==================== cdc_ack_arbiter
<file path="src/rtl/cdc_ack_arbiter.sv">
`timescale 1ns / 1ps
`default_nettype none
// ============================================================================
// Module   : cdc_ack_arbiter
// Purpose  : Round-robin arbiter that forwards one requester payload at a time
//            over a 2FF-with-ack CDC channel using a 4-phase return-to-zero
//            handshake (IDLE -> SEND -> CLEAR -> IDLE).
// Ports    : arst_a      async active-high reset
//            clk_a_in    clock (rising edge)
//            req_i       per-requester level request, held until gnt_o
//            data_i      packed payloads, requester k at [k*DATA_WIDTH +: DATA_WIDTH]
//            gnt_o       one-hot pulse: payload of that requester sampled
//            done_o      one-hot pulse: transfer of that requester complete
//            err_o       pulse: SEND phase timed out waiting for ack
//            busy_o      high whenever the FSM is not idle
//            cdc_data_o  registered channel word, MSB = valid flag
//            cdc_ack_i   channel ack, already synchronised to clk_a_in
// Revision : 1.0  initial release
// ============================================================================
module cdc_ack_arbiter #(
    parameter int DATA_WIDTH     = 8,
    parameter int NUM_REQ        = 4,
    parameter int TIMEOUT_CYCLES = 64
) (
    input  logic                          arst_a,
    input  logic                          clk_a_in,
    input  logic [NUM_REQ-1:0]            req_i,
    input  logic [NUM_REQ*DATA_WIDTH-1:0] data_i,
    output logic [NUM_REQ-1:0]            gnt_o,
    output logic [NUM_REQ-1:0]            done_o,
    output logic                          err_o,
    output logic                          busy_o,
    output logic [DATA_WIDTH:0]           cdc_data_o,
    input  logic                          cdc_ack_i
);

    localparam int c_ptr_w = (NUM_REQ > 1) ? $clog2(NUM_REQ) : 1;
    localparam int c_cnt_w = $clog2(TIMEOUT_CYCLES) + 1;
    localparam logic [NUM_REQ-1:0] c_one     = NUM_REQ'(1);
    localparam logic [c_ptr_w-1:0] c_last    = c_ptr_w'(NUM_REQ - 1);
    localparam logic [c_cnt_w-1:0] c_cnt_max = c_cnt_w'(TIMEOUT_CYCLES - 1);

    typedef enum logic [1:0] {
        S_IDLE  = 2'd0,
        S_SEND  = 2'd1,
        S_CLEAR = 2'd2
    } state_t;

    state_t                r_state,    w_state_nxt;
    logic [c_cnt_w-1:0]    r_cnt,      w_cnt_nxt;
    logic [c_ptr_w-1:0]    r_rr_ptr,   w_rr_nxt;
    logic [c_ptr_w-1:0]    r_owner,    w_owner_nxt;
    logic [DATA_WIDTH:0]   r_cdc_data, w_data_nxt;
    logic [NUM_REQ-1:0]    r_gnt,      w_gnt_nxt;
    logic [NUM_REQ-1:0]    r_done,     w_done_nxt;
    logic                  r_err,      w_err_nxt;

    // Round-robin search result
    logic                  w_found;
    logic [c_ptr_w-1:0]    w_sel;
    logic [DATA_WIDTH-1:0] w_sel_data;
    int                    w_idx;

    // Scan requesters starting at the round-robin pointer, wrapping at NUM_REQ.
    always_comb begin
        w_found    = 1'b0;
        w_sel      = '0;
        w_sel_data = '0;
        w_idx      = 0;
        for (int i = 0; i < NUM_REQ; i++) begin
            w_idx = int'(r_rr_ptr) + i;
            if (w_idx >= NUM_REQ) begin
                w_idx = w_idx - NUM_REQ;
            end
            if (!w_found && req_i[w_idx]) begin
                w_found    = 1'b1;
                w_sel      = w_idx[c_ptr_w-1:0];
                w_sel_data = data_i[w_idx*DATA_WIDTH +: DATA_WIDTH];
            end
        end
    end

    // Next-state and registered-output logic
    always_comb begin
        w_state_nxt = r_state;
        w_cnt_nxt   = r_cnt;
        w_rr_nxt    = r_rr_ptr;
        w_owner_nxt = r_owner;
        w_data_nxt  = r_cdc_data;
        w_gnt_nxt   = '0;
        w_done_nxt  = '0;
        w_err_nxt   = 1'b0;
        case (r_state)
            S_IDLE: begin
                if (w_found) begin
                    w_state_nxt = S_SEND;
                    w_gnt_nxt   = c_one << w_sel;
                    w_owner_nxt = w_sel;
                    // Valid flag guarantees a channel ack even for zero payloads.
                    w_data_nxt  = {1'b1, w_sel_data};
                    w_cnt_nxt   = '0;
                end
            end
            S_SEND: begin
                // Ack takes priority over a coincident timeout.
                if (cdc_ack_i) begin
                    w_data_nxt  = '0;
                    w_state_nxt = S_CLEAR;
                end else if (r_cnt == c_cnt_max) begin
                    w_err_nxt   = 1'b1;
                    w_data_nxt  = '0;
                    w_state_nxt = S_CLEAR;
                end else begin
                    w_cnt_nxt = r_cnt + c_cnt_w'(1);
                end
            end
            S_CLEAR: begin
                // Return-to-zero phase: wait as long as the channel needs.
                if (!cdc_ack_i) begin
                    w_done_nxt  = c_one << r_owner;
                    w_rr_nxt    = (r_owner == c_last) ? '0 : r_owner + c_ptr_w'(1);
                    w_state_nxt = S_IDLE;
                end
            end
            default: begin
                w_state_nxt = S_IDLE;
                w_data_nxt  = '0;
            end
        endcase
    end

    always_ff @(posedge clk_a_in or posedge arst_a) begin
        if (arst_a) begin
            r_state    <= S_IDLE;
            r_cnt      <= '0;
            r_rr_ptr   <= '0;
            r_owner    <= '0;
            r_cdc_data <= '0;
            r_gnt      <= '0;
            r_done     <= '0;
            r_err      <= 1'b0;
        end else begin
            r_state    <= w_state_nxt;
            r_cnt      <= w_cnt_nxt;
            r_rr_ptr   <= w_rr_nxt;
            r_owner    <= w_owner_nxt;
            r_cdc_data <= w_data_nxt;
            r_gnt      <= w_gnt_nxt;
            r_done     <= w_done_nxt;
            r_err      <= w_err_nxt;
        end
    end

    assign gnt_o      = r_gnt;
    assign done_o     = r_done;
    assign err_o      = r_err;
    assign busy_o     = (r_state != S_IDLE);
    assign cdc_data_o = r_cdc_data;

endmodule
`default_nettype wire

</file>
<file path="config.mk">
export PLATFORM = sky130hd
export DESIGN_NAME = cdc_ack_arbiter
export DESIGN_NICKNAME = d
export VERILOG_FILES = /design/src/rtl/cdc_ack_arbiter.sv
export SDC_FILE = /design/constraint.sdc
export NUM_CORES = 1
export LEC_CHECK = 0
export ABC_CLOCK_PERIOD_IN_PS = 8700
export CAP_MARGIN = 20
export CELL_PAD_IN_SITES_DETAIL_PLACEMENT = 1
export CELL_PAD_IN_SITES_GLOBAL_PLACEMENT = 2
export CORE_ASPECT_RATIO = 0.6
export CORE_UTILIZATION = 36
export DETAILED_ROUTE_END_ITERATION = 8
export GPL_TIMING_DRIVEN = 0
export HOLD_SLACK_MARGIN = 0.06
export MAX_ROUTING_LAYER = met4
export PLACE_DENSITY_LB_ADDON = 0.08
export SYNTH_ARGS = -nofsm -noshare
export SYNTH_HDL_FRONTEND = slang
export SYNTH_SLANG_ARGS = --single-unit
</file>
<file path="constraint.sdc">
create_clock -name clk_a_in -period 8.7 [get_ports clk_a_in]
set_input_delay 1.74 -clock clk_a_in [delete_from_list [all_inputs] [get_ports clk_a_in]]
set_output_delay 1.74 -clock clk_a_in [all_outputs]
set_load 0.05 [all_outputs]
</file>
==> cdc_ack_arbiter/metal_density.png <==
The bar under the picture is 20 um long. The die is cut into 23 by 14 equal tiles; dark purple is low, yellow is high, scaled to the fullest tile. Values are wire area over tile area, all layers added.
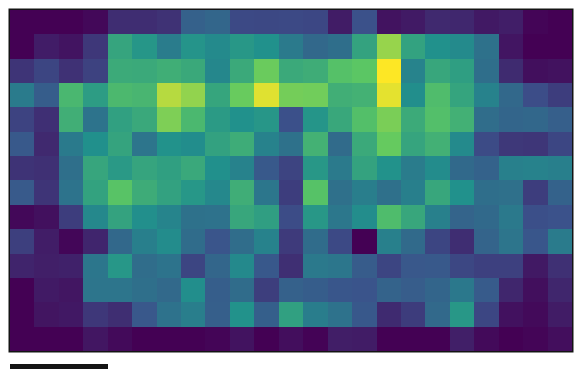
8.1% of the tiles are nearly empty. 27% of the tiles are over half the peak. The fullest tile reaches 0.49. The densest ninth of the die: north.

==> ci_impl_report.md <==
## Synthesis and layout report

| Metric | Value |
|---|---|
| Setup violators final | 0 |
| Clock sinks | 31 |
| Most common cell in the netlist | dfrtp_1 |
| Sequential portion of the cell area | 0.2141 |
| Worst setup margin | about 4500 ps |
| Number of logic gates | 195 |
| Worst Tran Pin Value | 887.4 ps |
| Row Count | 24 |
| Total track usage | 0.2424 |
| Clock share of power | 0.135 |
| Synth cell types | about 46 |
| Yosys adder share | 0.04541 |
| Clk ins delay skew pair | around 280 ps |
| CP startpoint kind | register |
| Logic pwr share | 0.704 |
| DIE HEIGHT | about 70 um |
| Syn nets | 303 |
| Antenna viol nets, final | 0 |
| Share of layout cells above drive strength 1 | 0.2138 |
| Buffering overhead | 0.1910 |
| Post-route DRC violation count | 0 |
| # H-tree levels | 2 |
| Inst Count DP | approximately 410 |
| Non-clk bufs | 75 |
| Reg2reg setup slack | between 4000 and 5000 ps |
| Final net count | 366 |
| Leak | 1.460 nW |
| Yosys Chip Area | 2755 um2 |
| CP Max Fanout | 10 |
| First-pass GRT wire length | 14210 um |
| Synth flops | 31 |
| Tool warnings | 33 |
| Crit path capture type | register |
| Status | finished clean |
| DP HPWL | ~6700 um |
| Synth Seq Share | 0.2816 |
| Post-CTS Hold Buffers | 0 |
| Critical path type | reg -> reg |
| CP max-delay cell | clkbuf_1 |
| Inverter count | 9 |
| Total grt overflow | 0 |
| Cell area after synthesis | 2755 um2 |
| Max cap viols | 0 |
| Die W | approximately 110 um |
-- cell usage in the layout, fill, tap and decap left out, types with 9 or more instances in the layout --
| cell type | Yosys | final |
|---|---|---|
| mux2i_1 | 18 | 18 |
| o2bb2ai_1 | 14 | 14 |
| nand2_1 | 20 | 20 |
| inv_1 | 9 | 9 |
| mux2_2 | 15 | 15 |
| ha_1 | 10 | 10 |
| dfrtp_1 | 31 | 31 |
| clkdlybuf4s50_1 | 0 | 55 |
| mux4_2 | 22 | 22 |
| nor2_1 | 14 | 14 |
-- per-layer routing --
| layer | vias to the layer above | track usage | wire length (um) |
|---|---|---|---|
| met2 | 71 | 0.3193 | 3627 |
| met5 | - | - | 0 |
| met4 | 0 | 0.03030 | 58 |
| li1 | 1115 | - | - |
| met3 | 6 | 0.04283 | 459 |
| met1 | 1254 | 0.3870 | 4660 |
-- worst max-delay path, delay by kind of cell (launching register included) --
kind,cells,cell delay (ps)
flip-flops,1,420
AND/OR/NAND/NOR,2,380
buffers and inverters,8,2400
adder cells (fa/ha/maj),1,430
AND-OR/OR-AND,2,440

==================== clock_input_ctrl
==> clock_input_ctrl/flops_by_reg.png <==
Other sequential cells in the stronger gray, the rest of the logic in the fainter gray.
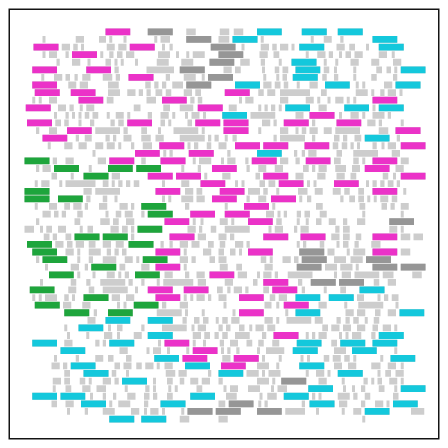
[src/rtl/clock_input_ctrl.sv]
// Clock front end: 1 Hz divider plus synchronised, debounced,
// auto-repeating set buttons. Increment pulses never share a cycle with a tick.
module clock_input_ctrl #(
  parameter int unsigned DIV_COUNT       = 100_000_000,
  parameter int unsigned DEBOUNCE_CYCLES = 1_000_000,
  parameter int unsigned REPEAT_DELAY    = 100_000_000,
  parameter int unsigned REPEAT_PERIOD   = 25_000_000
) (
  input  logic       clk_100MHz,
  input  logic       reset_n,
  input  logic       run,
  input  logic       btn_sec,
  input  logic       btn_min,
  input  logic       btn_hour,
  output logic       tick_1Hz,
  output logic       inc_sec,
  output logic       inc_min,
  output logic       inc_hour,
  output logic [2:0] btn_held
);

  localparam int unsigned DIV_W =
    (DIV_COUNT > 1) ? $clog2(DIV_COUNT) : 1;
  localparam int unsigned DEB_W =
    $clog2(DEBOUNCE_CYCLES + 1);
  localparam int unsigned RMAX =
    (REPEAT_DELAY > REPEAT_PERIOD) ? REPEAT_DELAY
                                   : REPEAT_PERIOD;
  localparam int unsigned REP_W =
    (RMAX > 1) ? $clog2(RMAX) : 1;

  localparam logic [DIV_W-1:0] DIV_LAST =
    DIV_W'(DIV_COUNT - 1);
  localparam logic [DEB_W-1:0] DEB_MAX =
    DEB_W'(DEBOUNCE_CYCLES);
  localparam logic [REP_W-1:0] DELAY_LAST =
    REP_W'(REPEAT_DELAY - 1);
  localparam logic [REP_W-1:0] PERIOD_LAST =
    REP_W'(REPEAT_PERIOD - 1);

  typedef enum logic [1:0] {
    IDLE,
    HOLD,
    REPEAT
  } rep_state_t;

  logic [DIV_W-1:0] div_cnt;
  logic             tick_next;

  logic [2:0] raw;
  logic [2:0] sync1;
  logic [2:0] sync2;
  logic [2:0] stable;
  logic [2:0] req;
  logic [2:0] pending;
  logic [2:0] want;
  logic [2:0] inc_q;

  assign tick_next = run && (div_cnt == DIV_LAST);

  always_ff @(posedge clk_100MHz or negedge reset_n) begin
    if (!reset_n) begin
      div_cnt <= '0;
    end else if (!run || tick_next) begin
      div_cnt <= '0;
    end else begin
      div_cnt <= div_cnt + DIV_W'(1);
    end
  end

  assign raw = {btn_hour, btn_min, btn_sec};

  always_ff @(posedge clk_100MHz or negedge reset_n) begin
    if (!reset_n) begin
      sync1 <= '0;
      sync2 <= '0;
    end else begin
      sync1 <= raw;
      sync2 <= sync1;
    end
  end

  for (genvar i = 0; i < 3; i++) begin : g_btn
    logic [DEB_W-1:0] deb_cnt;
    logic             stable_r;
    logic [REP_W-1:0] rep_cnt;
    rep_state_t       state;
    logic             req_b;

    assign stable[i] = stable_r;
    assign req[i]    = req_b;

    // a full count adopts whatever the synced level is now
    always_ff @(posedge clk_100MHz or negedge reset_n) begin
      if (!reset_n) begin
        deb_cnt  <= '0;
        stable_r <= 1'b0;
      end else if (deb_cnt == DEB_MAX) begin
        deb_cnt  <= '0;
        stable_r <= sync2[i];
      end else if (sync2[i] != stable_r) begin
        deb_cnt  <= deb_cnt + DEB_W'(1);
      end else begin
        deb_cnt  <= '0;
      end
    end

    always_comb begin
      req_b = 1'b0;
      unique case (state)
        IDLE:    req_b = stable_r;
        HOLD:    req_b = stable_r && (rep_cnt == DELAY_LAST);
        REPEAT:  req_b = stable_r && (rep_cnt == PERIOD_LAST);
        default: req_b = 1'b0;
      endcase
    end

    always_ff @(posedge clk_100MHz or negedge reset_n) begin
      if (!reset_n) begin
        state   <= IDLE;
        rep_cnt <= '0;
      end else if (!stable_r) begin
        state   <= IDLE;
        rep_cnt <= '0;
      end else begin
        unique case (state)
          IDLE: begin
            state   <= HOLD;
            rep_cnt <= '0;
          end
          HOLD: begin
            if (rep_cnt == DELAY_LAST) begin
              state   <= REPEAT;
              rep_cnt <= '0;
            end else begin
              rep_cnt <= rep_cnt + REP_W'(1);
            end
          end
          REPEAT: begin
            if (rep_cnt == PERIOD_LAST) begin
              rep_cnt <= '0;
            end else begin
              rep_cnt <= rep_cnt + REP_W'(1);
            end
          end
          default: begin
            state   <= IDLE;
            rep_cnt <= '0;
          end
        endcase
      end
    end
  end

  assign want = req | pending;

  // a tick cycle defers requests by one cycle via the pending flags
  always_ff @(posedge clk_100MHz or negedge reset_n) begin
    if (!reset_n) begin
      tick_1Hz <= 1'b0;
      inc_q    <= '0;
      pending  <= '0;
    end else begin
      tick_1Hz <= tick_next;
      if (tick_next) begin
        inc_q   <= '0;
        pending <= want;
      end else begin
        inc_q   <= want;
        pending <= '0;
      end
    end
  end

  assign inc_sec  = inc_q[0];
  assign inc_min  = inc_q[1];
  assign inc_hour = inc_q[2];
  assign btn_held = stable;

endmodule

[config.mk]
export PLATFORM = sky130hd
export DESIGN_NAME = clock_input_ctrl
export DESIGN_NICKNAME = d
export VERILOG_FILES = /design/src/rtl/clock_input_ctrl.sv
export SDC_FILE = /design/constraint.sdc
export NUM_CORES = 1
export LEC_CHECK = 0
export CELL_PAD_IN_SITES_DETAIL_PLACEMENT = 1
export CELL_PAD_IN_SITES_GLOBAL_PLACEMENT = 1
export CORE_MARGIN = 4
export CORE_UTILIZATION = 45
export CTS_CLUSTER_SIZE = 24
export DETAILED_ROUTE_END_ITERATION = 8
export HOLD_SLACK_MARGIN = 0.1
export PLACE_DENSITY_LB_ADDON = 0.1
export SLEW_MARGIN = 20
export SYNTH_ARGS = -nofsm -noshare
export SYNTH_HDL_FRONTEND = slang
export SYNTH_SLANG_ARGS = --single-unit
export TNS_END_PERCENT = 100
[constraint.sdc]
create_clock -name clk_100MHz -period 4.62 [get_ports clk_100MHz]
set_clock_uncertainty 0.2 [all_clocks]
set_input_delay 1.155 -clock clk_100MHz [delete_from_list [all_inputs] [get_ports clk_100MHz]]
set_output_delay 1.155 -clock clk_100MHz [all_outputs]
set_load 0.01 [all_outputs]
==> ci_impl_report.md <==
## Synthesis and layout report

| Metric | Value |
|---|---|
| Final hold slack | 150.8 ps |
| Row Count | ~52 |
| Seq. pwr | about 1.7 mW |
| Critical path type | reg -> out |
| Logic pwr share | 0.023 |
| Combinational power | approximately 0.078 mW |
| Vias in the first global route | between 7000 and 8000 |
| Ys cells | approximately 960 |
| Max Used Layer | met4 |
| Reg with most FFs | g_btn.rep_cnt |
| Reg2Reg Depth | 5 |
| Detailed-route wire length | about 20000 um |
| Pin count of the biggest net entering global routing | roughly 91 |
| Top cell area share | 0.5001 |
| Most common cell in the netlist | nor2_1 |
| Status | finished clean |
| Period Utilization, post-route | 0.6472 |
| Antenna viol nets, final | 0 |
Notes on clock_input_ctrl/flops_by_reg.png above:
Key: magenta = g_btn.rep_cnt [flops 81]; green = div_cnt [flops 27, where west]; cyan = g_btn.deb_cnt [flops 60, where all over the die]

kinds of logic (layout without fill, tap and decap cells):
family                   after synthesis  count (layout)  share of synthesized area
AND-OR/OR-AND                         27              27                    0.02145
XOR/XNOR                             155             155                     0.1428
adder cells (fa/ha/maj)               25              25                    0.03290
buffers and inverters                 53              80                    0.02790
flip-flops                           190             190                     0.5001
multiplexers                           7               7                   0.007764
AND/OR/NAND/NOR                      501             501                     0.2671
cell usage in the layout (no fill, tap or decap), types with 4 or more instances in the layout:
master           count
a21oi_1              7
and2_1               7
and3_1              18
and4_1              18
and4b_1              4
buf_4                5
clkbuf_16           17
clkdlybuf4s50_1     11
dfrtp_1            190
ha_1                25
inv_1               30
mux2i_1              4
nand2_1             62
nand3_1             69
nand4_1             49
nand4b_1             6
nor2_1             194
nor3_1              18
nor3_2               4
nor4_1              17
nor4b_1              4
or2_2                5
or4_1                5
xnor2_1             48
xor2_1             107
layout make-up:
class	instances	area (um2)
Fill cell	2299	10000
Timing Repair Buffer	18	181.4
Tap cell	270	337.8
Multi-Input combinational cell	715	4493
Clock inverter	12	158.9
Clock buffer	20	456.7
Sequential cell	190	4755
Inverter	30	112.6

==================== multicycle_control_fsm
==> multicycle_control_fsm/sizes.png <==
The bar under the picture is 10 um long.
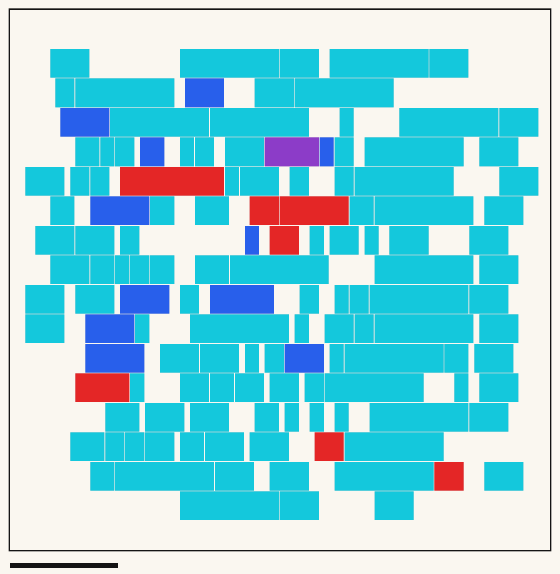
==> multicycle_control_fsm/placement.png <==
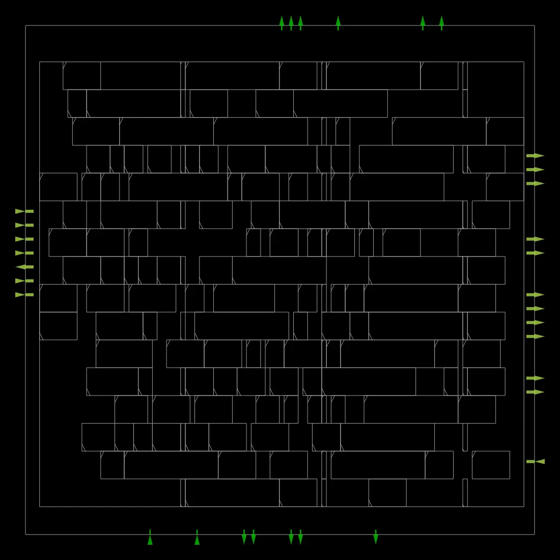
### src/rtl/multicycle_control_fsm.sv
// Main control FSM for the multi-cycle MIPS datapath: sequences fetch/decode/execute/memory/writeback
// and drives every datapath enable, mux select and the ALU operation code.
module multicycle_control_fsm #(
  parameter int STATE_W = 4
) (
  input  logic               clk_i,
  input  logic               rst_ni,
  input  logic [5:0]         opcode_i,
  input  logic               mem_ready_i,
  output logic               pc_write_o,
  output logic               pc_write_cond_o,
  output logic               branch_ne_o,
  output logic [1:0]         pc_source_o,
  output logic               i_or_d_o,
  output logic               mem_read_o,
  output logic               mem_write_o,
  output logic               ir_write_o,
  output logic               reg_dst_o,
  output logic               mem_to_reg_o,
  output logic               reg_write_o,
  output logic               alu_src_a_o,
  output logic [1:0]         alu_src_b_o,
  output logic [2:0]         alu_operation_o,
  output logic               illegal_op_o,
  output logic [STATE_W-1:0] state_o
);

  typedef enum logic [STATE_W-1:0] {
    RESET     = STATE_W'(0),
    FETCH     = STATE_W'(1),
    DECODE    = STATE_W'(2),
    MEM_ADDR  = STATE_W'(3),
    MEM_READ  = STATE_W'(4),
    MEM_WB    = STATE_W'(5),
    MEM_WRITE = STATE_W'(6),
    R_EXEC    = STATE_W'(7),
    R_WB      = STATE_W'(8),
    BRANCH    = STATE_W'(9),
    JUMP      = STATE_W'(10),
    IMM_EXEC  = STATE_W'(11),
    IMM_WB    = STATE_W'(12),
    ILLEGAL   = STATE_W'(13)
  } state_e;

  typedef struct packed {
    logic       pc_write;
    logic       pc_write_cond;
    logic       branch_ne;
    logic [1:0] pc_source;
    logic       i_or_d;
    logic       mem_read;
    logic       mem_write;
    logic       reg_dst;
    logic       mem_to_reg;
    logic       reg_write;
    logic       alu_src_a;
    logic [1:0] alu_src_b;
    logic [2:0] alu_operation;
    logic       illegal_op;
  } ctrl_t;

  localparam logic [5:0] OP_R    = 6'b000000;
  localparam logic [5:0] OP_LW   = 6'b100011;
  localparam logic [5:0] OP_SW   = 6'b101011;
  localparam logic [5:0] OP_BEQ  = 6'b000100;
  localparam logic [5:0] OP_BNE  = 6'b000101;
  localparam logic [5:0] OP_J    = 6'b000010;
  localparam logic [5:0] OP_ADDI = 6'b001000;
  localparam logic [5:0] OP_ANDI = 6'b001100;
  localparam logic [5:0] OP_ORI  = 6'b001101;

  state_e state_q, state_d;
  ctrl_t  ctrl_q;
  logic   fetch_ready;

  // Control word for a given state; registered alongside the state so outputs come straight from flops.
  function automatic ctrl_t decode_ctrl(state_e s, logic [5:0] op);
    ctrl_t c;
    c = '0;
    case (s)
      FETCH:     begin c.mem_read = 1'b1; c.alu_src_b = 2'b01; end
      DECODE:    c.alu_src_b = 2'b11;
      MEM_ADDR:  begin c.alu_src_a = 1'b1; c.alu_src_b = 2'b10; end
      MEM_READ:  begin c.mem_read = 1'b1; c.i_or_d = 1'b1; end
      MEM_WB:    begin c.mem_to_reg = 1'b1; c.reg_write = 1'b1; end
      MEM_WRITE: begin c.mem_write = 1'b1; c.i_or_d = 1'b1; end
      R_EXEC:    begin c.alu_src_a = 1'b1; c.alu_operation = 3'b010; end
      R_WB:      begin c.reg_dst = 1'b1; c.reg_write = 1'b1; end
      BRANCH: begin
        c.alu_src_a     = 1'b1;
        c.alu_operation = 3'b001;
        c.pc_write_cond = 1'b1;
        c.pc_source     = 2'b01;
        c.branch_ne     = (op == OP_BNE);
      end
      JUMP:      begin c.pc_write = 1'b1; c.pc_source = 2'b10; end
      IMM_EXEC: begin
        c.alu_src_a = 1'b1;
        c.alu_src_b = 2'b10;
        case (op)
          OP_ANDI: c.alu_operation = 3'b101;
          OP_ORI:  c.alu_operation = 3'b111;
          default: c.alu_operation = 3'b100;
        endcase
      end
      IMM_WB:    c.reg_write = 1'b1;
      ILLEGAL:   c.illegal_op = 1'b1;
      default:   c = '0;
    endcase
    return c;
  endfunction

  always_comb begin
    state_d = state_q;
    case (state_q)
      RESET:     state_d = FETCH;
      FETCH:     if (mem_ready_i) state_d = DECODE;
      DECODE: begin
        case (opcode_i)
          OP_LW, OP_SW:             state_d = MEM_ADDR;
          OP_R:                     state_d = R_EXEC;
          OP_BEQ, OP_BNE:           state_d = BRANCH;
          OP_J:                     state_d = JUMP;
          OP_ADDI, OP_ANDI, OP_ORI: state_d = IMM_EXEC;
          default:                  state_d = ILLEGAL;
        endcase
      end
      MEM_ADDR:  state_d = (opcode_i == OP_SW) ? MEM_WRITE : MEM_READ;
      MEM_READ:  if (mem_ready_i) state_d = MEM_WB;
      MEM_WRITE: if (mem_ready_i) state_d = FETCH;
      R_EXEC:    state_d = R_WB;
      IMM_EXEC:  state_d = IMM_WB;
      default:   state_d = FETCH;
    endcase
  end

  always_ff @(posedge clk_i or negedge rst_ni) begin
    if (!rst_ni) begin
      state_q <= RESET;
      ctrl_q  <= '0;
    end else begin
      state_q <= state_d;
      ctrl_q  <= decode_ctrl(state_d, opcode_i);
    end
  end

  // IR and PC only load on the cycle the instruction fetch actually completes.
  assign fetch_ready     = (state_q == FETCH) && mem_ready_i;
  assign ir_write_o      = fetch_ready;
  assign pc_write_o      = ctrl_q.pc_write | fetch_ready;
  assign pc_write_cond_o = ctrl_q.pc_write_cond;
  assign branch_ne_o     = ctrl_q.branch_ne;
  assign pc_source_o     = ctrl_q.pc_source;
  assign i_or_d_o        = ctrl_q.i_or_d;
  assign mem_read_o      = ctrl_q.mem_read;
  assign mem_write_o     = ctrl_q.mem_write;
  assign reg_dst_o       = ctrl_q.reg_dst;
  assign mem_to_reg_o    = ctrl_q.mem_to_reg;
  assign reg_write_o     = ctrl_q.reg_write;
  assign alu_src_a_o     = ctrl_q.alu_src_a;
  assign alu_src_b_o     = ctrl_q.alu_src_b;
  assign alu_operation_o = ctrl_q.alu_operation;
  assign illegal_op_o    = ctrl_q.illegal_op;
  assign state_o         = state_q;

endmodule

### config.mk
export PLATFORM = sky130hd
export DESIGN_NAME = multicycle_control_fsm
export DESIGN_NICKNAME = d
export VERILOG_FILES = /design/src/rtl/multicycle_control_fsm.sv
export SDC_FILE = /design/constraint.sdc
export NUM_CORES = 1
export LEC_CHECK = 0
export CAP_MARGIN = 20
export CORE_UTILIZATION = 50
export CTS_CLUSTER_DIAMETER = 150
export DETAILED_ROUTE_END_ITERATION = 16
export PLACE_DENSITY = 0.83
export SYNTH_ARGS = -nofsm -noshare
export SYNTH_HDL_FRONTEND = slang
export SYNTH_SLANG_ARGS = --single-unit
### constraint.sdc
create_clock -name clk_i -period 2.8 [get_ports clk_i]
set_input_delay 0.56 -clock clk_i [delete_from_list [all_inputs] [get_ports clk_i]]
set_output_delay 0.56 -clock clk_i [all_outputs]
set_load 0.01 [all_outputs]
==> ci_impl_report.md <==
## Synthesis and layout report

| Metric | Value |
|---|---|
| CTS tree | built |
| Critical path's most frequent cell | clkdlybuf4s50_1 |
| Post-synth top cells | 22 x dfrtp_1, 9 x nor2_1, 7 x buf_4, 6 x nand2_1, 6 x nor3_1 |
| Die W | 49.80 um |
| Clock buffers | 4 |
| Inst Count DP | between 150 and 200 |
| Met1 WL | approximately 950 um |
| CP Max Fanout | 8 |
| Period Utilization, post-route | 0.9049 |
| Cell area after synthesis | ~1100 um2 |
| Top cells, area | dfrtp_1 48%, buf_4 4.6%, nor2_1 3.0% |
| Die ar. | 2480 um2 |
| Ports | 32 |
| Status | finished clean |
| Dominant class by area | sequential cells |
| Detailed-route wire length | roughly 2300 um |
| Post-synth ARST share | 1.000 |
| Drt first pass iters | 4 |
| Critical path's largest stage delay | approximately 600 ps |
| Total track usage | 0.2157 |
| Setup TNS | 0 ps |
| CP max-delay cell | clkdlybuf4s50_1 |
| Final net count | approximately 140 |
| Logic share of the area | 0.3498 |
| Synth-to-layout area growth | 28.37% |
| Initial Utilization | 0.5540 |
| Synthesized area per cell | roughly 11 um2 |
| Grt met3 use | 0.01852 |
| Worst R2R End | ctrl_q[17] |
| Max Used Layer | met4 |
## Picture notes: multicycle_control_fsm/sizes.png
Key: blue = _2 cells [cells 11, share 8.3%, most used inv_2]; cyan = _0 and _1 cells [cells 114, share 86%, most used clkdlybuf4s50_1]; red = _3 and _4 cells [cells 7, share 5.3%, most used clkbuf_4]; purple = _6 and larger [cells 1, share 0.75%, most used clkbuf_8]

## Picture notes: multicycle_control_fsm/placement.png
fin cells: 160
flop count: 22
core area: 2062 um2
post-layout util: 0.7112

==> sequential cells by signal (all words and copies together) (netlist names), 2 cells and up <==
name,cells
alu_src_b_o,2
pc_source_o,2
state_o,4
alu_operation_o,3
==> power breakdown <==
part           internal, mW  switching (mW)  leakage, nW  total [mW]
Sequential            0.407          0.0965        0.296       0.504
Combinational         0.337           0.370        0.298       0.707
Clock                0.0794          0.0907       0.0210       0.170
==> worst max path at each step <==
| stage | endpoint | slack, ps | cells after the start |
|---|---|---|---|
| after floorplan | ctrl_q[17] | 1030 | 5 |
| after global placement | pc_write_o | 310 | 4 |
| after detailed placement | pc_write_o | 270 | 4 |
| after CTS | pc_write_o | 270 | 4 |
| after global routing | pc_write_o | 180 | 4 |
| final | pc_write_o | 270 | 4 |
==> critical path: cells and delay by family <==
kind / cells / cell delay [ps]
and+or+nand+nor: 2 / 280
buffers and inverters: 2 / 1130
==> kinds of logic after synthesis <==
logic type             after synthesis  synth area share
AND-OR/OR-AND                       21            0.1676
flip-flops                          22            0.4819
buffers and inverters               14           0.06901
AND/OR/NAND/NOR                     50            0.2815

==================== regfile_param
==> regfile_param/clk_routes.png <==
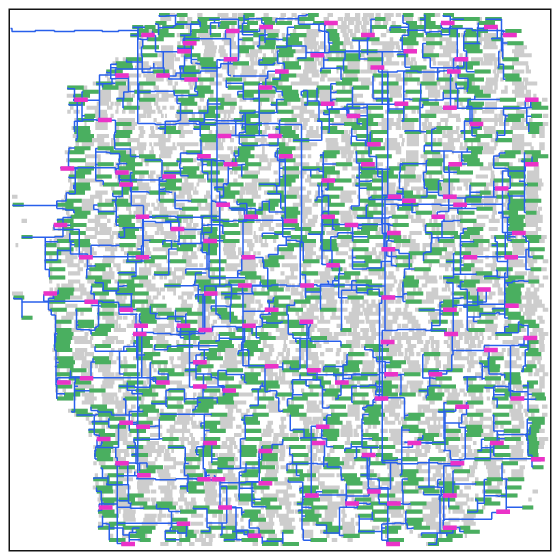
==> regfile_param/flops_by_reg.png <==
Other sequential cells in the stronger gray, the rest of the logic in the fainter gray.
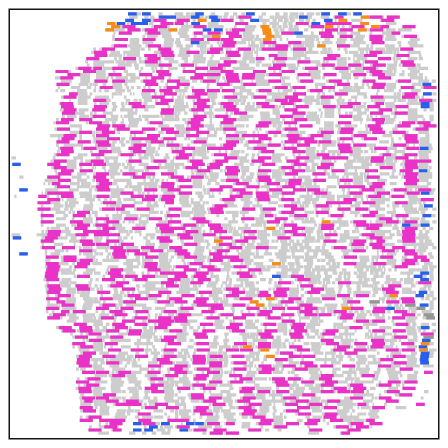
**src/rtl/regfile_pkg.sv**
```systemverilog
// rtl/regfile_pkg.sv - shared register-file constants and packed-port slicing helper
package regfile_pkg;

    localparam int DATA_W_DEF  = 32;
    localparam int ADDR_W_DEF  = 5;
    localparam int ZERO_R0_DEF = 1;
    localparam int SW_REG_DEF  = 1;

    // LSB position of port `port` inside a packed bus of `width`-bit lanes.
    function automatic int port_lsb(input int port, input int width);
        return port * width;
    endfunction

endpackage

```
**src/rtl/btn_rise.sv**
```systemverilog
// rtl/btn_rise.sv - 1-bit synchronous rising-edge detector with configurable reset value
module btn_rise #(
    parameter logic RST_VAL = 1'b1
) (
    input  logic CLK,
    input  logic RST,
    input  logic d,
    output logic rise
);

    logic q;

    always_ff @(posedge CLK) begin
        if (RST) begin
            q <= RST_VAL;
        end else begin
            q <= d;
        end
    end

    assign rise = d & ~q;

endmodule

```
**src/rtl/regfile_param.sv**
```systemverilog
// rtl/regfile_param.sv - parametrised register file with forwarding, switch register and debug display
module regfile_param
    import regfile_pkg::*;
#(
    parameter int DATA_W   = DATA_W_DEF,
    parameter int ADDR_W   = ADDR_W_DEF,
    parameter int NUM_RD   = 2,
    parameter int ZERO_R0  = ZERO_R0_DEF,
    parameter int SW_REG   = SW_REG_DEF,
    parameter int SW_W     = 3,
    parameter int DISP_RST = 2
) (
    input  logic                     CLK,
    input  logic                     RST,
    input  logic                     RegW,
    input  logic [ADDR_W-1:0]        DR,
    input  logic [DATA_W-1:0]        Reg_In,
    input  logic [NUM_RD*ADDR_W-1:0] SR,
    output logic [NUM_RD*DATA_W-1:0] ReadReg,
    input  logic [SW_W-1:0]          SW,
    input  logic                     btnL,
    input  logic                     btnR,
    output logic [ADDR_W-1:0]        disp_idx,
    output logic [15:0]              readreg
);

    localparam int                DEPTH  = 1 << ADDR_W;
    localparam logic [ADDR_W-1:0] SW_IDX = ADDR_W'(SW_REG);

    logic [DATA_W-1:0] regs [DEPTH];
    logic [DATA_W-1:0] display;
    logic              wr_lands;
    logic              step;

    // The switch register and a hardwired R0 are owned by the file itself, so writeback cannot touch them.
    assign wr_lands = RegW && (DR != SW_IDX) && !((ZERO_R0 != 0) && (DR == '0));

    always_ff @(posedge CLK) begin
        if (RST) begin
            for (int i = 0; i < DEPTH; i++) begin
                regs[i] <= '0;
            end
        end else begin
            if (wr_lands) begin
                regs[DR] <= Reg_In;
            end
            regs[SW_IDX] <= DATA_W'(SW);
        end
    end

    for (genvar k = 0; k < NUM_RD; k++) begin : g_rd
        logic [ADDR_W-1:0] sr_k;
        logic [DATA_W-1:0] rd_q;

        assign sr_k = SR[port_lsb(k, ADDR_W) +: ADDR_W];

        // Write-first: a write landing on the read index this edge is returned directly.
        always_ff @(posedge CLK) begin
            if (RST) begin
                rd_q <= '0;
            end else if (wr_lands && (DR == sr_k)) begin
                rd_q <= Reg_In;
            end else begin
                rd_q <= regs[sr_k];
            end
        end

        assign ReadReg[port_lsb(k, DATA_W) +: DATA_W] = rd_q;
    end

    btn_rise #(
        .RST_VAL(1'b1)
    ) u_btn_l (
        .CLK (CLK),
        .RST (RST),
        .d   (btnL),
        .rise(step)
    );

    always_ff @(posedge CLK) begin
        if (RST) begin
            disp_idx <= ADDR_W'(DISP_RST);
            display  <= '0;
        end else begin
            if (step) begin
                disp_idx <= disp_idx + ADDR_W'(1);
            end
            display <= regs[disp_idx];
        end
    end

    assign readreg = btnR ? display[DATA_W-1 -: 16] : display[15:0];

endmodule
```
**config.mk**
```make
export PLATFORM = sky130hd
export DESIGN_NAME = regfile_param
export DESIGN_NICKNAME = d
export VERILOG_FILES = /design/src/rtl/regfile_pkg.sv /design/src/rtl/btn_rise.sv /design/src/rtl/regfile_param.sv
export SDC_FILE = /design/constraint.sdc
export NUM_CORES = 2
export LEC_CHECK = 0
export CORE_UTILIZATION = 50
export CTS_BUF_LIST = sky130_fd_sc_hd__clkbuf_16
export DETAILED_ROUTE_END_ITERATION = 10
export HOLD_SLACK_MARGIN = 0.08
export PLACE_DENSITY = 0.65
export SYNTH_ARGS = -nofsm -noshare
export SYNTH_HDL_FRONTEND = slang
export SYNTH_SLANG_ARGS = --single-unit
export TNS_END_PERCENT = 10
```
**constraint.sdc**
```tcl
create_clock -name CLK -period 7 [get_ports CLK]
set_clock_uncertainty 0.15 [all_clocks]
set_input_delay 1.75 -clock CLK [delete_from_list [all_inputs] [get_ports CLK]]
set_output_delay 1.75 -clock CLK [all_outputs]
set_load 0.02 [all_outputs]
```
==> ci_impl_report.md <==
## Synthesis and layout report

| Metric | Value |
|---|---|
| XOR/XNOR Area Share | 0.001874 |
| Combinational gate area | 31390 um2 |
| Non-clk bufs | around 310 |
| Antenna viol nets, final | 0 |
| Dominant Register Cell | edfxtp_1 |
| Clock transition at path regs | about 60 ps |
| CP endpoint | readreg[13] |
| Period Utilization, post-route | 0.7656 |
| Worst setup margin | between 1500 and 2000 ps |
| Dpl ws | around 1600 ps |
| Setup TNS | 0 ps |
| M1 GR Usage | 0.5100 |
| Clock buffers | roughly 140 |
| Simple Share, Synth | 0.1118 |
| I/O Buffers | approximately 140 |
| Status | finished clean |
| First-pass GRT wire length | ~350000 um |
| Core area | about 130000 um2 |
| Final Cell Area | 73370 um2 |
## Picture notes: regfile_param/clk_routes.png
Key: blue = clock wires [length 15100 um]; green = flip-flops [count 1126]; magenta = clock drivers [count 132]
There are 133 routed clock nets. Position of the flops: all over the die.

## Picture notes: regfile_param/flops_by_reg.png
Key: magenta = regs [flops 1024, where all over the die]; blue = g_rd.rd_q [flops 64, where all over the die]; orange = display [flops 32]

[kinds of logic after synthesis]
logic type	Yosys count
compound gates	554
xor+xnor	14
fa+ha+maj	1
buf+inv	511
flops	1126
mux	999
other cells	1
simple gates	1206
[sequential cells by signal, summed over array words and instances (netlist names)]
register / flops
disp_idx: 5
g_rd.rd_q: 64
regs: 1024
u_btn_l.q: 1
display: 32
[synthesized netlist by cell type (52+ instances only)]
| master | instances |
|---|---|
| mux2i_1 | 271 |
| a211oi_1 | 90 |
| dfxtp_1 | 134 |
| and2_1 | 989 |
| nor2_1 | 54 |
| a21oi_1 | 53 |
| nor2b_1 | 56 |
| a211o_1 | 52 |
| edfxtp_1 | 992 |
| buf_2 | 94 |
| a221oi_1 | 57 |
| clkbuf_1 | 313 |
| o21ai_0 | 60 |
| mux4_2 | 712 |
| nand2_1 | 52 |
[power breakdown]
group          total, mW  internal [mW]  leakage, nW  switching, mW
registers           8.02           7.71         10.6          0.319
logic               2.50           1.08         12.6           1.42
clock network       6.97           4.03         2.22           2.94
total               17.5           12.8         25.4           4.69
[worst max-delay path, cell delays in order]
cell             delay [ps]
clkdlybuf4s50_1         450
buf_4                   310
mux2_2                  390
clkdlybuf4s50_1         540

==================== regfile_wb_queue
==> config.mk <==
export PLATFORM = sky130hd
export DESIGN_NAME = regfile_wb_queue
export DESIGN_NICKNAME = d
export VERILOG_FILES = /design/src/rtl/fermi32_pkg.sv /design/src/rtl/wb_fifo.sv /design/src/rtl/regfile_wb_queue.sv
export SDC_FILE = /design/constraint.sdc
export NUM_CORES = 1
export LEC_CHECK = 0
export CAP_MARGIN = 10
export CORE_MARGIN = 5
export CORE_UTILIZATION = 38
export CTS_CLUSTER_SIZE = 16
export DETAILED_ROUTE_END_ITERATION = 10
export PLACE_DENSITY = 0.59
export SLEW_MARGIN = 20
export SYNTH_ARGS = -nofsm -noshare
export SYNTH_HDL_FRONTEND = slang
export SYNTH_HIERARCHICAL = 1
export SYNTH_SLANG_ARGS = --single-unit
==> constraint.sdc <==
create_clock -name clk -period 10.2 [get_ports clk]
set_input_delay 1.53 -clock clk [delete_from_list [all_inputs] [get_ports clk]]
set_output_delay 1.53 -clock clk [all_outputs]
set_load 0.01 [all_outputs]
==> src/rtl/fermi32_pkg.sv <==
// Shared widths and the writeback entry type for the register-file write path.
// Latency: none (types and constants only).
// Backpressure: not applicable.
package fermi32_pkg;

    localparam int XLEN     = 32;
    localparam int REG_AW   = 5;
    localparam int WB_DEPTH = 4;

    // One pending register-file write: destination register and its result.
    typedef struct packed {
        logic [REG_AW-1:0] rd;
        logic [XLEN-1:0]   data;
    } wb_entry_t;

    // Occupancy counter width: one extra bit so that 0..depth is representable.
    function automatic int cnt_width(input int depth);
        return $clog2(depth) + 1;
    endfunction

endpackage

==> src/rtl/wb_fifo.sv <==
// In-order storage for pending writebacks with wrap-bit pointers and an entry valid vector.
// Latency: push visible at the head one edge after acceptance; pop on the edge it is requested.
// Backpressure: push ignored when full, pop ignored when empty; callers gate with full/empty.
module wb_fifo
    import fermi32_pkg::*;
#(
    parameter int AW    = REG_AW,
    parameter int XLEN  = fermi32_pkg::XLEN,
    parameter int DEPTH = WB_DEPTH,
    parameter int PW    = $clog2(DEPTH),
    parameter int CW    = $clog2(DEPTH) + 1
) (
    input  logic                        clk,
    input  logic                        rst_n,
    input  logic                        push_i,
    input  logic [AW-1:0]               push_rd_i,
    input  logic [XLEN-1:0]             push_data_i,
    input  logic                        pop_i,
    output logic                        full_o,
    output logic                        empty_o,
    output logic [CW-1:0]               count_o,
    output logic [AW-1:0]               head_rd_o,
    output logic [XLEN-1:0]             head_data_o,
    output logic [PW-1:0]               tail_idx_o,
    output logic [DEPTH-1:0][AW-1:0]    ent_rd_o,
    output logic [DEPTH-1:0][XLEN-1:0]  ent_data_o,
    output logic [DEPTH-1:0]            ent_vld_o
);

    logic [CW-1:0]              wr_ptr_q, wr_ptr_d;
    logic [CW-1:0]              rd_ptr_q, rd_ptr_d;
    logic [DEPTH-1:0][AW-1:0]   rd_mem_q;
    logic [DEPTH-1:0][XLEN-1:0] data_mem_q;
    logic                       do_push;
    logic                       do_pop;

    // Status flags and pointer advance; the wrap bit tells full apart from empty.
    always_comb begin
        full_o   = (wr_ptr_q[CW-1] != rd_ptr_q[CW-1]) &&
                   (wr_ptr_q[PW-1:0] == rd_ptr_q[PW-1:0]);
        empty_o  = (wr_ptr_q == rd_ptr_q);
        count_o  = wr_ptr_q - rd_ptr_q;
        do_push  = push_i && !full_o;
        do_pop   = pop_i && !empty_o;
        wr_ptr_d = wr_ptr_q + (do_push ? CW'(1) : CW'(0));
        rd_ptr_d = rd_ptr_q + (do_pop  ? CW'(1) : CW'(0));
    end

    // Pointer registers; reset discards every queued entry.
    always_ff @(posedge clk or negedge rst_n) begin
        if (!rst_n) begin
            wr_ptr_q <= '0;
            rd_ptr_q <= '0;
        end else begin
            wr_ptr_q <= wr_ptr_d;
            rd_ptr_q <= rd_ptr_d;
        end
    end

    // Entry storage needs no reset: only slots covered by the pointers are ever read as valid.
    always_ff @(posedge clk) begin
        if (do_push) begin
            rd_mem_q[wr_ptr_q[PW-1:0]]   <= push_rd_i;
            data_mem_q[wr_ptr_q[PW-1:0]] <= push_data_i;
        end
    end

    // Expose head, tail slot and per-slot validity for the forwarding search.
    always_comb begin
        head_rd_o   = rd_mem_q[rd_ptr_q[PW-1:0]];
        head_data_o = data_mem_q[rd_ptr_q[PW-1:0]];
        tail_idx_o  = wr_ptr_q[PW-1:0];
        ent_rd_o    = rd_mem_q;
        ent_data_o  = data_mem_q;
        ent_vld_o   = '0;
        for (int i = 0; i < DEPTH; i++) begin
            ent_vld_o[i] = ({1'b0, PW'(i) - rd_ptr_q[PW-1:0]} < count_o);
        end
    end

endmodule

==> src/rtl/regfile_wb_queue.sv <==
// Writeback front end: arbitrates ALU/load results into an in-order queue, drains one per cycle to WE3/A3/WD3, forwards pending data to A1/A2.
// Latency: accepted at edge N -> WE3 in cycle N..N+1 -> register file written at edge N+1 (empty queue, no stall).
// Backpressure: ready drops only on full (no same-cycle pop pass-through); load has priority over ALU; wb_stall holds the queue.
module regfile_wb_queue
    import fermi32_pkg::*;
#(
    parameter int XLEN  = fermi32_pkg::XLEN,
    parameter int AW    = REG_AW,
    parameter int DEPTH = WB_DEPTH
) (
    input  logic                     clk,
    input  logic                     rst_n,
    input  logic                     mem_valid,
    output logic                     mem_ready,
    input  logic [AW-1:0]            mem_rd,
    input  logic [XLEN-1:0]          mem_data,
    input  logic                     alu_valid,
    output logic                     alu_ready,
    input  logic [AW-1:0]            alu_rd,
    input  logic [XLEN-1:0]          alu_data,
    input  logic                     wb_stall,
    output logic                     WE3,
    output logic [AW-1:0]            A3,
    output logic [XLEN-1:0]          WD3,
    input  logic [AW-1:0]            A1,
    input  logic [AW-1:0]            A2,
    output logic                     fwd1_hit,
    output logic [XLEN-1:0]          fwd1_data,
    output logic                     fwd2_hit,
    output logic [XLEN-1:0]          fwd2_data,
    output logic [$clog2(DEPTH):0]   count
);

    localparam int PW = $clog2(DEPTH);
    localparam int CW = $clog2(DEPTH) + 1;

    logic                       full;
    logic                       empty;
    logic [CW-1:0]              fifo_count;
    logic [AW-1:0]              head_rd;
    logic [XLEN-1:0]            head_data;
    logic [PW-1:0]              tail_idx;
    logic [DEPTH-1:0][AW-1:0]   ent_rd;
    logic [DEPTH-1:0][XLEN-1:0] ent_data;
    logic [DEPTH-1:0]           ent_vld;
    logic                       push_acc;
    logic                       push_en;
    logic [AW-1:0]              sel_rd;
    logic [XLEN-1:0]            sel_data;

    // Youngest valid entry matching addr; x0 never hits. Scanning oldest-first lets the youngest overwrite.
    function automatic logic [XLEN:0] fwd_search(
        input logic [AW-1:0]              addr,
        input logic [PW-1:0]              tail,
        input logic [DEPTH-1:0]           vld,
        input logic [DEPTH-1:0][AW-1:0]   rds,
        input logic [DEPTH-1:0][XLEN-1:0] datas
    );
        logic [XLEN:0] res;
        logic [PW-1:0] idx;
        res = '0;
        for (int k = DEPTH - 1; k >= 0; k--) begin
            idx = tail - PW'(1) - PW'(k);
            if ((addr != '0) && vld[idx] && (rds[idx] == addr)) begin
                res = {1'b1, datas[idx]};
            end
        end
        return res;
    endfunction

    wb_fifo #(
        .AW    (AW),
        .XLEN  (XLEN),
        .DEPTH (DEPTH),
        .PW    (PW),
        .CW    (CW)
    ) u_fifo (
        .clk         (clk),
        .rst_n       (rst_n),
        .push_i      (push_en),
        .push_rd_i   (sel_rd),
        .push_data_i (sel_data),
        .pop_i       (WE3),
        .full_o      (full),
        .empty_o     (empty),
        .count_o     (fifo_count),
        .head_rd_o   (head_rd),
        .head_data_o (head_data),
        .tail_idx_o  (tail_idx),
        .ent_rd_o    (ent_rd),
        .ent_data_o  (ent_data),
        .ent_vld_o   (ent_vld)
    );

    // Fixed-priority arbitration (load over ALU) and x0 filter: x0 writes handshake but are dropped.
    always_comb begin
        mem_ready = !full;
        alu_ready = !full && !mem_valid;
        sel_rd    = mem_valid ? mem_rd   : alu_rd;
        sel_data  = mem_valid ? mem_data : alu_data;
        push_acc  = (mem_valid && mem_ready) || (alu_valid && alu_ready);
        push_en   = push_acc && (sel_rd != '0);
    end

    // Drain the head straight onto the write port; address and data read as zero when idle.
    always_comb begin
        WE3   = !empty && !wb_stall;
        A3    = empty ? '0 : head_rd;
        WD3   = empty ? '0 : head_data;
        count = fifo_count;
    end

    // Forwarding of still-queued results to both decode read ports, head included.
    always_comb begin
        {fwd1_hit, fwd1_data} = fwd_search(A1, tail_idx, ent_vld, ent_rd, ent_data);
        {fwd2_hit, fwd2_data} = fwd_search(A2, tail_idx, ent_vld, ent_rd, ent_data);
    end

endmodule

==> regfile_wb_queue/placement.png <==
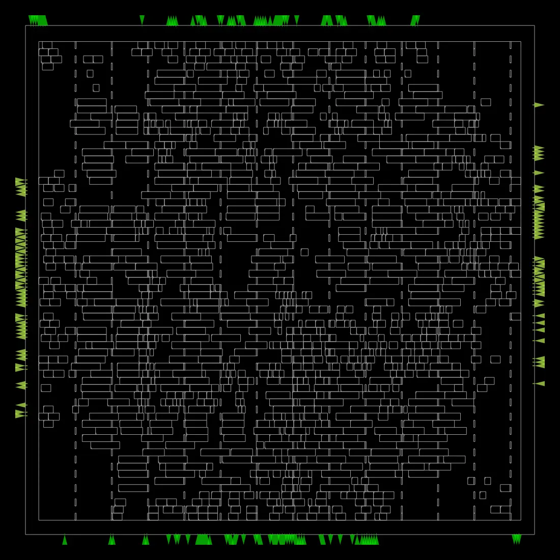
post-layout util: 0.4703
core area: 33450 um2
sequential portion of the cell area: 0.2929

==> regfile_wb_queue/metal_density.png <==
The bar under the picture is 50 um long. The die is cut into 39 by 39 equal tiles; dark purple is low, yellow is high, scaled to the fullest tile. Values are wire area over tile area, all layers added.
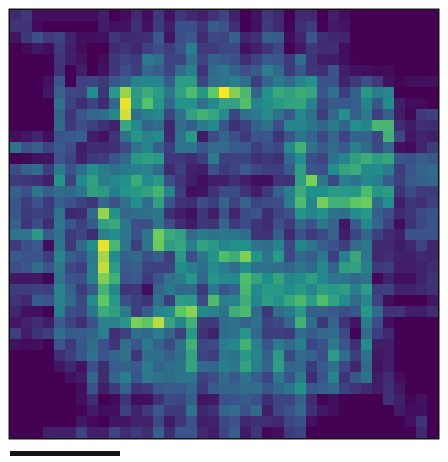
14% of the tiles are nearly empty. 11% of the tiles are over half the peak. The fullest tile reaches 0.64. The mean over all tiles is 0.16.

==> ci_impl_report.md <==
## Synthesis and layout report

| Metric | Value |
|---|---|
| CTS buffer count | 17 |
| Buffering overhead | 0.1367 |
| Via count | ~9600 |
| XOR/XNOR Area Share | 0.02710 |
| Yosys adder share | 0.01423 |
| Switching power | approximately 2.5 mW |
| Top non-seq family | multiplexers |
| Share of layout cells above drive strength 1 | 0.2695 |
| Total power draw | between 5 and 6 mW |
| Worst Tran Pin Value | about 1000 ps |
| Status | finished clean |
| Final Cell Area | about 16000 um2 |
| Mapped Cells | about 950 |
| Met2 global-route usage | 0.3488 |
| Clock transition at path regs | 70 ps |
| Fin cells | approximately 1600 |
| Inst Count DP | around 1500 |
| # H-tree levels | 4 |
| Gpl congestion | around 0.85 |
| Antenna viol nets, final | 0 |
| Cell-internal power | 3.352 mW |
| Critical path's largest stage delay | between 900 and 1000 ps |
| Synthesized area per cell | 13.54 um2 |
| Synth Seq Share | 0.3579 |
| Syn nets | ~1100 |
| DP HPWL | approximately 25000 um |
| Setup violators final | 0 |
| Hold Crit Start | u_fifo/rd_ptr_q[2] |
| Worst setup margin | 2403 ps |
| Part of the power in registers | 0.217 |
| Max-slew headroom | 0.3321 |
| RSZ-0062 raised after global routing | no |
| Critical path's most frequent cell | inv_1 |
| Post-synth ARST share | 0.03896 |
| Crit path from | u_fifo/wr_ptr_q[0] |
| Multiplexer share of the synthesized area | 0.3971 |
| Critical path type | reg -> out |
| Yosys warning count | 6 |
| WP depth | 15 |
| CP delay by family, top | simple AND/OR/NAND/NOR gates |
==> regfile_wb_queue/layer_met4.png <==
The bar under the picture is 50 um long. Supply wires on this layer in gray.
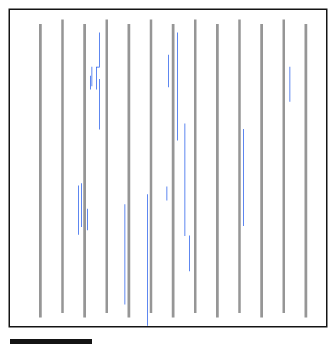
The longest straight run is 80.2 um. The layer holds 1.5% of the routed length.

[cells in the mapped netlist (2+ instances only)]
cell type  instances  area [um2]
or3_1              2       12.51
buf_1             13       48.80
o211ai_1          31       232.7
a21oi_1            6       30.03
nor4_2             2       25.02
nand2b_1           5       31.28
nand3_1           33       165.2
mux2_2            40       450.4
nor2b_1           41       256.5
ha_1              13       162.7
o31ai_1           31       232.7
xor2_1            12       105.1
nand4_1            3       18.77
nor3_1             8       40.04
dfrtp_1            6       150.1
nor4b_1            2       17.52
and2_1             4       25.02
mux2i_1           57       570.6
buf_6              5       56.30
a221oi_1          30       262.8
a2111oi_0          5       43.79
a211oi_1           3       22.52
mux4_2           181        4076
nor2_1            45       168.9
inv_1             13       48.80
or4_1              4       30.03
nor4_1             4       25.02
clkbuf_1          44       165.2
buf_2             26       130.1
xnor2_1           25       219.0
edfxtp_1         148        4444
o21ai_0            7       35.03
buf_4             11       82.58
nand2_1           70       262.8
[flip-flops by register name, summed over array words and instances (netlist names)]
register           cells
u_fifo/ent_rd_o       20
u_fifo/wr_ptr_q        3
u_fifo/rd_ptr_q        3
u_fifo/ent_data_o    128

==================== alu_seq
==> alu_seq/clk_routes.png <==
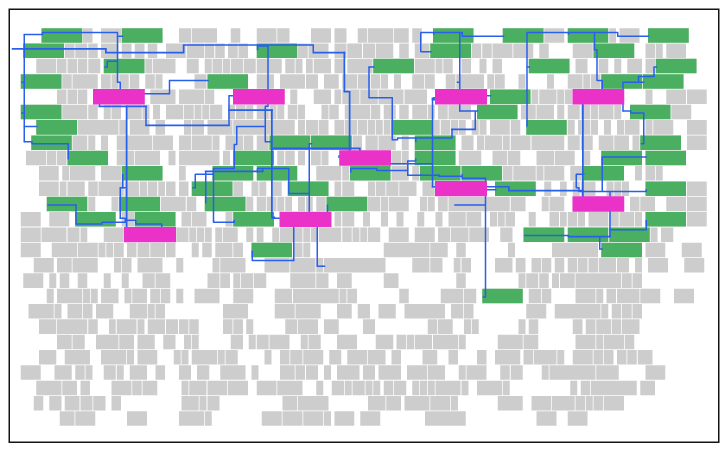
`config.mk`:
```
export PLATFORM = sky130hd
export DESIGN_NAME = alu_seq
export DESIGN_NICKNAME = d
export VERILOG_FILES = /design/src/rtl/alu_pkg.sv /design/src/rtl/alu_muldiv_core.sv /design/src/rtl/alu_seq.sv
export SDC_FILE = /design/constraint.sdc
export NUM_CORES = 1
export LEC_CHECK = 0
export CORE_ASPECT_RATIO = 0.6
export CORE_MARGIN = 1.5
export CORE_UTILIZATION = 59
export CTS_CLUSTER_DIAMETER = 30
export DETAILED_ROUTE_END_ITERATION = 8
export GPL_ROUTABILITY_DRIVEN = 1
export GPL_TIMING_DRIVEN = 0
export PLACE_DENSITY = 0.84
export SLEW_MARGIN = 20
export SYNTH_ARGS = -nofsm -noshare
export SYNTH_HDL_FRONTEND = slang
export SYNTH_SLANG_ARGS = --single-unit
```
`constraint.sdc`:
```
create_clock -name clk -period 4.8 [get_ports clk]
set_clock_uncertainty 0.05 [all_clocks]
set_input_delay 0.72 -clock clk [delete_from_list [all_inputs] [get_ports clk]]
set_output_delay 0.72 -clock clk [all_outputs]
set_load 0.02 [all_outputs]
```
`src/rtl/alu_pkg.sv`:
```
// alu_pkg: opcode map, FSM states and flag helper shared by the ALU files.
package alu_pkg;
  localparam logic [3:0] OP_ADD  = 4'b0000;
  localparam logic [3:0] OP_SUB  = 4'b0001;
  localparam logic [3:0] OP_MULU = 4'b0010;
  localparam logic [3:0] OP_DIVU = 4'b0011;
  localparam logic [3:0] OP_SLL  = 4'b0100;
  localparam logic [3:0] OP_SRA  = 4'b0101;
  localparam logic [3:0] OP_SRL  = 4'b0110;
  localparam logic [3:0] OP_AND  = 4'b1000;
  localparam logic [3:0] OP_OR   = 4'b1001;
  localparam logic [3:0] OP_XOR  = 4'b1010;
  localparam logic [3:0] OP_NAND = 4'b1100;
  localparam logic [3:0] OP_SLT  = 4'b1110;
  localparam logic [3:0] OP_EQ   = 4'b1111;
  typedef enum logic {S_IDLE, S_ITER} state_t;
  // Signed overflow from operand and result sign bits; sub compares against -b.
  function automatic logic ovf(input logic sa, input logic sb, input logic sr, input logic sub);
    return sub ? (sa != sb) && (sr != sa) : (sa == sb) && (sr != sa);
  endfunction
endpackage

```
`src/rtl/alu_muldiv_core.sv`:
```
// alu_muldiv_core: iterative shift-add multiplier / restoring divider, one bit per step.
module alu_muldiv_core #(
  parameter int WIDTH = 8
) (
  input  logic             clk,
  input  logic             rst,
  input  logic             load,
  input  logic             div,
  input  logic             step,
  input  logic [WIDTH-1:0] a,
  input  logic [WIDTH-1:0] b,
  output logic             finish,
  output logic [WIDTH-1:0] hi,
  output logic [WIDTH-1:0] lo,
  output logic             div_by_zero
);
  localparam int CW = $clog2(WIDTH);
  logic [WIDTH-1:0] hi_q, lo_q, b_q;
  logic             div_q;
  logic [CW-1:0]    cnt_q;
  logic [WIDTH:0]   sum, diff;
  // hi/lo are the next-step values, so the top can capture the result on the final step.
  always_comb begin
    sum  = {1'b0, hi_q} + (lo_q[0] ? {1'b0, b_q} : '0);
    diff = {hi_q, lo_q[WIDTH-1]} - {1'b0, b_q};
    hi   = div_q ? (diff[WIDTH] ? {hi_q[WIDTH-2:0], lo_q[WIDTH-1]} : diff[WIDTH-1:0]) : sum[WIDTH:1];
    lo   = div_q ? {lo_q[WIDTH-2:0], ~diff[WIDTH]} : {sum[0], lo_q[WIDTH-1:1]};
  end
  assign finish      = step && (cnt_q == CW'(WIDTH - 1));
  assign div_by_zero = div_q && (b_q == '0);
  always_ff @(posedge clk) begin
    if (rst) begin
      hi_q  <= '0;
      lo_q  <= '0;
      b_q   <= '0;
      div_q <= 1'b0;
      cnt_q <= '0;
    end else if (load) begin
      hi_q  <= '0;
      lo_q  <= a;
      b_q   <= b;
      div_q <= div;
      cnt_q <= '0;
    end else if (step) begin
      hi_q  <= hi;
      lo_q  <= lo;
      cnt_q <= cnt_q + 1'b1;
    end
  end
endmodule

```
`src/rtl/alu_seq.sv`:
```
// alu_seq: WIDTH-bit ALU with start/busy/done handshake; MULU/DIVU run WIDTH cycles.
module alu_seq
  import alu_pkg::*;
#(
  parameter int WIDTH = 8
) (
  input  logic             clk,
  input  logic             rst,
  input  logic             start,
  input  logic [3:0]       ALU_OP,
  input  logic [WIDTH-1:0] A,
  input  logic [WIDTH-1:0] B,
  output logic             busy,
  output logic             done,
  output logic [WIDTH-1:0] ALU_Out,
  output logic [WIDTH-1:0] HI,
  output logic [WIDTH-1:0] LO,
  output logic             overflow,
  output logic             less_than_flag,
  output logic             is_equal,
  output logic             zero_flag,
  output logic             div_by_zero
);
  state_t           state_q;
  logic             busy_q, done_q, ovf_q, lt_q, eq_q, zf_q, dz_q;
  logic [WIDTH-1:0] out_q, hi_q, lo_q;
  logic             md_op, md_load, md_fin, md_dz, lt, eq, sc_ovf;
  logic [WIDTH-1:0] md_hi, md_lo, sum, dif, sc_res;
  assign md_op   = (ALU_OP == OP_MULU) || (ALU_OP == OP_DIVU);
  assign md_load = (state_q == S_IDLE) && start && md_op;
  alu_muldiv_core #(.WIDTH(WIDTH)) u_core (
    .clk        (clk),
    .rst        (rst),
    .load       (md_load),
    .div        (ALU_OP == OP_DIVU),
    .step       (state_q == S_ITER),
    .a          (A),
    .b          (B),
    .finish     (md_fin),
    .hi         (md_hi),
    .lo         (md_lo),
    .div_by_zero(md_dz)
  );
  // Shifts rely on SV semantics: amounts >= WIDTH yield 0, or sign fill for >>>.
  always_comb begin
    sum = A + B;
    dif = A - B;
    lt  = $signed(A) < $signed(B);
    eq  = A == B;
    case (ALU_OP)
      OP_ADD:  sc_res = sum;
      OP_SUB:  sc_res = dif;
      OP_SLL:  sc_res = A << B;
      OP_SRA:  sc_res = $signed(A) >>> B;
      OP_SRL:  sc_res = A >> B;
      OP_AND:  sc_res = A & B;
      OP_OR:   sc_res = A | B;
      OP_XOR:  sc_res = A ^ B;
      OP_NAND: sc_res = ~(A & B);
      OP_SLT:  sc_res = {{(WIDTH-1){1'b0}}, lt};
      OP_EQ:   sc_res = {{(WIDTH-1){1'b0}}, eq};
      default: sc_res = '0;
    endcase
    sc_ovf = (ALU_OP == OP_ADD) ? ovf(A[WIDTH-1], B[WIDTH-1], sum[WIDTH-1], 1'b0) :
             (ALU_OP == OP_SUB) ? ovf(A[WIDTH-1], B[WIDTH-1], dif[WIDTH-1], 1'b1) : 1'b0;
  end
  always_ff @(posedge clk) begin
    if (rst) begin
      state_q <= S_IDLE;
      busy_q  <= 1'b0;
      done_q  <= 1'b0;
      out_q   <= '0;
      hi_q    <= '0;
      lo_q    <= '0;
      ovf_q   <= 1'b0;
      lt_q    <= 1'b0;
      eq_q    <= 1'b0;
      zf_q    <= 1'b0;
      dz_q    <= 1'b0;
    end else begin
      done_q <= 1'b0;
      case (state_q)
        S_IDLE: if (start) begin
          if (md_op) begin
            state_q <= S_ITER;
            busy_q  <= 1'b1;
          end else begin
            done_q <= 1'b1;
            out_q  <= sc_res;
            ovf_q  <= sc_ovf;
            lt_q   <= (ALU_OP == OP_SLT) && lt;
            eq_q   <= (ALU_OP == OP_EQ) && eq;
            zf_q   <= sc_res == '0;
            dz_q   <= 1'b0;
          end
        end
        S_ITER: if (md_fin) begin
          state_q <= S_IDLE;
          busy_q  <= 1'b0;
          done_q  <= 1'b1;
          hi_q    <= md_hi;
          lo_q    <= md_lo;
          out_q   <= md_lo;
          ovf_q   <= 1'b0;
          lt_q    <= 1'b0;
          eq_q    <= 1'b0;
          zf_q    <= md_lo == '0;
          dz_q    <= md_dz;
        end
        default: state_q <= S_IDLE;
      endcase
    end
  end
  assign busy           = busy_q;
  assign done           = done_q;
  assign ALU_Out        = out_q;
  assign HI             = hi_q;
  assign LO             = lo_q;
  assign overflow       = ovf_q;
  assign less_than_flag = lt_q;
  assign is_equal       = eq_q;
  assign zero_flag      = zf_q;
  assign div_by_zero    = dz_q;
endmodule

```
==> ci_impl_report.md <==
## Synthesis and layout report

| Metric | Value |
|---|---|
| Status | finished clean |
| Sw frac | 0.2978 |
| Mapped Cells | 696 |
| CTS buffer count | 9 |
| I/O Buffers | about 51 |
| Ports | between 50 and 60 |
| Met2 global-route usage | 0.5538 |
| Buffer-and-inverter tally for the worst setup path | 4 |
| # H-tree levels | 3 |
| Critical Path AT | 4820 ps |
| Buffering overhead | 0.1123 |
| Synth cell types | roughly 73 |
| Cell-internal power | about 1.2 mW |
| Post-synth ARST share | 0 |
| Flop count | 60 |
| Drt first pass iters | 8 |
| DIE HEIGHT | around 77 um |
| CP delay by family, top | AND-OR/OR-AND gates |
| Pwr top | clock |
| Combinational gate area | 3801 um2 |
| Largest area contributor in the netlist | dfxtp_1 |
| Syn nets | 765 |
| DP HPWL | 15340 um |
| CP max-delay cell | or4_1 |
| Max Used Layer | met5 |
| Dominant class by area | combinational gates |
| CTS tree | built |
| First-pass GRT wire length | just over 30000 um |
| Reg2Reg Depth | 12 |
| Hold Path End | LO[3] |
| Part of the power in registers | 0.310 |
| Max cap viols | 0 |
| Slew Limit Fails | 0 |
## Picture notes: alu_seq/clk_routes.png
Key: blue = clock wires [length 813 um]; magenta = clock drivers [count 9]; green = flip-flops [count 60]
There are 10 routed clock nets.

[stage by stage]
stage / setup slack (ps) / util / instances / setup TNS, ps / cell area [um2]
after floorplan: 1274 / - / 696 / 0 / 5325
after global placement: -117.1 / 0.6932 / 859 / -117.1 / 5976
after detailed placement: -134.5 / 0.6946 / 859 / -134.5 / 5988
after CTS: 184.7 / 0.7341 / 874 / 0 / 6329
after global routing: 105.2 / 0.7356 / 874 / 0 / 6341
final: 174.4 / 0.7356 / 874 / 0 / 6341
[cell families (layout without fill, tap and decap cells)]
logic type	count (synthesis)	in the layout	share of synthesized area
mux	36	36	0.08623
fa+ha+maj	46	46	0.1137
simple gates	243	243	0.2317
compound gates	207	207	0.2495
flops	60	60	0.2256
buf+inv	87	153	0.06532
xor+xnor	17	17	0.02796
[state kept, by name, summed over array words and instances, names as in the netlist]
name / cells
ALU_Out: 8
HI: 8
LO: 8
busy: 1
div_by_zero: 1
done: 1
is_equal: 1
less_than_flag: 1
overflow: 1
state_q: 1
u_core.b_q: 8
u_core.cnt_q: 3
u_core.div_q: 1
u_core.hi_q: 8
u_core.lo_q: 8
zero_flag: 1
[repair_timing]
item,CTS,global route
setup buffers,0,0
endpoints found under the setup margin,0,1
resized,0,1

==================== uart_tx
==> uart_tx/sizes.png <==
The bar under the picture is 20 um long.
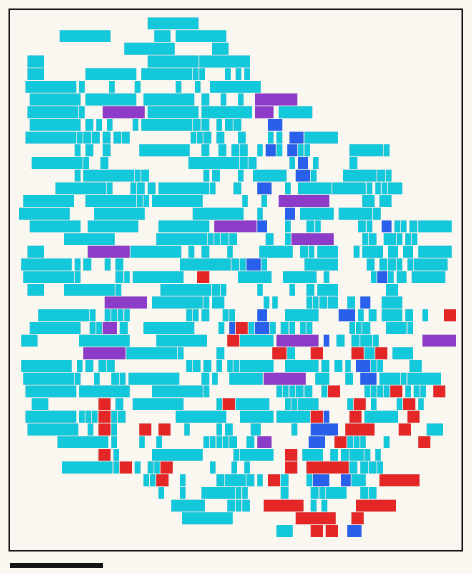
==> uart_tx/clk_routes.png <==
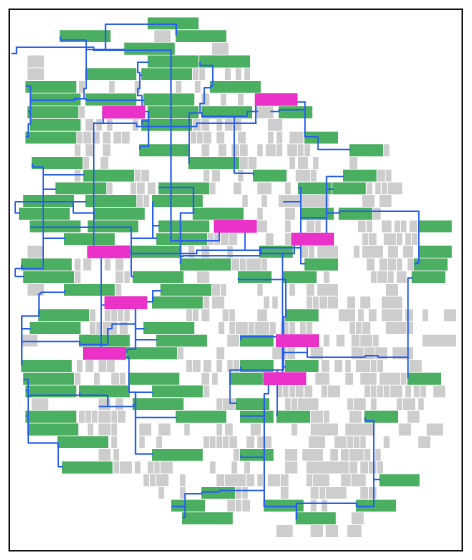
==> uart_tx/placement.png <==
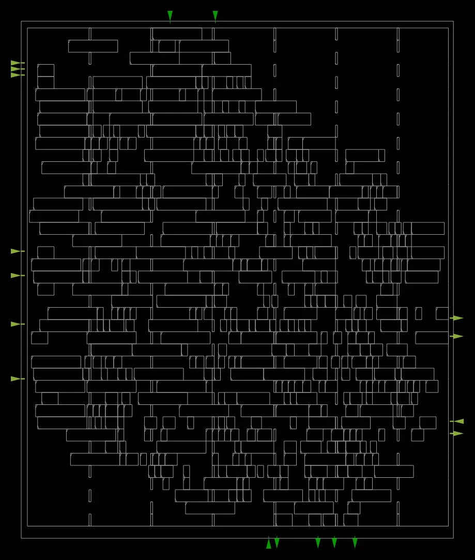
**src/rtl/uart_tx.sv**
```systemverilog
// uart_tx: buffered 8N1 UART transmitter.
// A small FIFO absorbs producer bursts; a 4-state FSM serialises bytes.
module uart_tx #(
  parameter int CLKS_PER_BIT = 104,
  parameter int FIFO_DEPTH   = 8
) (
  input  logic                          clk,
  input  logic                          rst,
  input  logic [7:0]                    data,
  input  logic                          valid,
  output logic                          ready,
  output logic                          tx,
  output logic                          busy,
  output logic [$clog2(FIFO_DEPTH):0]   fifo_count
);

  localparam int AW = $clog2(FIFO_DEPTH);
  localparam int CW = (CLKS_PER_BIT > 2) ? $clog2(CLKS_PER_BIT) : 1;
  localparam logic [CW-1:0] LAST_CLK = CW'(CLKS_PER_BIT - 1);
  localparam logic [AW:0]   FULL_CNT = (AW+1)'(FIFO_DEPTH);

  typedef enum logic [1:0] {
    IDLE  = 2'd0,
    START = 2'd1,
    DATA  = 2'd2,
    STOP  = 2'd3
  } state_t;

  // FIFO storage and bookkeeping
  logic [7:0]    r_mem [FIFO_DEPTH];
  logic [AW-1:0] r_wptr;
  logic [AW-1:0] r_rptr;
  logic [AW:0]   r_count;

  logic          w_push;
  logic          w_pop;
  logic          w_empty;
  logic [7:0]    w_head;

  // Transmit engine state
  state_t        r_state;
  state_t        w_state_nxt;
  logic [CW-1:0] r_clk_cnt;
  logic [CW-1:0] w_clk_nxt;
  logic [2:0]    r_bit_idx;
  logic [2:0]    w_bit_nxt;
  logic [7:0]    r_shift;
  logic [7:0]    w_shift_nxt;
  logic          r_tx;
  logic          w_tx_nxt;
  logic          w_bit_end;

  // ready depends only on registered occupancy, never on valid
  assign ready      = (r_count != FULL_CNT);
  assign w_empty    = (r_count == '0);
  assign w_push     = valid && ready && !rst;
  assign w_head     = r_mem[r_rptr];
  assign fifo_count = r_count;
  assign tx         = r_tx;
  assign busy       = !w_empty || (r_state != IDLE);
  assign w_bit_end  = (r_clk_cnt == LAST_CLK);

  // Write accepted bytes into the FIFO array (contents need no reset)
  always_ff @(posedge clk) begin
    if (w_push) begin
      r_mem[r_wptr] <= data;
    end
  end

  // FIFO pointers and occupancy; push and pop together keep count
  always_ff @(posedge clk) begin
    if (rst) begin
      r_wptr  <= '0;
      r_rptr  <= '0;
      r_count <= '0;
    end else begin
      if (w_push) begin
        r_wptr <= r_wptr + AW'(1);
      end
      if (w_pop) begin
        r_rptr <= r_rptr + AW'(1);
      end
      unique case ({w_push, w_pop})
        2'b10:   r_count <= r_count + (AW+1)'(1);
        2'b01:   r_count <= r_count - (AW+1)'(1);
        default: r_count <= r_count;
      endcase
    end
  end

  // Transmit state register; reset aborts any frame at once
  always_ff @(posedge clk) begin
    if (rst) begin
      r_state   <= IDLE;
      r_clk_cnt <= '0;
      r_bit_idx <= '0;
      r_shift   <= '0;
      r_tx      <= 1'b1;
    end else begin
      r_state   <= w_state_nxt;
      r_clk_cnt <= w_clk_nxt;
      r_bit_idx <= w_bit_nxt;
      r_shift   <= w_shift_nxt;
      r_tx      <= w_tx_nxt;
    end
  end

  // Next-state, counters, line value and FIFO pop request
  always_comb begin
    w_state_nxt = r_state;
    w_clk_nxt   = r_clk_cnt;
    w_bit_nxt   = r_bit_idx;
    w_shift_nxt = r_shift;
    w_tx_nxt    = r_tx;
    w_pop       = 1'b0;
    case (r_state)
      IDLE: begin
        w_tx_nxt = 1'b1;
        if (!w_empty) begin
          w_pop       = 1'b1;
          w_shift_nxt = w_head;
          w_bit_nxt   = '0;
          w_clk_nxt   = '0;
          w_state_nxt = START;
          w_tx_nxt    = 1'b0;
        end
      end
      START: begin
        if (w_bit_end) begin
          w_clk_nxt   = '0;
          w_state_nxt = DATA;
          w_tx_nxt    = r_shift[0];
        end else begin
          w_clk_nxt = r_clk_cnt + CW'(1);
        end
      end
      DATA: begin
        if (w_bit_end) begin
          w_clk_nxt = '0;
          if (r_bit_idx == 3'd7) begin
            w_state_nxt = STOP;
            w_tx_nxt    = 1'b1;
          end else begin
            w_bit_nxt   = r_bit_idx + 3'd1;
            w_shift_nxt = {1'b0, r_shift[7:1]};
            w_tx_nxt    = r_shift[1];
          end
        end else begin
          w_clk_nxt = r_clk_cnt + CW'(1);
        end
      end
      STOP: begin
        if (w_bit_end) begin
          w_clk_nxt = '0;
          if (!w_empty) begin
            // chain straight into the next frame, no idle gap
            w_pop       = 1'b1;
            w_shift_nxt = w_head;
            w_bit_nxt   = '0;
            w_state_nxt = START;
            w_tx_nxt    = 1'b0;
          end else begin
            w_state_nxt = IDLE;
            w_tx_nxt    = 1'b1;
          end
        end else begin
          w_clk_nxt = r_clk_cnt + CW'(1);
        end
      end
      default: begin
        w_state_nxt = IDLE;
        w_clk_nxt   = '0;
        w_bit_nxt   = '0;
        w_tx_nxt    = 1'b1;
      end
    endcase
  end

endmodule

```
**config.mk**
```make
export PLATFORM = sky130hd
export DESIGN_NAME = uart_tx
export DESIGN_NICKNAME = d
export VERILOG_FILES = /design/src/rtl/uart_tx.sv
export SDC_FILE = /design/constraint.sdc
export NUM_CORES = 1
export LEC_CHECK = 0
export ABC_AREA = 1
export CORE_ASPECT_RATIO = 1.2
export CORE_UTILIZATION = 40
export CTS_CLUSTER_SIZE = 20
export DETAILED_ROUTE_END_ITERATION = 7
export PLACE_DENSITY = 0.59
export SLEW_MARGIN = 20
export SYNTH_ARGS = -nofsm -noshare
export SYNTH_HDL_FRONTEND = slang
export SYNTH_SLANG_ARGS = --single-unit
```
**constraint.sdc**
```tcl
create_clock -name clk -period 2.2 [get_ports clk]
set_input_delay 0.44 -clock clk [delete_from_list [all_inputs] [get_ports clk]]
set_output_delay 0.44 -clock clk [all_outputs]
set_load 0.1 [all_outputs]
```
==> ci_impl_report.md <==
## Synthesis and layout report

| Metric | Value |
|---|---|
| Status | finished clean |
| Setup bufs post-CTS | 0 |
| Max Buffers Root-to-Sink | 2 |
| Clk_skew | 6.407 ps |
| AND-OR/OR-AND Cells, Area Fraction | 0.07195 |
| CP startpoint kind | register |
| Cell area after synthesis | approximately 4300 um2 |
| Total track usage | 0.1634 |
| Pin count of the biggest net entering global routing | 32 |
| Reg with most FFs | r_mem |
| Synth flops | between 90 and 100 |
| M1 GR Usage | 0.1987 |
| Met2 global-route usage | 0.2873 |
| Leak | around 2 nW |
| Crit path capture type | register |
| Via/cell ratio | approximately 4.9 |
| Setup TNS | 0 ps |
| XOR/XNOR Area Share | 0.01015 |
| Max Used Layer | met4 |
| Power per cell area | approximately 1300 nW/um2 |
| Die ar. | roughly 11000 um2 |
| Combinational power | 2.65 mW |
| Top cells, area | edfxtp_1 45%, dfxtp_1 16%, nand2_1 9.9% |
| Final hold slack | 468.6 ps |
| Total power draw | about 6.6 mW |
| Die W | slightly below 100 um |
| Type of the most critical hold path | reg -> reg |
| Max cap viols | 0 |
| Clock transition at path regs | 70 ps |
| Post_cts resized | 0 |
| Fin cells | between 600 and 700 |
| Period Utilization, post-route | 0.9321 |
| Post-CTS Hold Buffers | 0 |
| Grt met3 use | 0.03438 |
## Picture notes: uart_tx/sizes.png
Key: red = _3 and _4 cells [cells 41, share 8.3%, most used buf_4]; blue = _2 cells [cells 26, share 5.3%]; cyan = _0 and _1 cells [cells 411, share 84%, most used nand2_1]; purple = _6 and larger [cells 14, share 2.8%, most used clkbuf_16]

## Picture notes: uart_tx/clk_routes.png
Key: magenta = clock drivers [count 9]; blue = clock wires [length 1160 um]; green = flip-flops [count 98]
Position of the flops: all over the die. There are 10 routed clock nets.

## Picture notes: uart_tx/placement.png
post-layout util: 0.4872
fillers: 994
n_taps: 129
flop count: 98

[worst max-delay path: stages (launching register included)]
cell	delay (ps)
dfxtp_1	330
inv_1	60
ha_1	310
inv_1	60
nand2_1	70
a21oi_2	120
nand2_1	100
inv_2	100
ha_1	280
nor3_2	190
nand3_1	110
a21oi_1	160
nor2_1	50
[synthesized netlist by cell type (all sizes together)]
master	instances
a22oi	1
nor2	51
a31oi	1
and3	1
edfxtp	64
nand2	116
nor3	2
clkinv	1
o21bai	2
o21ai	20
o211ai	3
buf	13
xor2	5
ha	13
nand3	57
nand3b	1
inv	31
o22ai	1
nand4	3
dfxtp	34
clkbuf	4
a21oi	26
[cell type report]
| class | instances | share of cell area |
|---|---|---|
| Timing Repair Buffer | 44 | 0.07179 |
| Sequential cell | 98 | 0.5109 |
| Clock buffer | 9 | 0.04396 |
| Tap cell | 129 | 0.03150 |
| Clock inverter | 6 | 0.01465 |
| Inverter | 32 | 0.02344 |
| Multi-Input combinational cell | 303 | 0.3038 |
[final timing paths]
kind,from,endpoint,cells past startpoint
max,r_state[0],fifo_count[3],12
min,r_bit_idx[0],r_bit_idx[0],2
max reg2reg,r_state[0],fifo_count[3],12
min reg2reg,r_bit_idx[0],r_bit_idx[0],2

==================== truth_table_scanner_flat
==> truth_table_scanner_flat/placement.png <==
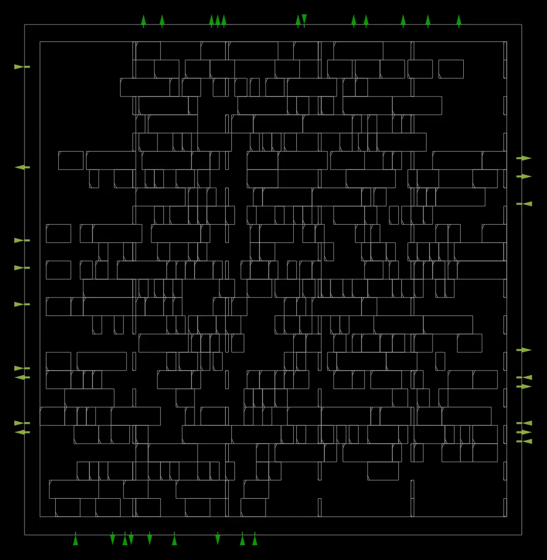
==> truth_table_scanner_flat/metal_density.png <==
The bar under the picture is 20 um long. The die is cut into 15 by 15 equal tiles; dark purple is low, yellow is high, scaled to the fullest tile. Values are wire area over tile area, all layers added.
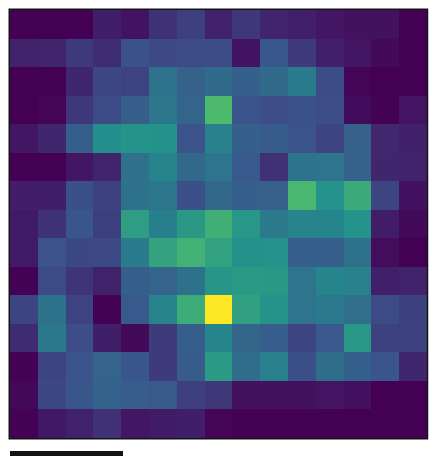
### config.mk
export PLATFORM = sky130hd
export DESIGN_NAME = truth_table_scanner_flat
export DESIGN_NICKNAME = d
export VERILOG_FILES = /design/src/rtl/truth_table_scanner_if.sv /design/src/rtl/truth_table_scanner.sv /design/src/flat_wrapper.sv
export SDC_FILE = /design/constraint.sdc
export NUM_CORES = 1
export LEC_CHECK = 0
export ABC_AREA = 1
export CAP_MARGIN = 0
export CORE_AREA = 2 2 72 74
export CTS_CLUSTER_DIAMETER = 100
export CTS_CLUSTER_SIZE = 40
export DETAILED_ROUTE_END_ITERATION = 8
export DIE_AREA = 0 0 74 76
export PLACE_DENSITY_LB_ADDON = 0.25
export REMOVE_ABC_BUFFERS = 1
export SYNTH_ARGS = -nofsm -noshare
export SYNTH_HDL_FRONTEND = slang
export SYNTH_SLANG_ARGS = --single-unit
### constraint.sdc
create_clock -name clk -period 5.3 [get_ports clk]
set_clock_uncertainty 0.1 [all_clocks]
set_input_delay 0.53 -clock clk [delete_from_list [all_inputs] [get_ports clk]]
set_output_delay 0.53 -clock clk [all_outputs]
set_load 0.01 [all_outputs]
### src/rtl/truth_table_scanner_if.sv
// truth_table_scanner_if: request, stimulus and result signals between the scanner and its user.
interface truth_table_scanner_if #(
    parameter int N_VARS = 3,
    parameter int TBL_W  = 2 ** N_VARS
);
    logic              start;
    logic [3:0]        letra_in;
    logic [TBL_W-1:0]  expect_in;
    logic              s_in;
    logic [N_VARS-1:0] vars;
    logic [3:0]        letra;
    logic              busy;
    logic              done;
    logic [TBL_W-1:0]  table_out;
    logic [N_VARS:0]   ones_count;
    logic              letra_ok;
    logic              pass;

    modport master (
        output start, letra_in, expect_in, s_in,
        input  vars, letra, busy, done, table_out, ones_count, letra_ok, pass
    );

    modport slave (
        input  start, letra_in, expect_in, s_in,
        output vars, letra, busy, done, table_out, ones_count, letra_ok, pass
    );
endinterface

### src/rtl/truth_table_scanner.sv
// truth_table_scanner: walks the function inputs through every combination, waits SETTLE
// cycles per step, samples s_in and reports the table, its popcount and a compare result.
module truth_table_scanner #(
    parameter int N_VARS = 3,
    parameter int SETTLE = 1
) (
    input logic                  clk,
    input logic                  reset,
    truth_table_scanner_if.slave bus
);
    localparam int TBL_W = 2 ** N_VARS;
    localparam int CW    = SETTLE > 1 ? $clog2(SETTLE) : 1;
    localparam int PW    = N_VARS + 1;

    typedef enum logic [1:0] {IDLE, WAIT, SAMPLE, DONE} state_t;

    state_t            state, state_nxt;
    logic [N_VARS-1:0] idx;
    logic [CW-1:0]     cnt;
    logic [TBL_W-1:0]  shadow, shadow_nxt, expected;
    logic [PW-1:0]     pop;
    logic              last;

    assign last = idx == N_VARS'(TBL_W - 1);

    always_ff @(posedge clk) state <= reset ? IDLE : state_nxt;

    always_comb begin
        state_nxt = state;
        case (state)
            IDLE:    state_nxt = bus.start ? WAIT : IDLE;
            WAIT:    state_nxt = cnt == '0 ? SAMPLE : WAIT;
            SAMPLE:  state_nxt = last ? DONE : WAIT;
            default: state_nxt = IDLE;
        endcase
    end

    // The table including the sample being taken now, so results land with the done pulse.
    always_comb begin
        shadow_nxt      = shadow;
        shadow_nxt[idx] = bus.s_in;
        pop             = '0;
        for (int i = 0; i < TBL_W; i++) pop = pop + PW'(shadow_nxt[i]);
    end

    always_ff @(posedge clk) begin
        if (reset) begin
            bus.vars       <= '0;
            bus.letra      <= '0;
            bus.busy       <= 1'b0;
            bus.done       <= 1'b0;
            bus.table_out  <= '0;
            bus.ones_count <= '0;
            bus.letra_ok   <= 1'b0;
            bus.pass       <= 1'b0;
            idx            <= '0;
            cnt            <= '0;
            shadow         <= '0;
            expected       <= '0;
        end else begin
            bus.done <= 1'b0;
            case (state)
                IDLE: if (bus.start) begin
                    bus.letra <= bus.letra_in;
                    expected  <= bus.expect_in;
                    bus.vars  <= '0;
                    idx       <= '0;
                    cnt       <= CW'(SETTLE - 1);
                    bus.busy  <= 1'b1;
                end
                WAIT: if (cnt != '0) cnt <= cnt - 1'b1;
                SAMPLE: begin
                    shadow <= shadow_nxt;
                    if (last) begin
                        bus.table_out  <= shadow_nxt;
                        bus.ones_count <= pop;
                        bus.letra_ok   <= bus.letra >= 4'hA && bus.letra <= 4'hE;
                        bus.pass       <= shadow_nxt == expected;
                        bus.done       <= 1'b1;
                    end else begin
                        idx      <= idx + 1'b1;
                        bus.vars <= idx + 1'b1;
                        cnt      <= CW'(SETTLE - 1);
                    end
                end
                default: bus.busy <= 1'b0;
            endcase
        end
    end
endmodule

### src/flat_wrapper.sv
// flat-port wrapper written by rule: the top's interface ports become plain ports
module truth_table_scanner_flat 
#(
    parameter int N_VARS = 3,
    parameter int SETTLE = 1
)
  (clk, reset, bus_start, bus_letra_in, bus_expect_in, bus_s_in, bus_vars, bus_letra, bus_busy, bus_done, bus_table_out, bus_ones_count, bus_letra_ok, bus_pass);
  truth_table_scanner_if #(.N_VARS(N_VARS)) bus_i ();
  input logic clk;
  input logic reset;
  input wire logic [$bits(bus_i.start)-1:0] bus_start;
  input wire logic [$bits(bus_i.letra_in)-1:0] bus_letra_in;
  input wire logic [$bits(bus_i.expect_in)-1:0] bus_expect_in;
  input wire logic [$bits(bus_i.s_in)-1:0] bus_s_in;
  output wire logic [$bits(bus_i.vars)-1:0] bus_vars;
  output wire logic [$bits(bus_i.letra)-1:0] bus_letra;
  output wire logic [$bits(bus_i.busy)-1:0] bus_busy;
  output wire logic [$bits(bus_i.done)-1:0] bus_done;
  output wire logic [$bits(bus_i.table_out)-1:0] bus_table_out;
  output wire logic [$bits(bus_i.ones_count)-1:0] bus_ones_count;
  output wire logic [$bits(bus_i.letra_ok)-1:0] bus_letra_ok;
  output wire logic [$bits(bus_i.pass)-1:0] bus_pass;
  assign bus_i.start = bus_start;
  assign bus_i.letra_in = bus_letra_in;
  assign bus_i.expect_in = bus_expect_in;
  assign bus_i.s_in = bus_s_in;
  assign bus_vars = bus_i.vars;
  assign bus_letra = bus_i.letra;
  assign bus_busy = bus_i.busy;
  assign bus_done = bus_i.done;
  assign bus_table_out = bus_i.table_out;
  assign bus_ones_count = bus_i.ones_count;
  assign bus_letra_ok = bus_i.letra_ok;
  assign bus_pass = bus_i.pass;
  truth_table_scanner #(.N_VARS(N_VARS), .SETTLE(SETTLE)) u_core (.clk(clk), .reset(reset), .bus(bus_i));
endmodule
==> ci_impl_report.md <==
## Synthesis and layout report

| Metric | Value |
|---|---|
| Hold Crit Start | u_core.bus.pass |
| Clock group | around 0.20 mW |
| Number of diodes | 0 |
| Inverter count | 48 |
| Fillers | roughly 480 |
| Inst Count DP | 381 |
| CP Cell Sequence | clkdlybuf4s50_1, nand3_1, nand2_1, ha_1, inv_1, fa_1, fa_1, fa_1, fa_1, xor2_1, a21oi_1 |
| Buffer-and-inverter tally for the worst setup path | 2 |
| Max rail drop VDD | 0.1416 mV |
| Wire per inst | 11.47 um |
| Critical Path AT | approximately 3800 ps |
| Final Cell Area | approximately 2600 um2 |
| Total grt overflow | 0 |
| Pwr top | registers |
| Top Layout Cells | 53 x nand2_1, 43 x inv_1, 41 x dfxtp_1 |
| Seq. pwr | between 0.3 and 0.4 mW |
| Gpl congestion | roughly 0.89 |
| First-pass GRT wire length | between 7000 and 8000 um |
| FF-to-FF Start | u_core.bus.vars[1] |
| Power per cell area | roughly 260 nW/um2 |
| Yosys Chip Area | approximately 2100 um2 |
| Hold Crit Depth | 2 |
| Max Buffers Root-to-Sink | 2 |
| CTS tree | built |
| Post-CTS Hold Buffers | 0 |
| Post_cts resized | 0 |
| Share of layout cells above drive strength 1 | 0.05329 |
| Min Tclk post-route | around 3700 ps |
| CP startpoint kind | input pin |
| Synth cell types | 25 |
| Reg2reg setup slack | about 1800 ps |
| Max Used Layer | met4 |
| CP delay by family, top | adder cells |
| WP depth | 11 |
| Status | finished clean |
| Die ar. | approximately 5600 um2 |
| Critical Path RT | about 5400 ps |
| Initial antenna violation count | 0 |
| Synth flops | ~41 |
| CP Max Fanout | 9 |
| Synth-to-layout area growth | 22.47% |
| Top Registers | u_core.bus.table_out: 8 flops, u_core.expected: 8 flops, u_core.shadow: 8 flops |
About truth_table_scanner_flat/placement.png:
flop count: 41
post-layout util: 0.5262

About truth_table_scanner_flat/metal_density.png:
The emptiest ninth of the die: north-east. 13% of the tiles are nearly empty. The fullest tile reaches 0.53. 11% of the tiles are over half the peak. The densest ninth of the die: center. The mean over all tiles is 0.13.

-- cells in the mapped netlist --
master     n  area (um2)
o21ai_0   25       125.1
inv_1     43       161.4
o211ai_1  12       90.09
fa_1       4       80.08
xor2_1     1       8.760
buf_2      4       20.02
nand4_1    8       50.05
buf_6      2       22.52
ha_1       9       112.6
nand3b_1   4       30.03
a21oi_1   14       70.07
inv_2      2       7.510
inv_4      1       6.260
a211oi_1   4       30.03
nand3_1   13       65.06
nand2_2    2       12.51
nor2_2     1       6.260
nor2_1    30       112.6
buf_4      2       15.01
dfxtp_1   41       820.8
a21oi_2    1       8.760
clkbuf_1   5       18.77
clkinv_1   2       7.510
nand3_2    3       30.03
nand2_1   53       198.9
-- routing by layer --
metal,GRT usage,vias up
met5,0,-
met1,0.2302,811
met2,0.2857,36
met3,0.04762,6
li1,-,982
met4,0.05818,0
-- kinds of logic (layout without fill, tap and decap cells) --
family / count (synthesis) / after routing / share of synthesized area
AND/OR/NAND/NOR: 114 / 114 / 0.2395
flip-flops: 41 / 41 / 0.3889
buffers and inverters: 61 / 94 / 0.1227
adder cells (fa/ha/maj): 13 / 13 / 0.09129
AND-OR/OR-AND: 56 / 56 / 0.1535
XOR/XNOR: 1 / 1 / 0.004150

==================== mux2x1_serial_capture
==> mux2x1_serial_capture/metal_density.png <==
The bar under the picture is 20 um long. The die is cut into 12 by 12 equal tiles; dark purple is low, yellow is high, scaled to the fullest tile. Values are wire area over tile area, all layers added.
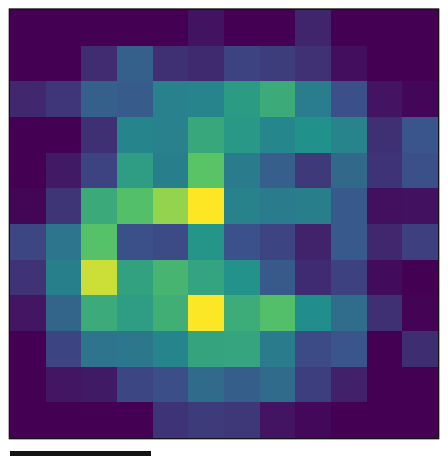
==> mux2x1_serial_capture/clk_routes.png <==
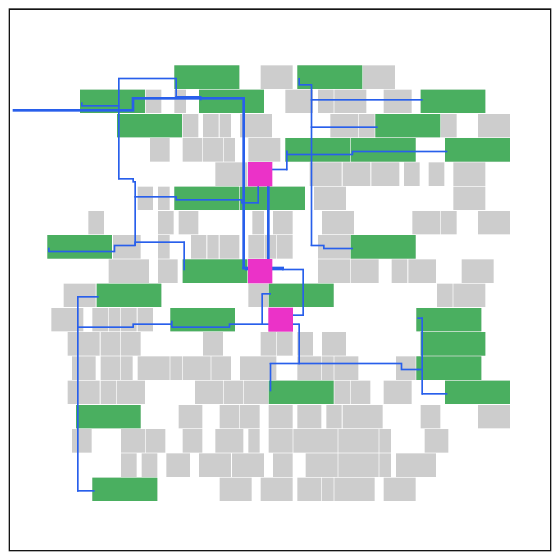
`config.mk`:
```
export PLATFORM = sky130hd
export DESIGN_NAME = mux2x1_serial_capture
export DESIGN_NICKNAME = d
export VERILOG_FILES = /design/src/rtl/mux2x1_serial_capture.sv
export SDC_FILE = /design/constraint.sdc
export NUM_CORES = 1
export LEC_CHECK = 0
export ABC_CLOCK_PERIOD_IN_PS = 2150
export CAP_MARGIN = 30
export CORE_MARGIN = 4
export CORE_UTILIZATION = 45
export CTS_CLUSTER_DIAMETER = 30
export DETAILED_ROUTE_END_ITERATION = 10
export PLACE_DENSITY = 0.77
export SYNTH_ARGS = -nofsm -noshare
export SYNTH_HDL_FRONTEND = slang
export SYNTH_SLANG_ARGS = --single-unit
export TNS_END_PERCENT = 1
```
`constraint.sdc`:
```
create_clock -name clk -period 2.15 [get_ports clk]
set_input_delay 0.43 -clock clk [delete_from_list [all_inputs] [get_ports clk]]
set_output_delay 0.43 -clock clk [all_outputs]
set_load 0.05 [all_outputs]
```
`src/rtl/mux2x1_serial_capture.sv`:
```
// Assembles WIDTH serial y bits (MSB first) into a word; data_valid rises on the edge sampling the last bit.
// One-word output slot: if it is still full at completion, the word waits in HOLD and extra bits flag overrun.
module mux2x1_serial_capture #(
  parameter int WIDTH = 8,
  parameter int CW    = $clog2(WIDTH + 1)
) (
  input  logic             clk,
  input  logic             rst,
  input  logic             start,
  input  logic             y_in,
  input  logic             bit_valid,
  output logic [WIDTH-1:0] data_out,
  output logic             data_valid,
  input  logic             data_ready,
  output logic             busy,
  output logic [CW-1:0]    bit_count,
  output logic             overrun
);

  typedef enum logic [1:0] {IDLE, SHIFT, HOLD} state_t;

  state_t           state, state_n;
  logic [WIDTH-1:0] sr, sr_n, data_out_n, shifted;
  logic [CW-1:0]    bit_count_n;
  logic             data_valid_n, overrun_n, busy_n;

  assign shifted = {sr[WIDTH-2:0], y_in};

  always_ff @(posedge clk) begin
    if (rst) begin
      state      <= IDLE;
      sr         <= '0;
      data_out   <= '0;
      data_valid <= 1'b0;
      bit_count  <= '0;
      overrun    <= 1'b0;
      busy       <= 1'b0;
    end else begin
      state      <= state_n;
      sr         <= sr_n;
      data_out   <= data_out_n;
      data_valid <= data_valid_n;
      bit_count  <= bit_count_n;
      overrun    <= overrun_n;
      busy       <= busy_n;
    end
  end

  always_comb begin
    state_n      = state;
    sr_n         = sr;
    data_out_n   = data_out;
    data_valid_n = data_valid;
    bit_count_n  = bit_count;
    overrun_n    = overrun;
    // A transfer empties the slot unless a new word is loaded below on the same edge.
    if (data_valid && data_ready) data_valid_n = 1'b0;
    case (state)
      IDLE: begin
        if (start) begin
          state_n     = SHIFT;
          sr_n        = '0;
          bit_count_n = '0;
          overrun_n   = 1'b0;
        end
      end
      SHIFT: begin
        if (bit_valid) begin
          sr_n = shifted;
          if (bit_count == CW'(WIDTH - 1)) begin
            if (!data_valid || data_ready) begin
              data_out_n   = shifted;
              data_valid_n = 1'b1;
              state_n      = IDLE;
              bit_count_n  = '0;
            end else begin
              state_n     = HOLD;
              bit_count_n = CW'(WIDTH);
            end
          end else begin
            bit_count_n = bit_count + 1'b1;
          end
        end
      end
      HOLD: begin
        if (bit_valid) overrun_n = 1'b1;
        if (data_ready) begin
          data_out_n   = sr;
          data_valid_n = 1'b1;
          state_n      = IDLE;
          bit_count_n  = '0;
        end
      end
      default: state_n = IDLE;
    endcase
    busy_n = (state_n != IDLE);
  end

endmodule

```
==> ci_impl_report.md <==
## Synthesis and layout report

| Metric | Value |
|---|---|
| Status | finished clean |
| Critical Path RT | 1720 ps |
| Yosys Chip Area | 1244 um2 |
| Total power draw | approximately 0.83 mW |
| Top cells, area | dfxtp_1 40%, a21oi_1 8.5%, mux2i_1 6.4% |
| Worst Tran Pin Value | 499.6 ps |
| FF-to-FF Start | state[1] |
| Hold Crit Start | sr[7] |
| Setup bufs post-CTS | 0 |
| Final hold violation count | 0 |
| Die ar. | 3669 um2 |
| CP Max Fanout | 6 |
| CTS tree | built |
| Largest area contributor in the netlist | dfxtp_1 |
| Critical Path AT | between 1500 and 2000 ps |
| Post_cts resized | 0 |
| First-pass GRT wire length | about 4900 um |
| I/O Buffers | 20 |
| ClkCell Share | 0.01982 |
| Max cap viols | 0 |
| Ports | 21 |
| Yosys warning count | 0 |
| Die W | approximately 60 um |
| Row Count | 18 |
| Core area | 2545 um2 |
About mux2x1_serial_capture/metal_density.png:
The fullest tile reaches 0.48. The densest ninth of the die: center. 17% of the tiles are over half the peak. The mean over all tiles is 0.12.

About mux2x1_serial_capture/clk_routes.png:
Key: green = flip-flops [count 25]; magenta = clock drivers [count 3]; blue = clock wires [length 308 um]
There are 4 routed clock nets.

worst max-delay path by stage:
stage | start | end | slack (ps) | cells past startpoint
finish | bit_count[0] | bit_count[0] | 110 | 1
detailed placement | start | bit_count[0] | 40 | 5
global placement | start | bit_count[0] | 70 | 5
CTS | bit_count[2] | bit_count[2] | 100 | 1
global route | bit_count[0] | bit_count[0] | 30 | 1
floorplan | bit_count[0] | data_out[4] | 200 | 6
where the power goes:
group          internal [mW]  switching (mW)
Clock                 0.0711           0.148
Sequential             0.470         0.00615
Combinational         0.0525          0.0822
Total                  0.593           0.236
kinds of logic (layout without fill, tap and decap cells):
kind of cell | after synthesis | after routing | synth area share
flops | 25 | 25 | 0.4024
buf+inv | 12 | 32 | 0.03923
simple gates | 47 | 47 | 0.2264
compound gates | 41 | 41 | 0.2073
mux | 8 | 8 | 0.06439
fa+ha+maj | 6 | 6 | 0.06036
sequential cells by signal, indices dropped and copies added (netlist names):
register / flops
busy: 1
data_valid: 1
overrun: 1
sr: 8
data_out: 8
bit_count: 4
state: 2
routing by layer:
metal / share of wire / track usage
met5: 0 / 0
met1: 0.50 / 0.2565
met3: 0.050 / 0.02766
met2: 0.44 / 0.2580
met4: 0.010 / 0.05573

==================== backtrack_unit_flat
**src/rtl/backtrack_pkg.sv**
```systemverilog
// Shared types for the backtrack unit: FSM states, trace-table entry layout, widths.
// Latency: n/a (types only).
// Backpressure: n/a.
package backtrack_pkg;

    localparam int MAX_VARS = 64;
    localparam int VAR_W    = $clog2(MAX_VARS);
    localparam int CNT_W    = $clog2(MAX_VARS) + 1;

    localparam logic TYPE_DECIDE = 1'b0;
    localparam logic TYPE_FORCED = 1'b1;

    typedef enum logic [2:0] {
        BT_IDLE   = 3'd0,
        BT_POP    = 3'd1,
        BT_REPUSH = 3'd2,
        BT_FIN    = 3'd3,
        BT_NOSAT  = 3'd4
    } bt_state_e;

    typedef struct packed {
        logic             etype;
        logic             val;
        logic [VAR_W-1:0] vidx;
    } trace_entry_t;

    // A decision becomes a forced entry carrying the opposite value.
    function automatic trace_entry_t flip_entry(input trace_entry_t e);
        trace_entry_t r;
        r       = e;
        r.etype = TYPE_FORCED;
        r.val   = ~e.val;
        return r;
    endfunction

endpackage

```
**src/rtl/backtrack_unit_if.sv**
```systemverilog
// Bundle between backtrack unit, conflict detector, trace table and assignment store.
// Latency: n/a. Backpressure: trace_full stalls the re-push.
// BACKTRACK_STATS_EN adds stat_pops / stat_backtracks.
interface backtrack_unit_if;
    import backtrack_pkg::*;

    logic             start;
    logic             trace_empty;
    logic             trace_full;
    logic             trace_type;
    logic             trace_val;
    logic [VAR_W-1:0] trace_var;
    logic             trace_pop;
    logic             trace_push;
    logic             trace_push_type;
    logic             trace_push_val;
    logic [VAR_W-1:0] trace_push_var;
    logic             unassign_en;
    logic [VAR_W-1:0] unassign_var;
    logic             assign_en;
    logic [VAR_W-1:0] assign_var;
    logic             assign_val;
    logic             busy;
    logic             done;
    logic             unsat;
`ifdef BACKTRACK_STATS_EN
    logic [CNT_W-1:0] stat_pops;
    logic [31:0]      stat_backtracks;
`endif

    modport master (
        input  start, trace_empty, trace_full, trace_type, trace_val, trace_var,
        output trace_pop, trace_push, trace_push_type, trace_push_val, trace_push_var,
        output unassign_en, unassign_var, assign_en, assign_var, assign_val,
        output busy, done, unsat
`ifdef BACKTRACK_STATS_EN
        , output stat_pops, stat_backtracks
`endif
    );

    modport slave (
        output start, trace_empty, trace_full, trace_type, trace_val, trace_var,
        input  trace_pop, trace_push, trace_push_type, trace_push_val, trace_push_var,
        input  unassign_en, unassign_var, assign_en, assign_var, assign_val,
        input  busy, done, unsat
`ifdef BACKTRACK_STATS_EN
        , input stat_pops, stat_backtracks
`endif
    );

endinterface

```
**src/rtl/backtrack_unit.sv**
```systemverilog
// Pops the trace table down to the latest decision, unassigning as it goes, then re-pushes it flipped.
// Latency: done k+3 cycles after start (k forced entries above the decision); unsat 2 cycles after start on empty.
// Backpressure: one pop per cycle; re-push holds while trace_full. Optional stats under BACKTRACK_STATS_EN.
module backtrack_unit
    import backtrack_pkg::*;
(
    input  logic              clock,
    input  logic              reset,
    backtrack_unit_if.master  bt
);

    bt_state_e    state_q, state_d;
    trace_entry_t saved_q, saved_d;
    trace_entry_t push_ent;

    always_ff @(posedge clock) begin
        if (reset) begin
            state_q <= BT_IDLE;
            saved_q <= '0;
        end else begin
            state_q <= state_d;
            saved_q <= saved_d;
        end
    end

    always_comb begin
        state_d = state_q;
        saved_d = saved_q;
        case (state_q)
            BT_IDLE: begin
                if (bt.start) state_d = BT_POP;
            end
            BT_POP: begin
                if (bt.trace_empty) begin
                    state_d = BT_NOSAT;
                end else if (bt.trace_type == TYPE_DECIDE) begin
                    saved_d = '{etype: TYPE_DECIDE, val: bt.trace_val, vidx: bt.trace_var};
                    state_d = BT_REPUSH;
                end
            end
            BT_REPUSH: begin
                if (!bt.trace_full) state_d = BT_FIN;
            end
            BT_FIN:   state_d = BT_IDLE;
            BT_NOSAT: state_d = BT_IDLE;
            default:  state_d = BT_IDLE;
        endcase
    end

    assign push_ent = flip_entry(saved_q);

    always_comb begin
        bt.trace_pop       = 1'b0;
        bt.trace_push      = 1'b0;
        bt.trace_push_type = 1'b0;
        bt.trace_push_val  = 1'b0;
        bt.trace_push_var  = '0;
        bt.unassign_en     = 1'b0;
        bt.unassign_var    = '0;
        bt.assign_en       = 1'b0;
        bt.assign_var      = '0;
        bt.assign_val      = 1'b0;
        bt.done            = 1'b0;
        bt.unsat           = 1'b0;
        bt.busy            = (state_q != BT_IDLE);
        case (state_q)
            BT_POP: begin
                if (!bt.trace_empty) begin
                    bt.trace_pop    = 1'b1;
                    bt.unassign_en  = 1'b1;
                    bt.unassign_var = bt.trace_var;
                end
            end
            BT_REPUSH: begin
                // Table full here means a misbehaving table; wait rather than drop the entry.
                if (!bt.trace_full) begin
                    bt.trace_push      = 1'b1;
                    bt.trace_push_type = push_ent.etype;
                    bt.trace_push_val  = push_ent.val;
                    bt.trace_push_var  = push_ent.vidx;
                    bt.assign_en       = 1'b1;
                    bt.assign_var      = push_ent.vidx;
                    bt.assign_val      = push_ent.val;
                end
            end
            BT_FIN:   bt.done  = 1'b1;
            BT_NOSAT: bt.unsat = 1'b1;
            default: ;
        endcase
    end

`ifdef BACKTRACK_STATS_EN
    logic [CNT_W-1:0] pop_cnt_q, pop_cnt_d;
    logic [CNT_W-1:0] stat_pops_q, stat_pops_d;
    logic [31:0]      stat_bt_q, stat_bt_d;

    always_ff @(posedge clock) begin
        if (reset) begin
            pop_cnt_q   <= '0;
            stat_pops_q <= '0;
            stat_bt_q   <= '0;
        end else begin
            pop_cnt_q   <= pop_cnt_d;
            stat_pops_q <= stat_pops_d;
            stat_bt_q   <= stat_bt_d;
        end
    end

    always_comb begin
        pop_cnt_d   = pop_cnt_q;
        stat_pops_d = stat_pops_q;
        stat_bt_d   = stat_bt_q;
        if (state_q == BT_IDLE && bt.start) begin
            pop_cnt_d = '0;
        end else if (bt.trace_pop) begin
            pop_cnt_d = pop_cnt_q + CNT_W'(1);
        end
        if (state_q == BT_FIN || state_q == BT_NOSAT) begin
            stat_pops_d = pop_cnt_q;
        end
        if (state_q == BT_FIN && stat_bt_q != '1) begin
            stat_bt_d = stat_bt_q + 32'd1;
        end
    end

    assign bt.stat_pops       = stat_pops_q;
    assign bt.stat_backtracks = stat_bt_q;
`endif

endmodule

```
**src/flat_wrapper.sv**
```systemverilog
// flat-port wrapper written by rule: the top's interface ports become plain ports
module backtrack_unit_flat import backtrack_pkg::*;
  (clock, reset, bt_start, bt_trace_empty, bt_trace_full, bt_trace_type, bt_trace_val, bt_trace_var, bt_trace_pop, bt_trace_push, bt_trace_push_type, bt_trace_push_val, bt_trace_push_var, bt_unassign_en, bt_unassign_var, bt_assign_en, bt_assign_var, bt_assign_val, bt_busy, bt_done, bt_unsat);
  backtrack_unit_if bt_i ();
  input  logic clock;
  input  logic reset;
  input wire logic [$bits(bt_i.start)-1:0] bt_start;
  input wire logic [$bits(bt_i.trace_empty)-1:0] bt_trace_empty;
  input wire logic [$bits(bt_i.trace_full)-1:0] bt_trace_full;
  input wire logic [$bits(bt_i.trace_type)-1:0] bt_trace_type;
  input wire logic [$bits(bt_i.trace_val)-1:0] bt_trace_val;
  input wire logic [$bits(bt_i.trace_var)-1:0] bt_trace_var;
  output wire logic [$bits(bt_i.trace_pop)-1:0] bt_trace_pop;
  output wire logic [$bits(bt_i.trace_push)-1:0] bt_trace_push;
  output wire logic [$bits(bt_i.trace_push_type)-1:0] bt_trace_push_type;
  output wire logic [$bits(bt_i.trace_push_val)-1:0] bt_trace_push_val;
  output wire logic [$bits(bt_i.trace_push_var)-1:0] bt_trace_push_var;
  output wire logic [$bits(bt_i.unassign_en)-1:0] bt_unassign_en;
  output wire logic [$bits(bt_i.unassign_var)-1:0] bt_unassign_var;
  output wire logic [$bits(bt_i.assign_en)-1:0] bt_assign_en;
  output wire logic [$bits(bt_i.assign_var)-1:0] bt_assign_var;
  output wire logic [$bits(bt_i.assign_val)-1:0] bt_assign_val;
  output wire logic [$bits(bt_i.busy)-1:0] bt_busy;
  output wire logic [$bits(bt_i.done)-1:0] bt_done;
  output wire logic [$bits(bt_i.unsat)-1:0] bt_unsat;
  assign bt_i.start = bt_start;
  assign bt_i.trace_empty = bt_trace_empty;
  assign bt_i.trace_full = bt_trace_full;
  assign bt_i.trace_type = bt_trace_type;
  assign bt_i.trace_val = bt_trace_val;
  assign bt_i.trace_var = bt_trace_var;
  assign bt_trace_pop = bt_i.trace_pop;
  assign bt_trace_push = bt_i.trace_push;
  assign bt_trace_push_type = bt_i.trace_push_type;
  assign bt_trace_push_val = bt_i.trace_push_val;
  assign bt_trace_push_var = bt_i.trace_push_var;
  assign bt_unassign_en = bt_i.unassign_en;
  assign bt_unassign_var = bt_i.unassign_var;
  assign bt_assign_en = bt_i.assign_en;
  assign bt_assign_var = bt_i.assign_var;
  assign bt_assign_val = bt_i.assign_val;
  assign bt_busy = bt_i.busy;
  assign bt_done = bt_i.done;
  assign bt_unsat = bt_i.unsat;
  backtrack_unit u_core (.clock(clock), .reset(reset), .bt(bt_i));
endmodule
```
**config.mk**
```make
export PLATFORM = sky130hd
export DESIGN_NAME = backtrack_unit_flat
export DESIGN_NICKNAME = d
export VERILOG_FILES = /design/src/rtl/backtrack_pkg.sv /design/src/rtl/backtrack_unit_if.sv /design/src/rtl/backtrack_unit.sv /design/src/flat_wrapper.sv
export SDC_FILE = /design/constraint.sdc
export NUM_CORES = 1
export LEC_CHECK = 0
export ABC_AREA = 1
export CORE_AREA = 10 10 53 55
export CTS_BUF_LIST = sky130_fd_sc_hd__clkbuf_4
export CTS_CLUSTER_SIZE = 12
export DETAILED_ROUTE_END_ITERATION = 6
export DIE_AREA = 0 0 63 65
export GPL_TIMING_DRIVEN = 0
export PLACE_DENSITY_LB_ADDON = 0.12
export SYNTH_ARGS = -nofsm -noshare
export SYNTH_HDL_FRONTEND = slang
export SYNTH_SLANG_ARGS = --single-unit
export TNS_END_PERCENT = 30
```
**constraint.sdc**
```tcl
create_clock -name clock -period 1.7 [get_ports clock]
set_clock_uncertainty 0.05 [all_clocks]
set_input_delay 0.51 -clock clock [delete_from_list [all_inputs] [get_ports clock]]
set_output_delay 0.51 -clock clock [all_outputs]
set_load 0.05 [all_outputs]
```
==> ci_impl_report.md <==
## Synthesis and layout report

| Metric | Value |
|---|---|
| Worst setup margin | -296.0 ps |
| CP startpoint kind | register |
| Total track usage | 0.1041 |
| Final hold violation count | 0 |
| CP delay by family, top | simple AND/OR/NAND/NOR gates |
| Buffering overhead | 0.4389 |
| Combinational gate area | 360.3 um2 |
| Cell area after synthesis | about 650 um2 |
| Hold Path End | u_core.state_q[1] |
| XOR/XNOR Area Share | 0 |
| Die W | roughly 63 um |
| Clock transition at path regs | ~60 ps |
| Failing checks | setup timing |
| Logic share of the area | 0.2840 |
| CTS tree | built |
| Yosys Chip Area | around 650 um2 |
| Mapped Cells | 104 |
| Yosys warning count | 0 |
| CP max-delay cell | dfxtp_4 |
| Setup violators final | 25 |
| Top cell area share | 0.3071 |
| Multiplexer share of the synthesized area | 0 |
| Worst Tran Pin Value | between 200 and 300 ps |
| Leak | a little under 0.6 nW |
| Synth Seq Share | 0.3071 |
| Power per cell area | between 500 and 600 nW/um2 |
| Period Utilization, post-route | 1.174 |
| Ports | ~41 |
| Clk ins delay skew pair | 270 ps |
| Flop count | 10 |
| DIE HEIGHT | roughly 65 um |
| Via count | ~770 |
| Max cap viols | 0 |
| Antenna viol nets, final | 0 |
| # H-tree levels | 1 |
| AND-OR/OR-AND Cells, Area Fraction | 0.05374 |
| Total power draw | roughly 0.71 mW |
| FF-to-FF Start | u_core.state_q[2] |
| Status | finished with violations |
power groups by stage:
| stage | registers (mW) | clock network, mW | logic [mW] |
|---|---|---|---|
| 6_report | 0.266 | 0.173 | 0.267 |
| 5_1_grt | 0.268 | 0.184 | 0.290 |
| 4_1_cts | 0.267 | 0.175 | 0.264 |
| 3_5_place_dp | 0.271 | 0 | 0.261 |
| 3_3_place_gp | 0.271 | 0 | 0.258 |
| 2_1_floorplan | 0.269 | 0 | 0.172 |
per-layer routing:
metal | global-route usage | share of wire | vias to the layer above
li1 | - | - | 392
met1 | 0.1081 | 0.39 | 348
met2 | 0.1891 | 0.53 | 24
met3 | 0.04467 | 0.076 | 2
met4 | 0.02514 | 0.0058 | 0
met5 | 0 | 0 | -
what timing repair did:
action,4_1_cts,5_1_grt
hold buffers,0,0
setup endpoints to repair,28,28
setup buffers,2,0
endpoints found under the hold margin,0,0
pin swaps,15,0
resized,202,7
cloned,0,0
registers in the layout, indices dropped and copies added (netlist names):
register	flops
u_core.push_ent	6
u_core.state_q	3
u_core.saved_q	1
Yosys cell counts, drive strengths merged:
master / n
dfxtp: 10
nor2: 29
nor3: 2
nand2: 18
inv: 20
nand4: 1
o21ai: 6
a21oi: 1
buf: 11
nand3: 6
==> backtrack_unit_flat/flops_by_reg.png <==
Other sequential cells in the stronger gray, the rest of the logic in the fainter gray.
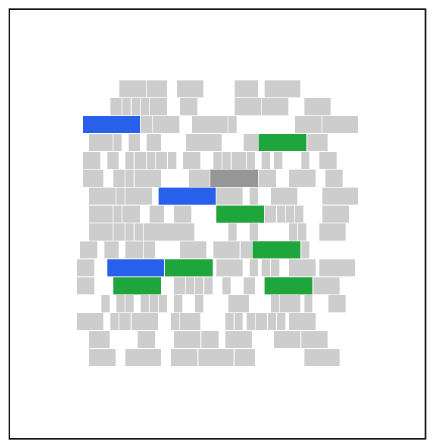
Key: green = u_core.push_ent [flops 6]; blue = u_core.state_q [flops 3]
Another 1 sequential cells are not colored.

==> backtrack_unit_flat/placement.png <==
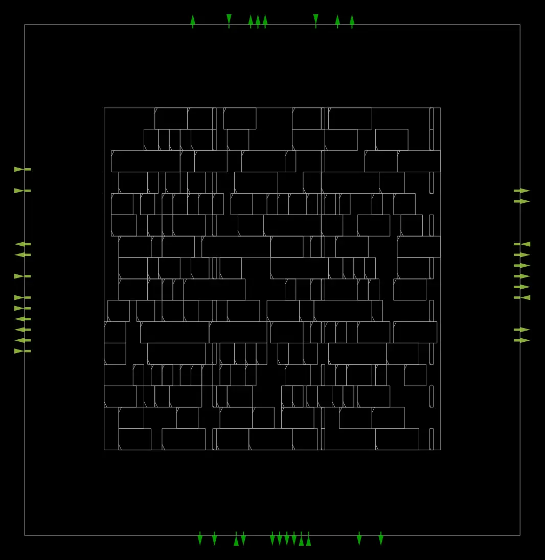
fillers: 167
sequential portion of the cell area: 0.1667
core area: 1862 um2


==================== player_id_reader_flat
==> player_id_reader_flat/layer_met4.png <==
The bar under the picture is 20 um long. Supply wires on this layer in gray.
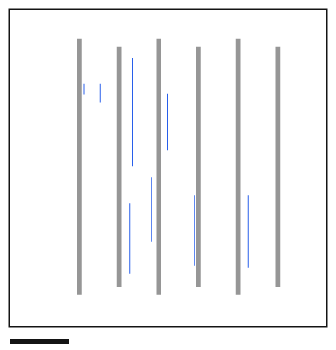
==> player_id_reader_flat/flops_by_reg.png <==
Other sequential cells in the stronger gray, the rest of the logic in the fainter gray.
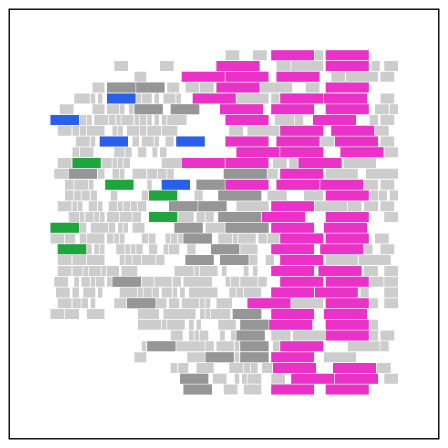
## src/rtl/player_id_if.sv

```systemverilog
// Bundles the burst-request, ROM read and word-stream signals of the player-ID reader.
// The slave modport is the reader's view; master is the surrounding game logic, ROM and consumer.
interface player_id_if #(
  parameter int ADDR_W = 5,
  parameter int DATA_W = 16
);
  logic              req_valid;
  logic              req_ready;
  logic [ADDR_W-1:0] req_index;
  logic [ADDR_W:0]   req_count;
  logic [ADDR_W-1:0] rom_addr;
  logic [DATA_W-1:0] rom_q;
  logic              id_valid;
  logic              id_ready;
  logic [DATA_W-1:0] id_data;
  logic              id_last;
  logic              busy;

  modport master (
    output req_valid, req_index, req_count, rom_q, id_ready,
    input  req_ready, rom_addr, id_valid, id_data, id_last, busy
  );

  modport slave (
    input  req_valid, req_index, req_count, rom_q, id_ready,
    output req_ready, rom_addr, id_valid, id_data, id_last, busy
  );
endinterface

```

## src/rtl/player_id_reader.sv

```systemverilog
// Burst reader for the player-ID ROM: issues one address per cycle under FIFO credit,
// tracks the fixed ROM latency with a tag pipeline and streams words out through a small FIFO.
module player_id_reader #(
  parameter int ADDR_W      = 5,
  parameter int DATA_W      = 16,
  parameter int ROM_LATENCY = 2,
  parameter int FIFO_DEPTH  = 4
) (
  input  logic       clk,
  input  logic       reset,
  player_id_if.slave bus
);

  localparam int                PTR_W      = (FIFO_DEPTH > 1) ? $clog2(FIFO_DEPTH) : 1;
  localparam int                CNT_W      = $clog2(FIFO_DEPTH + 1);
  localparam logic [ADDR_W:0]   FULL_BURST = (ADDR_W + 1)'(2 ** ADDR_W);
  localparam logic [PTR_W-1:0]  PTR_MAX    = PTR_W'(FIFO_DEPTH - 1);

  typedef enum logic [1:0] {S_IDLE, S_RUN, S_DRAIN} state_e;

  state_e              state_q, state_d;
  logic [ADDR_W-1:0]   addr_cnt_q, addr_cnt_d;
  logic [ADDR_W:0]     remaining_q, remaining_d;
  logic [ADDR_W-1:0]   rom_addr_q, rom_addr_d;
  logic                req_ready_q, req_ready_d;
  logic                busy_q, busy_d;
  // Stage 0 tracks the address currently on rom_addr; stage ROM_LATENCY lines up with rom_q.
  logic [ROM_LATENCY:0] tag_valid_q, tag_valid_d;
  logic [ROM_LATENCY:0] tag_last_q, tag_last_d;
  logic [PTR_W-1:0]    wr_ptr_q, wr_ptr_d;
  logic [PTR_W-1:0]    rd_ptr_q, rd_ptr_d;
  logic [CNT_W-1:0]    count_q, count_d;
  logic [DATA_W-1:0]   fifo_data [FIFO_DEPTH];
  logic                fifo_last [FIFO_DEPTH];

  logic                push, pop, issue, issue_last;
  logic [ADDR_W-1:0]   issue_addr;
  logic [ADDR_W:0]     burst_len;
  int                  outstanding;

  function automatic logic [PTR_W-1:0] ptr_inc(input logic [PTR_W-1:0] p);
    return (p == PTR_MAX) ? '0 : p + 1'b1;
  endfunction

  assign push = tag_valid_q[ROM_LATENCY];
  assign pop  = (count_q != '0) && bus.id_ready;

  always_comb begin
    // NOTE: every signal gets a default first so no path through the case leaves one unassigned (no latches).
    state_d     = state_q;
    addr_cnt_d  = addr_cnt_q;
    remaining_d = remaining_q;
    rom_addr_d  = rom_addr_q;
    wr_ptr_d    = wr_ptr_q;
    rd_ptr_d    = rd_ptr_q;
    count_d     = count_q;
    tag_valid_d = {tag_valid_q[ROM_LATENCY-1:0], 1'b0};
    tag_last_d  = {tag_last_q[ROM_LATENCY-1:0], 1'b0};
    issue       = 1'b0;
    issue_last  = 1'b0;
    issue_addr  = addr_cnt_q;
    burst_len   = (bus.req_count == '0) ? FULL_BURST : bus.req_count;

    // Words already owned by the FIFO or in flight, after this cycle's pop; a pop frees its slot
    // for an issue at the same edge.
    outstanding = int'(count_q) + $countones(tag_valid_q) - int'(pop);

    unique case (state_q)
      S_IDLE: begin
        if (bus.req_valid) begin
          issue       = 1'b1;
          issue_addr  = bus.req_index;
          issue_last  = (burst_len == 1);
          addr_cnt_d  = bus.req_index + 1'b1;
          remaining_d = burst_len - 1'b1;
          state_d     = (burst_len == 1) ? S_DRAIN : S_RUN;
        end
      end
      S_RUN: begin
        if (outstanding < FIFO_DEPTH) begin
          issue       = 1'b1;
          issue_last  = (remaining_q == 1);
          addr_cnt_d  = addr_cnt_q + 1'b1;
          remaining_d = remaining_q - 1'b1;
          if (remaining_q == 1) state_d = S_DRAIN;
        end
      end
      S_DRAIN: begin
        if (outstanding == 0) state_d = S_IDLE;
      end
      default: state_d = S_IDLE;
    endcase

    if (issue) begin
      rom_addr_d     = issue_addr;
      tag_valid_d[0] = 1'b1;
      tag_last_d[0]  = issue_last;
    end

    if (push) wr_ptr_d = ptr_inc(wr_ptr_q);
    if (pop)  rd_ptr_d = ptr_inc(rd_ptr_q);
    count_d = count_q + CNT_W'(push) - CNT_W'(pop);

    req_ready_d = (state_d == S_IDLE);
    busy_d      = (state_d != S_IDLE);
  end

  always_ff @(posedge clk) begin
    // NOTE: sequential state uses non-blocking assignments so every flop samples pre-edge values.
    if (reset) begin
      state_q     <= S_IDLE;
      addr_cnt_q  <= '0;
      remaining_q <= '0;
      rom_addr_q  <= '0;
      req_ready_q <= 1'b1;
      busy_q      <= 1'b0;
      tag_valid_q <= '0;
      tag_last_q  <= '0;
      wr_ptr_q    <= '0;
      rd_ptr_q    <= '0;
      count_q     <= '0;
    end else begin
      state_q     <= state_d;
      addr_cnt_q  <= addr_cnt_d;
      remaining_q <= remaining_d;
      rom_addr_q  <= rom_addr_d;
      req_ready_q <= req_ready_d;
      busy_q      <= busy_d;
      tag_valid_q <= tag_valid_d;
      tag_last_q  <= tag_last_d;
      wr_ptr_q    <= wr_ptr_d;
      rd_ptr_q    <= rd_ptr_d;
      count_q     <= count_d;
    end
  end

  // NOTE: FIFO storage is deliberately not reset; the pointers and count alone decide what is valid.
  always_ff @(posedge clk) begin
    if (push) begin
      fifo_data[wr_ptr_q] <= bus.rom_q;
      fifo_last[wr_ptr_q] <= tag_last_q[ROM_LATENCY];
    end
  end

  assign bus.req_ready = req_ready_q;
  assign bus.busy      = busy_q;
  assign bus.rom_addr  = rom_addr_q;
  assign bus.id_valid  = (count_q != '0);
  assign bus.id_data   = bus.id_valid ? fifo_data[rd_ptr_q] : '0;
  assign bus.id_last   = bus.id_valid ? fifo_last[rd_ptr_q] : 1'b0;

endmodule
```

## src/flat_wrapper.sv

```systemverilog
// flat-port wrapper written by rule: the top's interface ports become plain ports
module player_id_reader_flat 
#(
  parameter int ADDR_W      = 5,
  parameter int DATA_W      = 16,
  parameter int ROM_LATENCY = 2,
  parameter int FIFO_DEPTH  = 4
)
  (clk, reset, bus_req_valid, bus_req_index, bus_req_count, bus_rom_q, bus_id_ready, bus_req_ready, bus_rom_addr, bus_id_valid, bus_id_data, bus_id_last, bus_busy);
  player_id_if #(.ADDR_W(ADDR_W), .DATA_W(DATA_W)) bus_i ();
  input  logic clk;
  input  logic reset;
  input wire logic [$bits(bus_i.req_valid)-1:0] bus_req_valid;
  input wire logic [$bits(bus_i.req_index)-1:0] bus_req_index;
  input wire logic [$bits(bus_i.req_count)-1:0] bus_req_count;
  input wire logic [$bits(bus_i.rom_q)-1:0] bus_rom_q;
  input wire logic [$bits(bus_i.id_ready)-1:0] bus_id_ready;
  output wire logic [$bits(bus_i.req_ready)-1:0] bus_req_ready;
  output wire logic [$bits(bus_i.rom_addr)-1:0] bus_rom_addr;
  output wire logic [$bits(bus_i.id_valid)-1:0] bus_id_valid;
  output wire logic [$bits(bus_i.id_data)-1:0] bus_id_data;
  output wire logic [$bits(bus_i.id_last)-1:0] bus_id_last;
  output wire logic [$bits(bus_i.busy)-1:0] bus_busy;
  assign bus_i.req_valid = bus_req_valid;
  assign bus_i.req_index = bus_req_index;
  assign bus_i.req_count = bus_req_count;
  assign bus_i.rom_q = bus_rom_q;
  assign bus_i.id_ready = bus_id_ready;
  assign bus_req_ready = bus_i.req_ready;
  assign bus_rom_addr = bus_i.rom_addr;
  assign bus_id_valid = bus_i.id_valid;
  assign bus_id_data = bus_i.id_data;
  assign bus_id_last = bus_i.id_last;
  assign bus_busy = bus_i.busy;
  player_id_reader #(.ADDR_W(ADDR_W), .DATA_W(DATA_W), .ROM_LATENCY(ROM_LATENCY), .FIFO_DEPTH(FIFO_DEPTH)) u_core (.clk(clk), .reset(reset), .bus(bus_i));
endmodule
```

## config.mk

```make
export PLATFORM = sky130hd
export DESIGN_NAME = player_id_reader_flat
export DESIGN_NICKNAME = d
export VERILOG_FILES = /design/src/rtl/player_id_if.sv /design/src/rtl/player_id_reader.sv /design/src/flat_wrapper.sv
export SDC_FILE = /design/constraint.sdc
export NUM_CORES = 1
export LEC_CHECK = 0
export ABC_CLOCK_PERIOD_IN_PS = 9200
export CAP_MARGIN = 20
export CORE_MARGIN = 10
export CORE_UTILIZATION = 60
export DETAILED_ROUTE_END_ITERATION = 8
export PLACE_DENSITY = 0.9
export SYNTH_ARGS = -nofsm -noshare
export SYNTH_HDL_FRONTEND = slang
export SYNTH_SLANG_ARGS = --single-unit
```

## constraint.sdc

```tcl
create_clock -name clk -period 9.2 [get_ports clk]
set_input_delay 0.92 -clock clk [delete_from_list [all_inputs] [get_ports clk]]
set_output_delay 0.92 -clock clk [all_outputs]
set_load 0.05 [all_outputs]
```

==> ci_impl_report.md <==
## Synthesis and layout report

| Metric | Value |
|---|---|
| Setup TNS | 0 ps |
| Critical Path AT | between 4000 and 5000 ps |
| Combinational gate area | ~1700 um2 |
| Fmax | ~220 MHz |
| DRT iter0 DRCs | roughly 230 |
| Tool warnings | 33 |
| Initial antenna violation count | 0 |
| CP delay by family, top | simple AND/OR/NAND/NOR gates |
| Max Buffers Root-to-Sink | 2 |
| Critical Path RT | ~9500 ps |
| ClkCell Share | 0.03444 |
| Share of layout cells above drive strength 1 | 0.09856 |
| Post-CTS Hold Buffers | 0 |
| CP max-delay cell | or3_1 |
| Detailed-route wire length | 9523 um |
| CTS tree | built |
| Via count | 3083 |
| Largest area contributor in the netlist | edfxtp_1 |
| Cell-internal power | 0.8879 mW |
| Buffering overhead | 0.1038 |
| DP HPWL | between 6000 and 7000 um |
| Leak | 1.885 nW |
| I/O Buffers | about 55 |
| Worst Tran Pin Value | 892.8 ps |
| Root Driver | clkbuf_8 |
| Status | finished clean |
| Syn nets | ~410 |
| Core area | approximately 7600 um2 |
| Min Tclk post-route | between 4000 and 5000 ps |
| Inst Count DP | between 500 and 600 |
| Row Count | 32 |
| Mapped Cells | ~360 |
| CP startpoint kind | register |
| Combinational power | around 0.64 mW |
| Synth flops | just over 100 |
| Non-clk bufs | ~57 |
| Sequential portion of the cell area | 0.5033 |
| CTS buffer count | 9 |
Notes on player_id_reader_flat/layer_met4.png above:
The layer carries 159 um of wire. 7 nets have wire on it. The layer holds 1.7% of the routed length. The longest straight run is 36.7 um.

Notes on player_id_reader_flat/flops_by_reg.png above:
Key: magenta = u_core.fifo_data [flops 64]; blue = u_core.addr_cnt_q [flops 5]; green = u_core.remaining_q [flops 6, where west]

==> cells in the mapped netlist (all sizes together), types with 3 or more instances <==
cell	instances
clkbuf	12
nand2	26
o22ai	3
nor2	27
nor2b	7
mux4	17
xnor2	5
fa	3
o21ai	7
or3	4
nor3	8
inv	22
a21oi	11
nor4	3
ha	19
edfxtp	68
and2	22
a311oi	6
nand3	12
mux2i	3
dfxtp	35
a31oi	6
buf	6
==> layer usage <==
metal / part of all wire / GRT usage / wire length (um)
met5: 0 / 0 / 0
met2: 0.50 / 0.2897 / 4767
met4: 0.017 / 0.05534 / 159
met3: 0.078 / 0.04343 / 746
met1: 0.40 / 0.2077 / 3850
==> path summary, 6_finish.rpt <==
kind / from / to / slack, ps
worst max-delay path: u_core.count_q[2] / u_core.remaining_q[5] / 4720
worst min-delay path: u_core.tag_last_q[0] / u_core.tag_last_q[1] / 460
worst max register to register: u_core.count_q[2] / u_core.remaining_q[5] / 4720
worst min register to register: u_core.tag_last_q[0] / u_core.tag_last_q[1] / 460


==> screenshots <==
Routed metal per tile.
picture 1
The bar under the picture is 10 um long. The die is cut into 10 by 10 equal tiles; dark purple is low, yellow is high, scaled to the fullest tile. Values are wire area over tile area, all layers added.
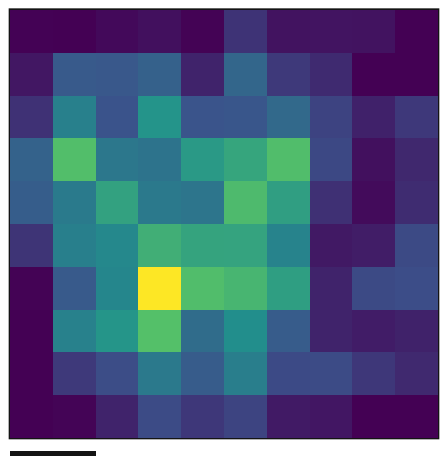
picture 2
The bar under the picture is 100 um long. The die is cut into 36 by 36 equal tiles; dark purple is low, yellow is high, scaled to the fullest tile. Values are wire area over tile area, all layers added.
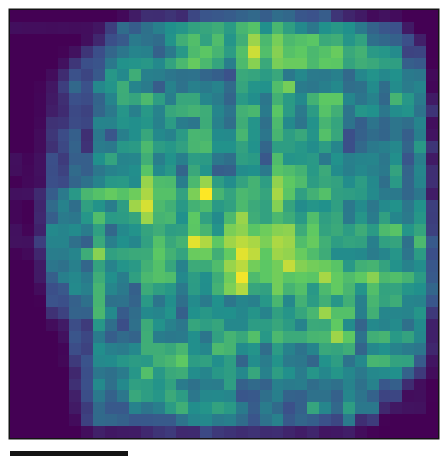
picture 3
The bar under the picture is 20 um long. The die is cut into 13 by 13 equal tiles; dark purple is low, yellow is high, scaled to the fullest tile. Values are wire area over tile area, all layers added.
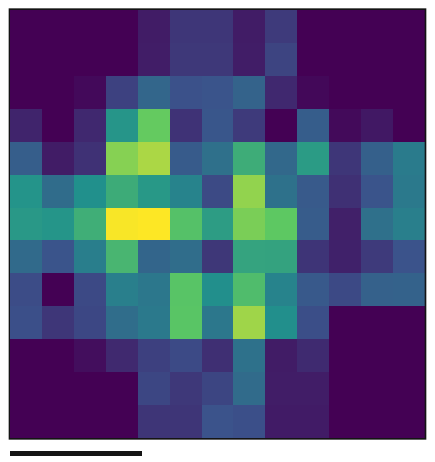
picture 4
The bar under the picture is 20 um long. The die is cut into 22 by 22 equal tiles; dark purple is low, yellow is high, scaled to the fullest tile. Values are wire area over tile area, all layers added.
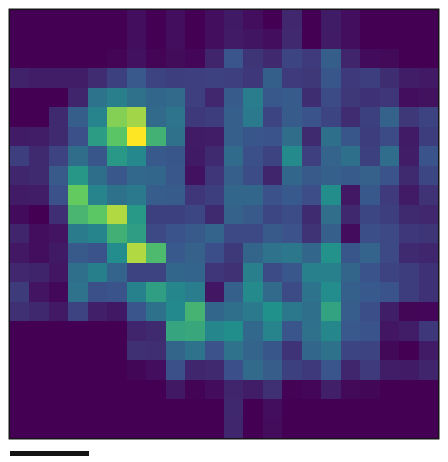
picture 5
The bar under the picture is 20 um long. The die is cut into 19 by 23 equal tiles; dark purple is low, yellow is high, scaled to the fullest tile. Values are wire area over tile area, all layers added.
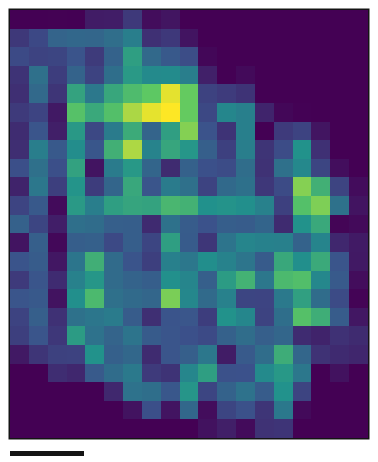
picture 6
The bar under the picture is 50 um long. The die is cut into 25 by 15 equal tiles; dark purple is low, yellow is high, scaled to the fullest tile. Values are wire area over tile area, all layers added.
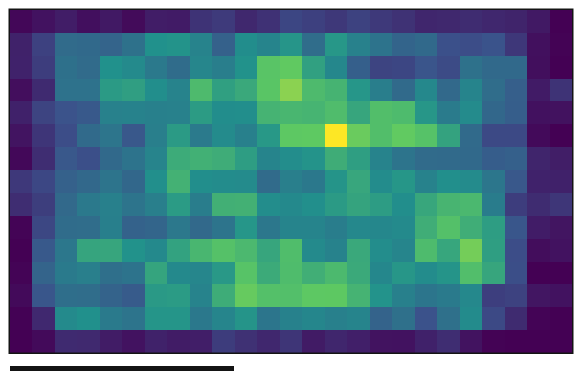
- picture 6 = alu_seq
- picture 4 = player_id_reader_flat
- picture 3 = backtrack_unit_flat
- picture 2 = regfile_param
- picture 5 = uart_tx
- picture 1 = multicycle_control_fsm
- largest die: picture 2


==> gallery <==
Clock wires, drivers and flops.
image #1
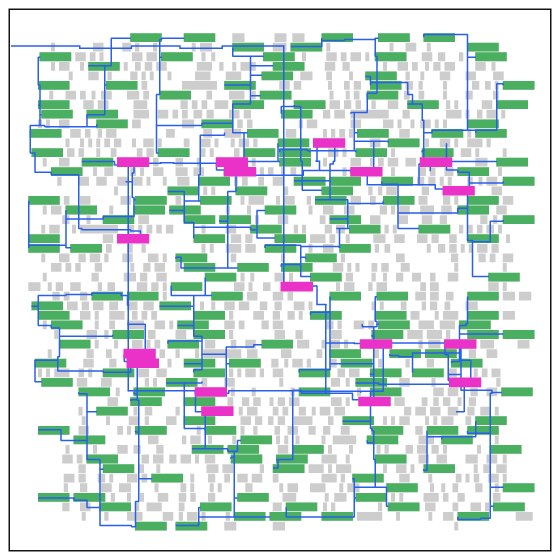
image #2
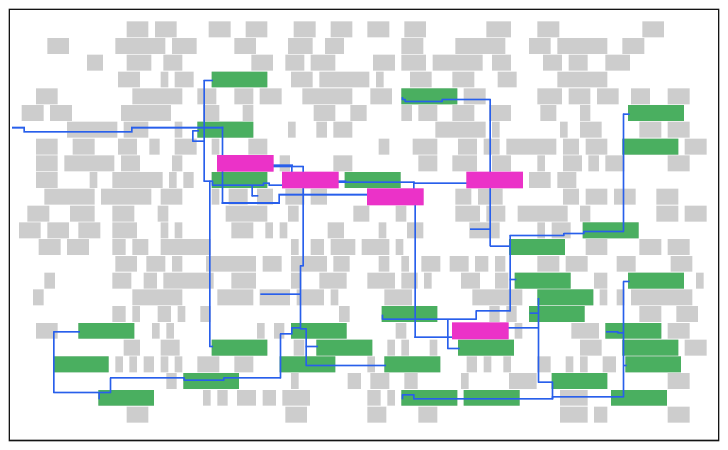
image #3
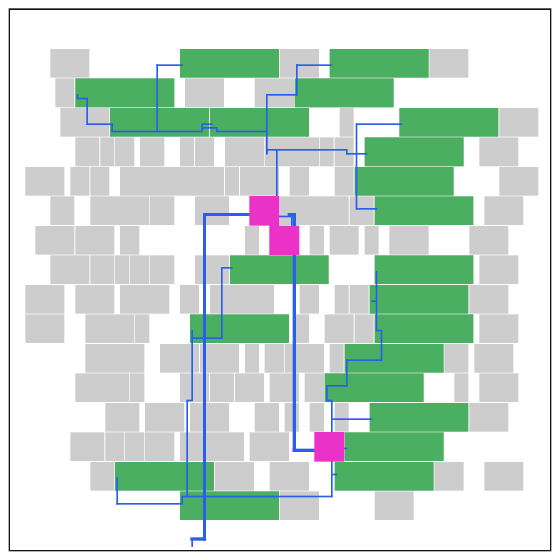
image #4
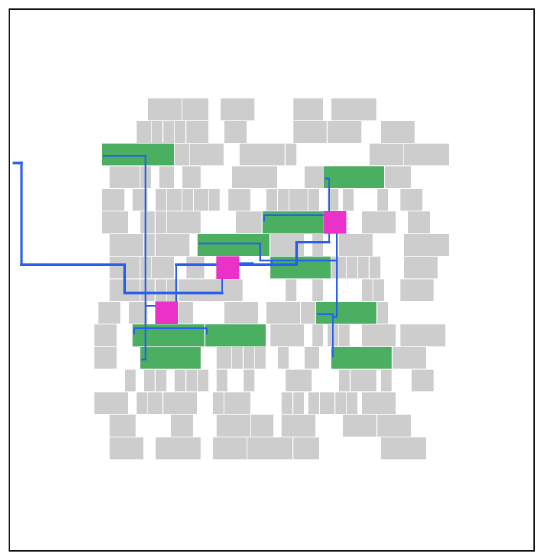
image #5
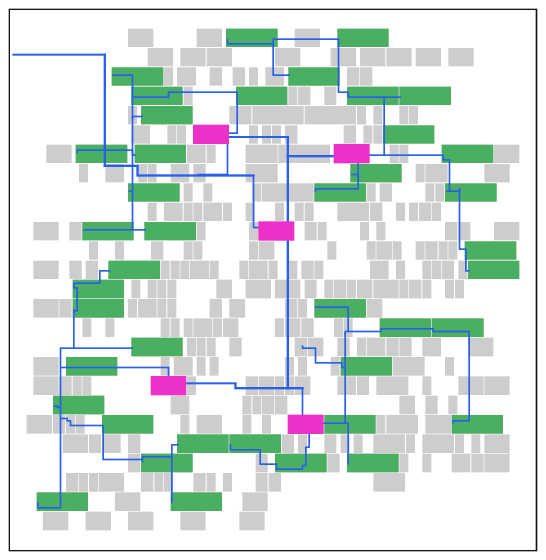
cdc_ack_arbiter is image #2.
clock_input_ctrl is image #1.
multicycle_control_fsm is image #3.
truth_table_scanner_flat is image #5.
backtrack_unit_flat is image #4.

Power figures rest on the tool's default switching activity, not on a simulated workload.
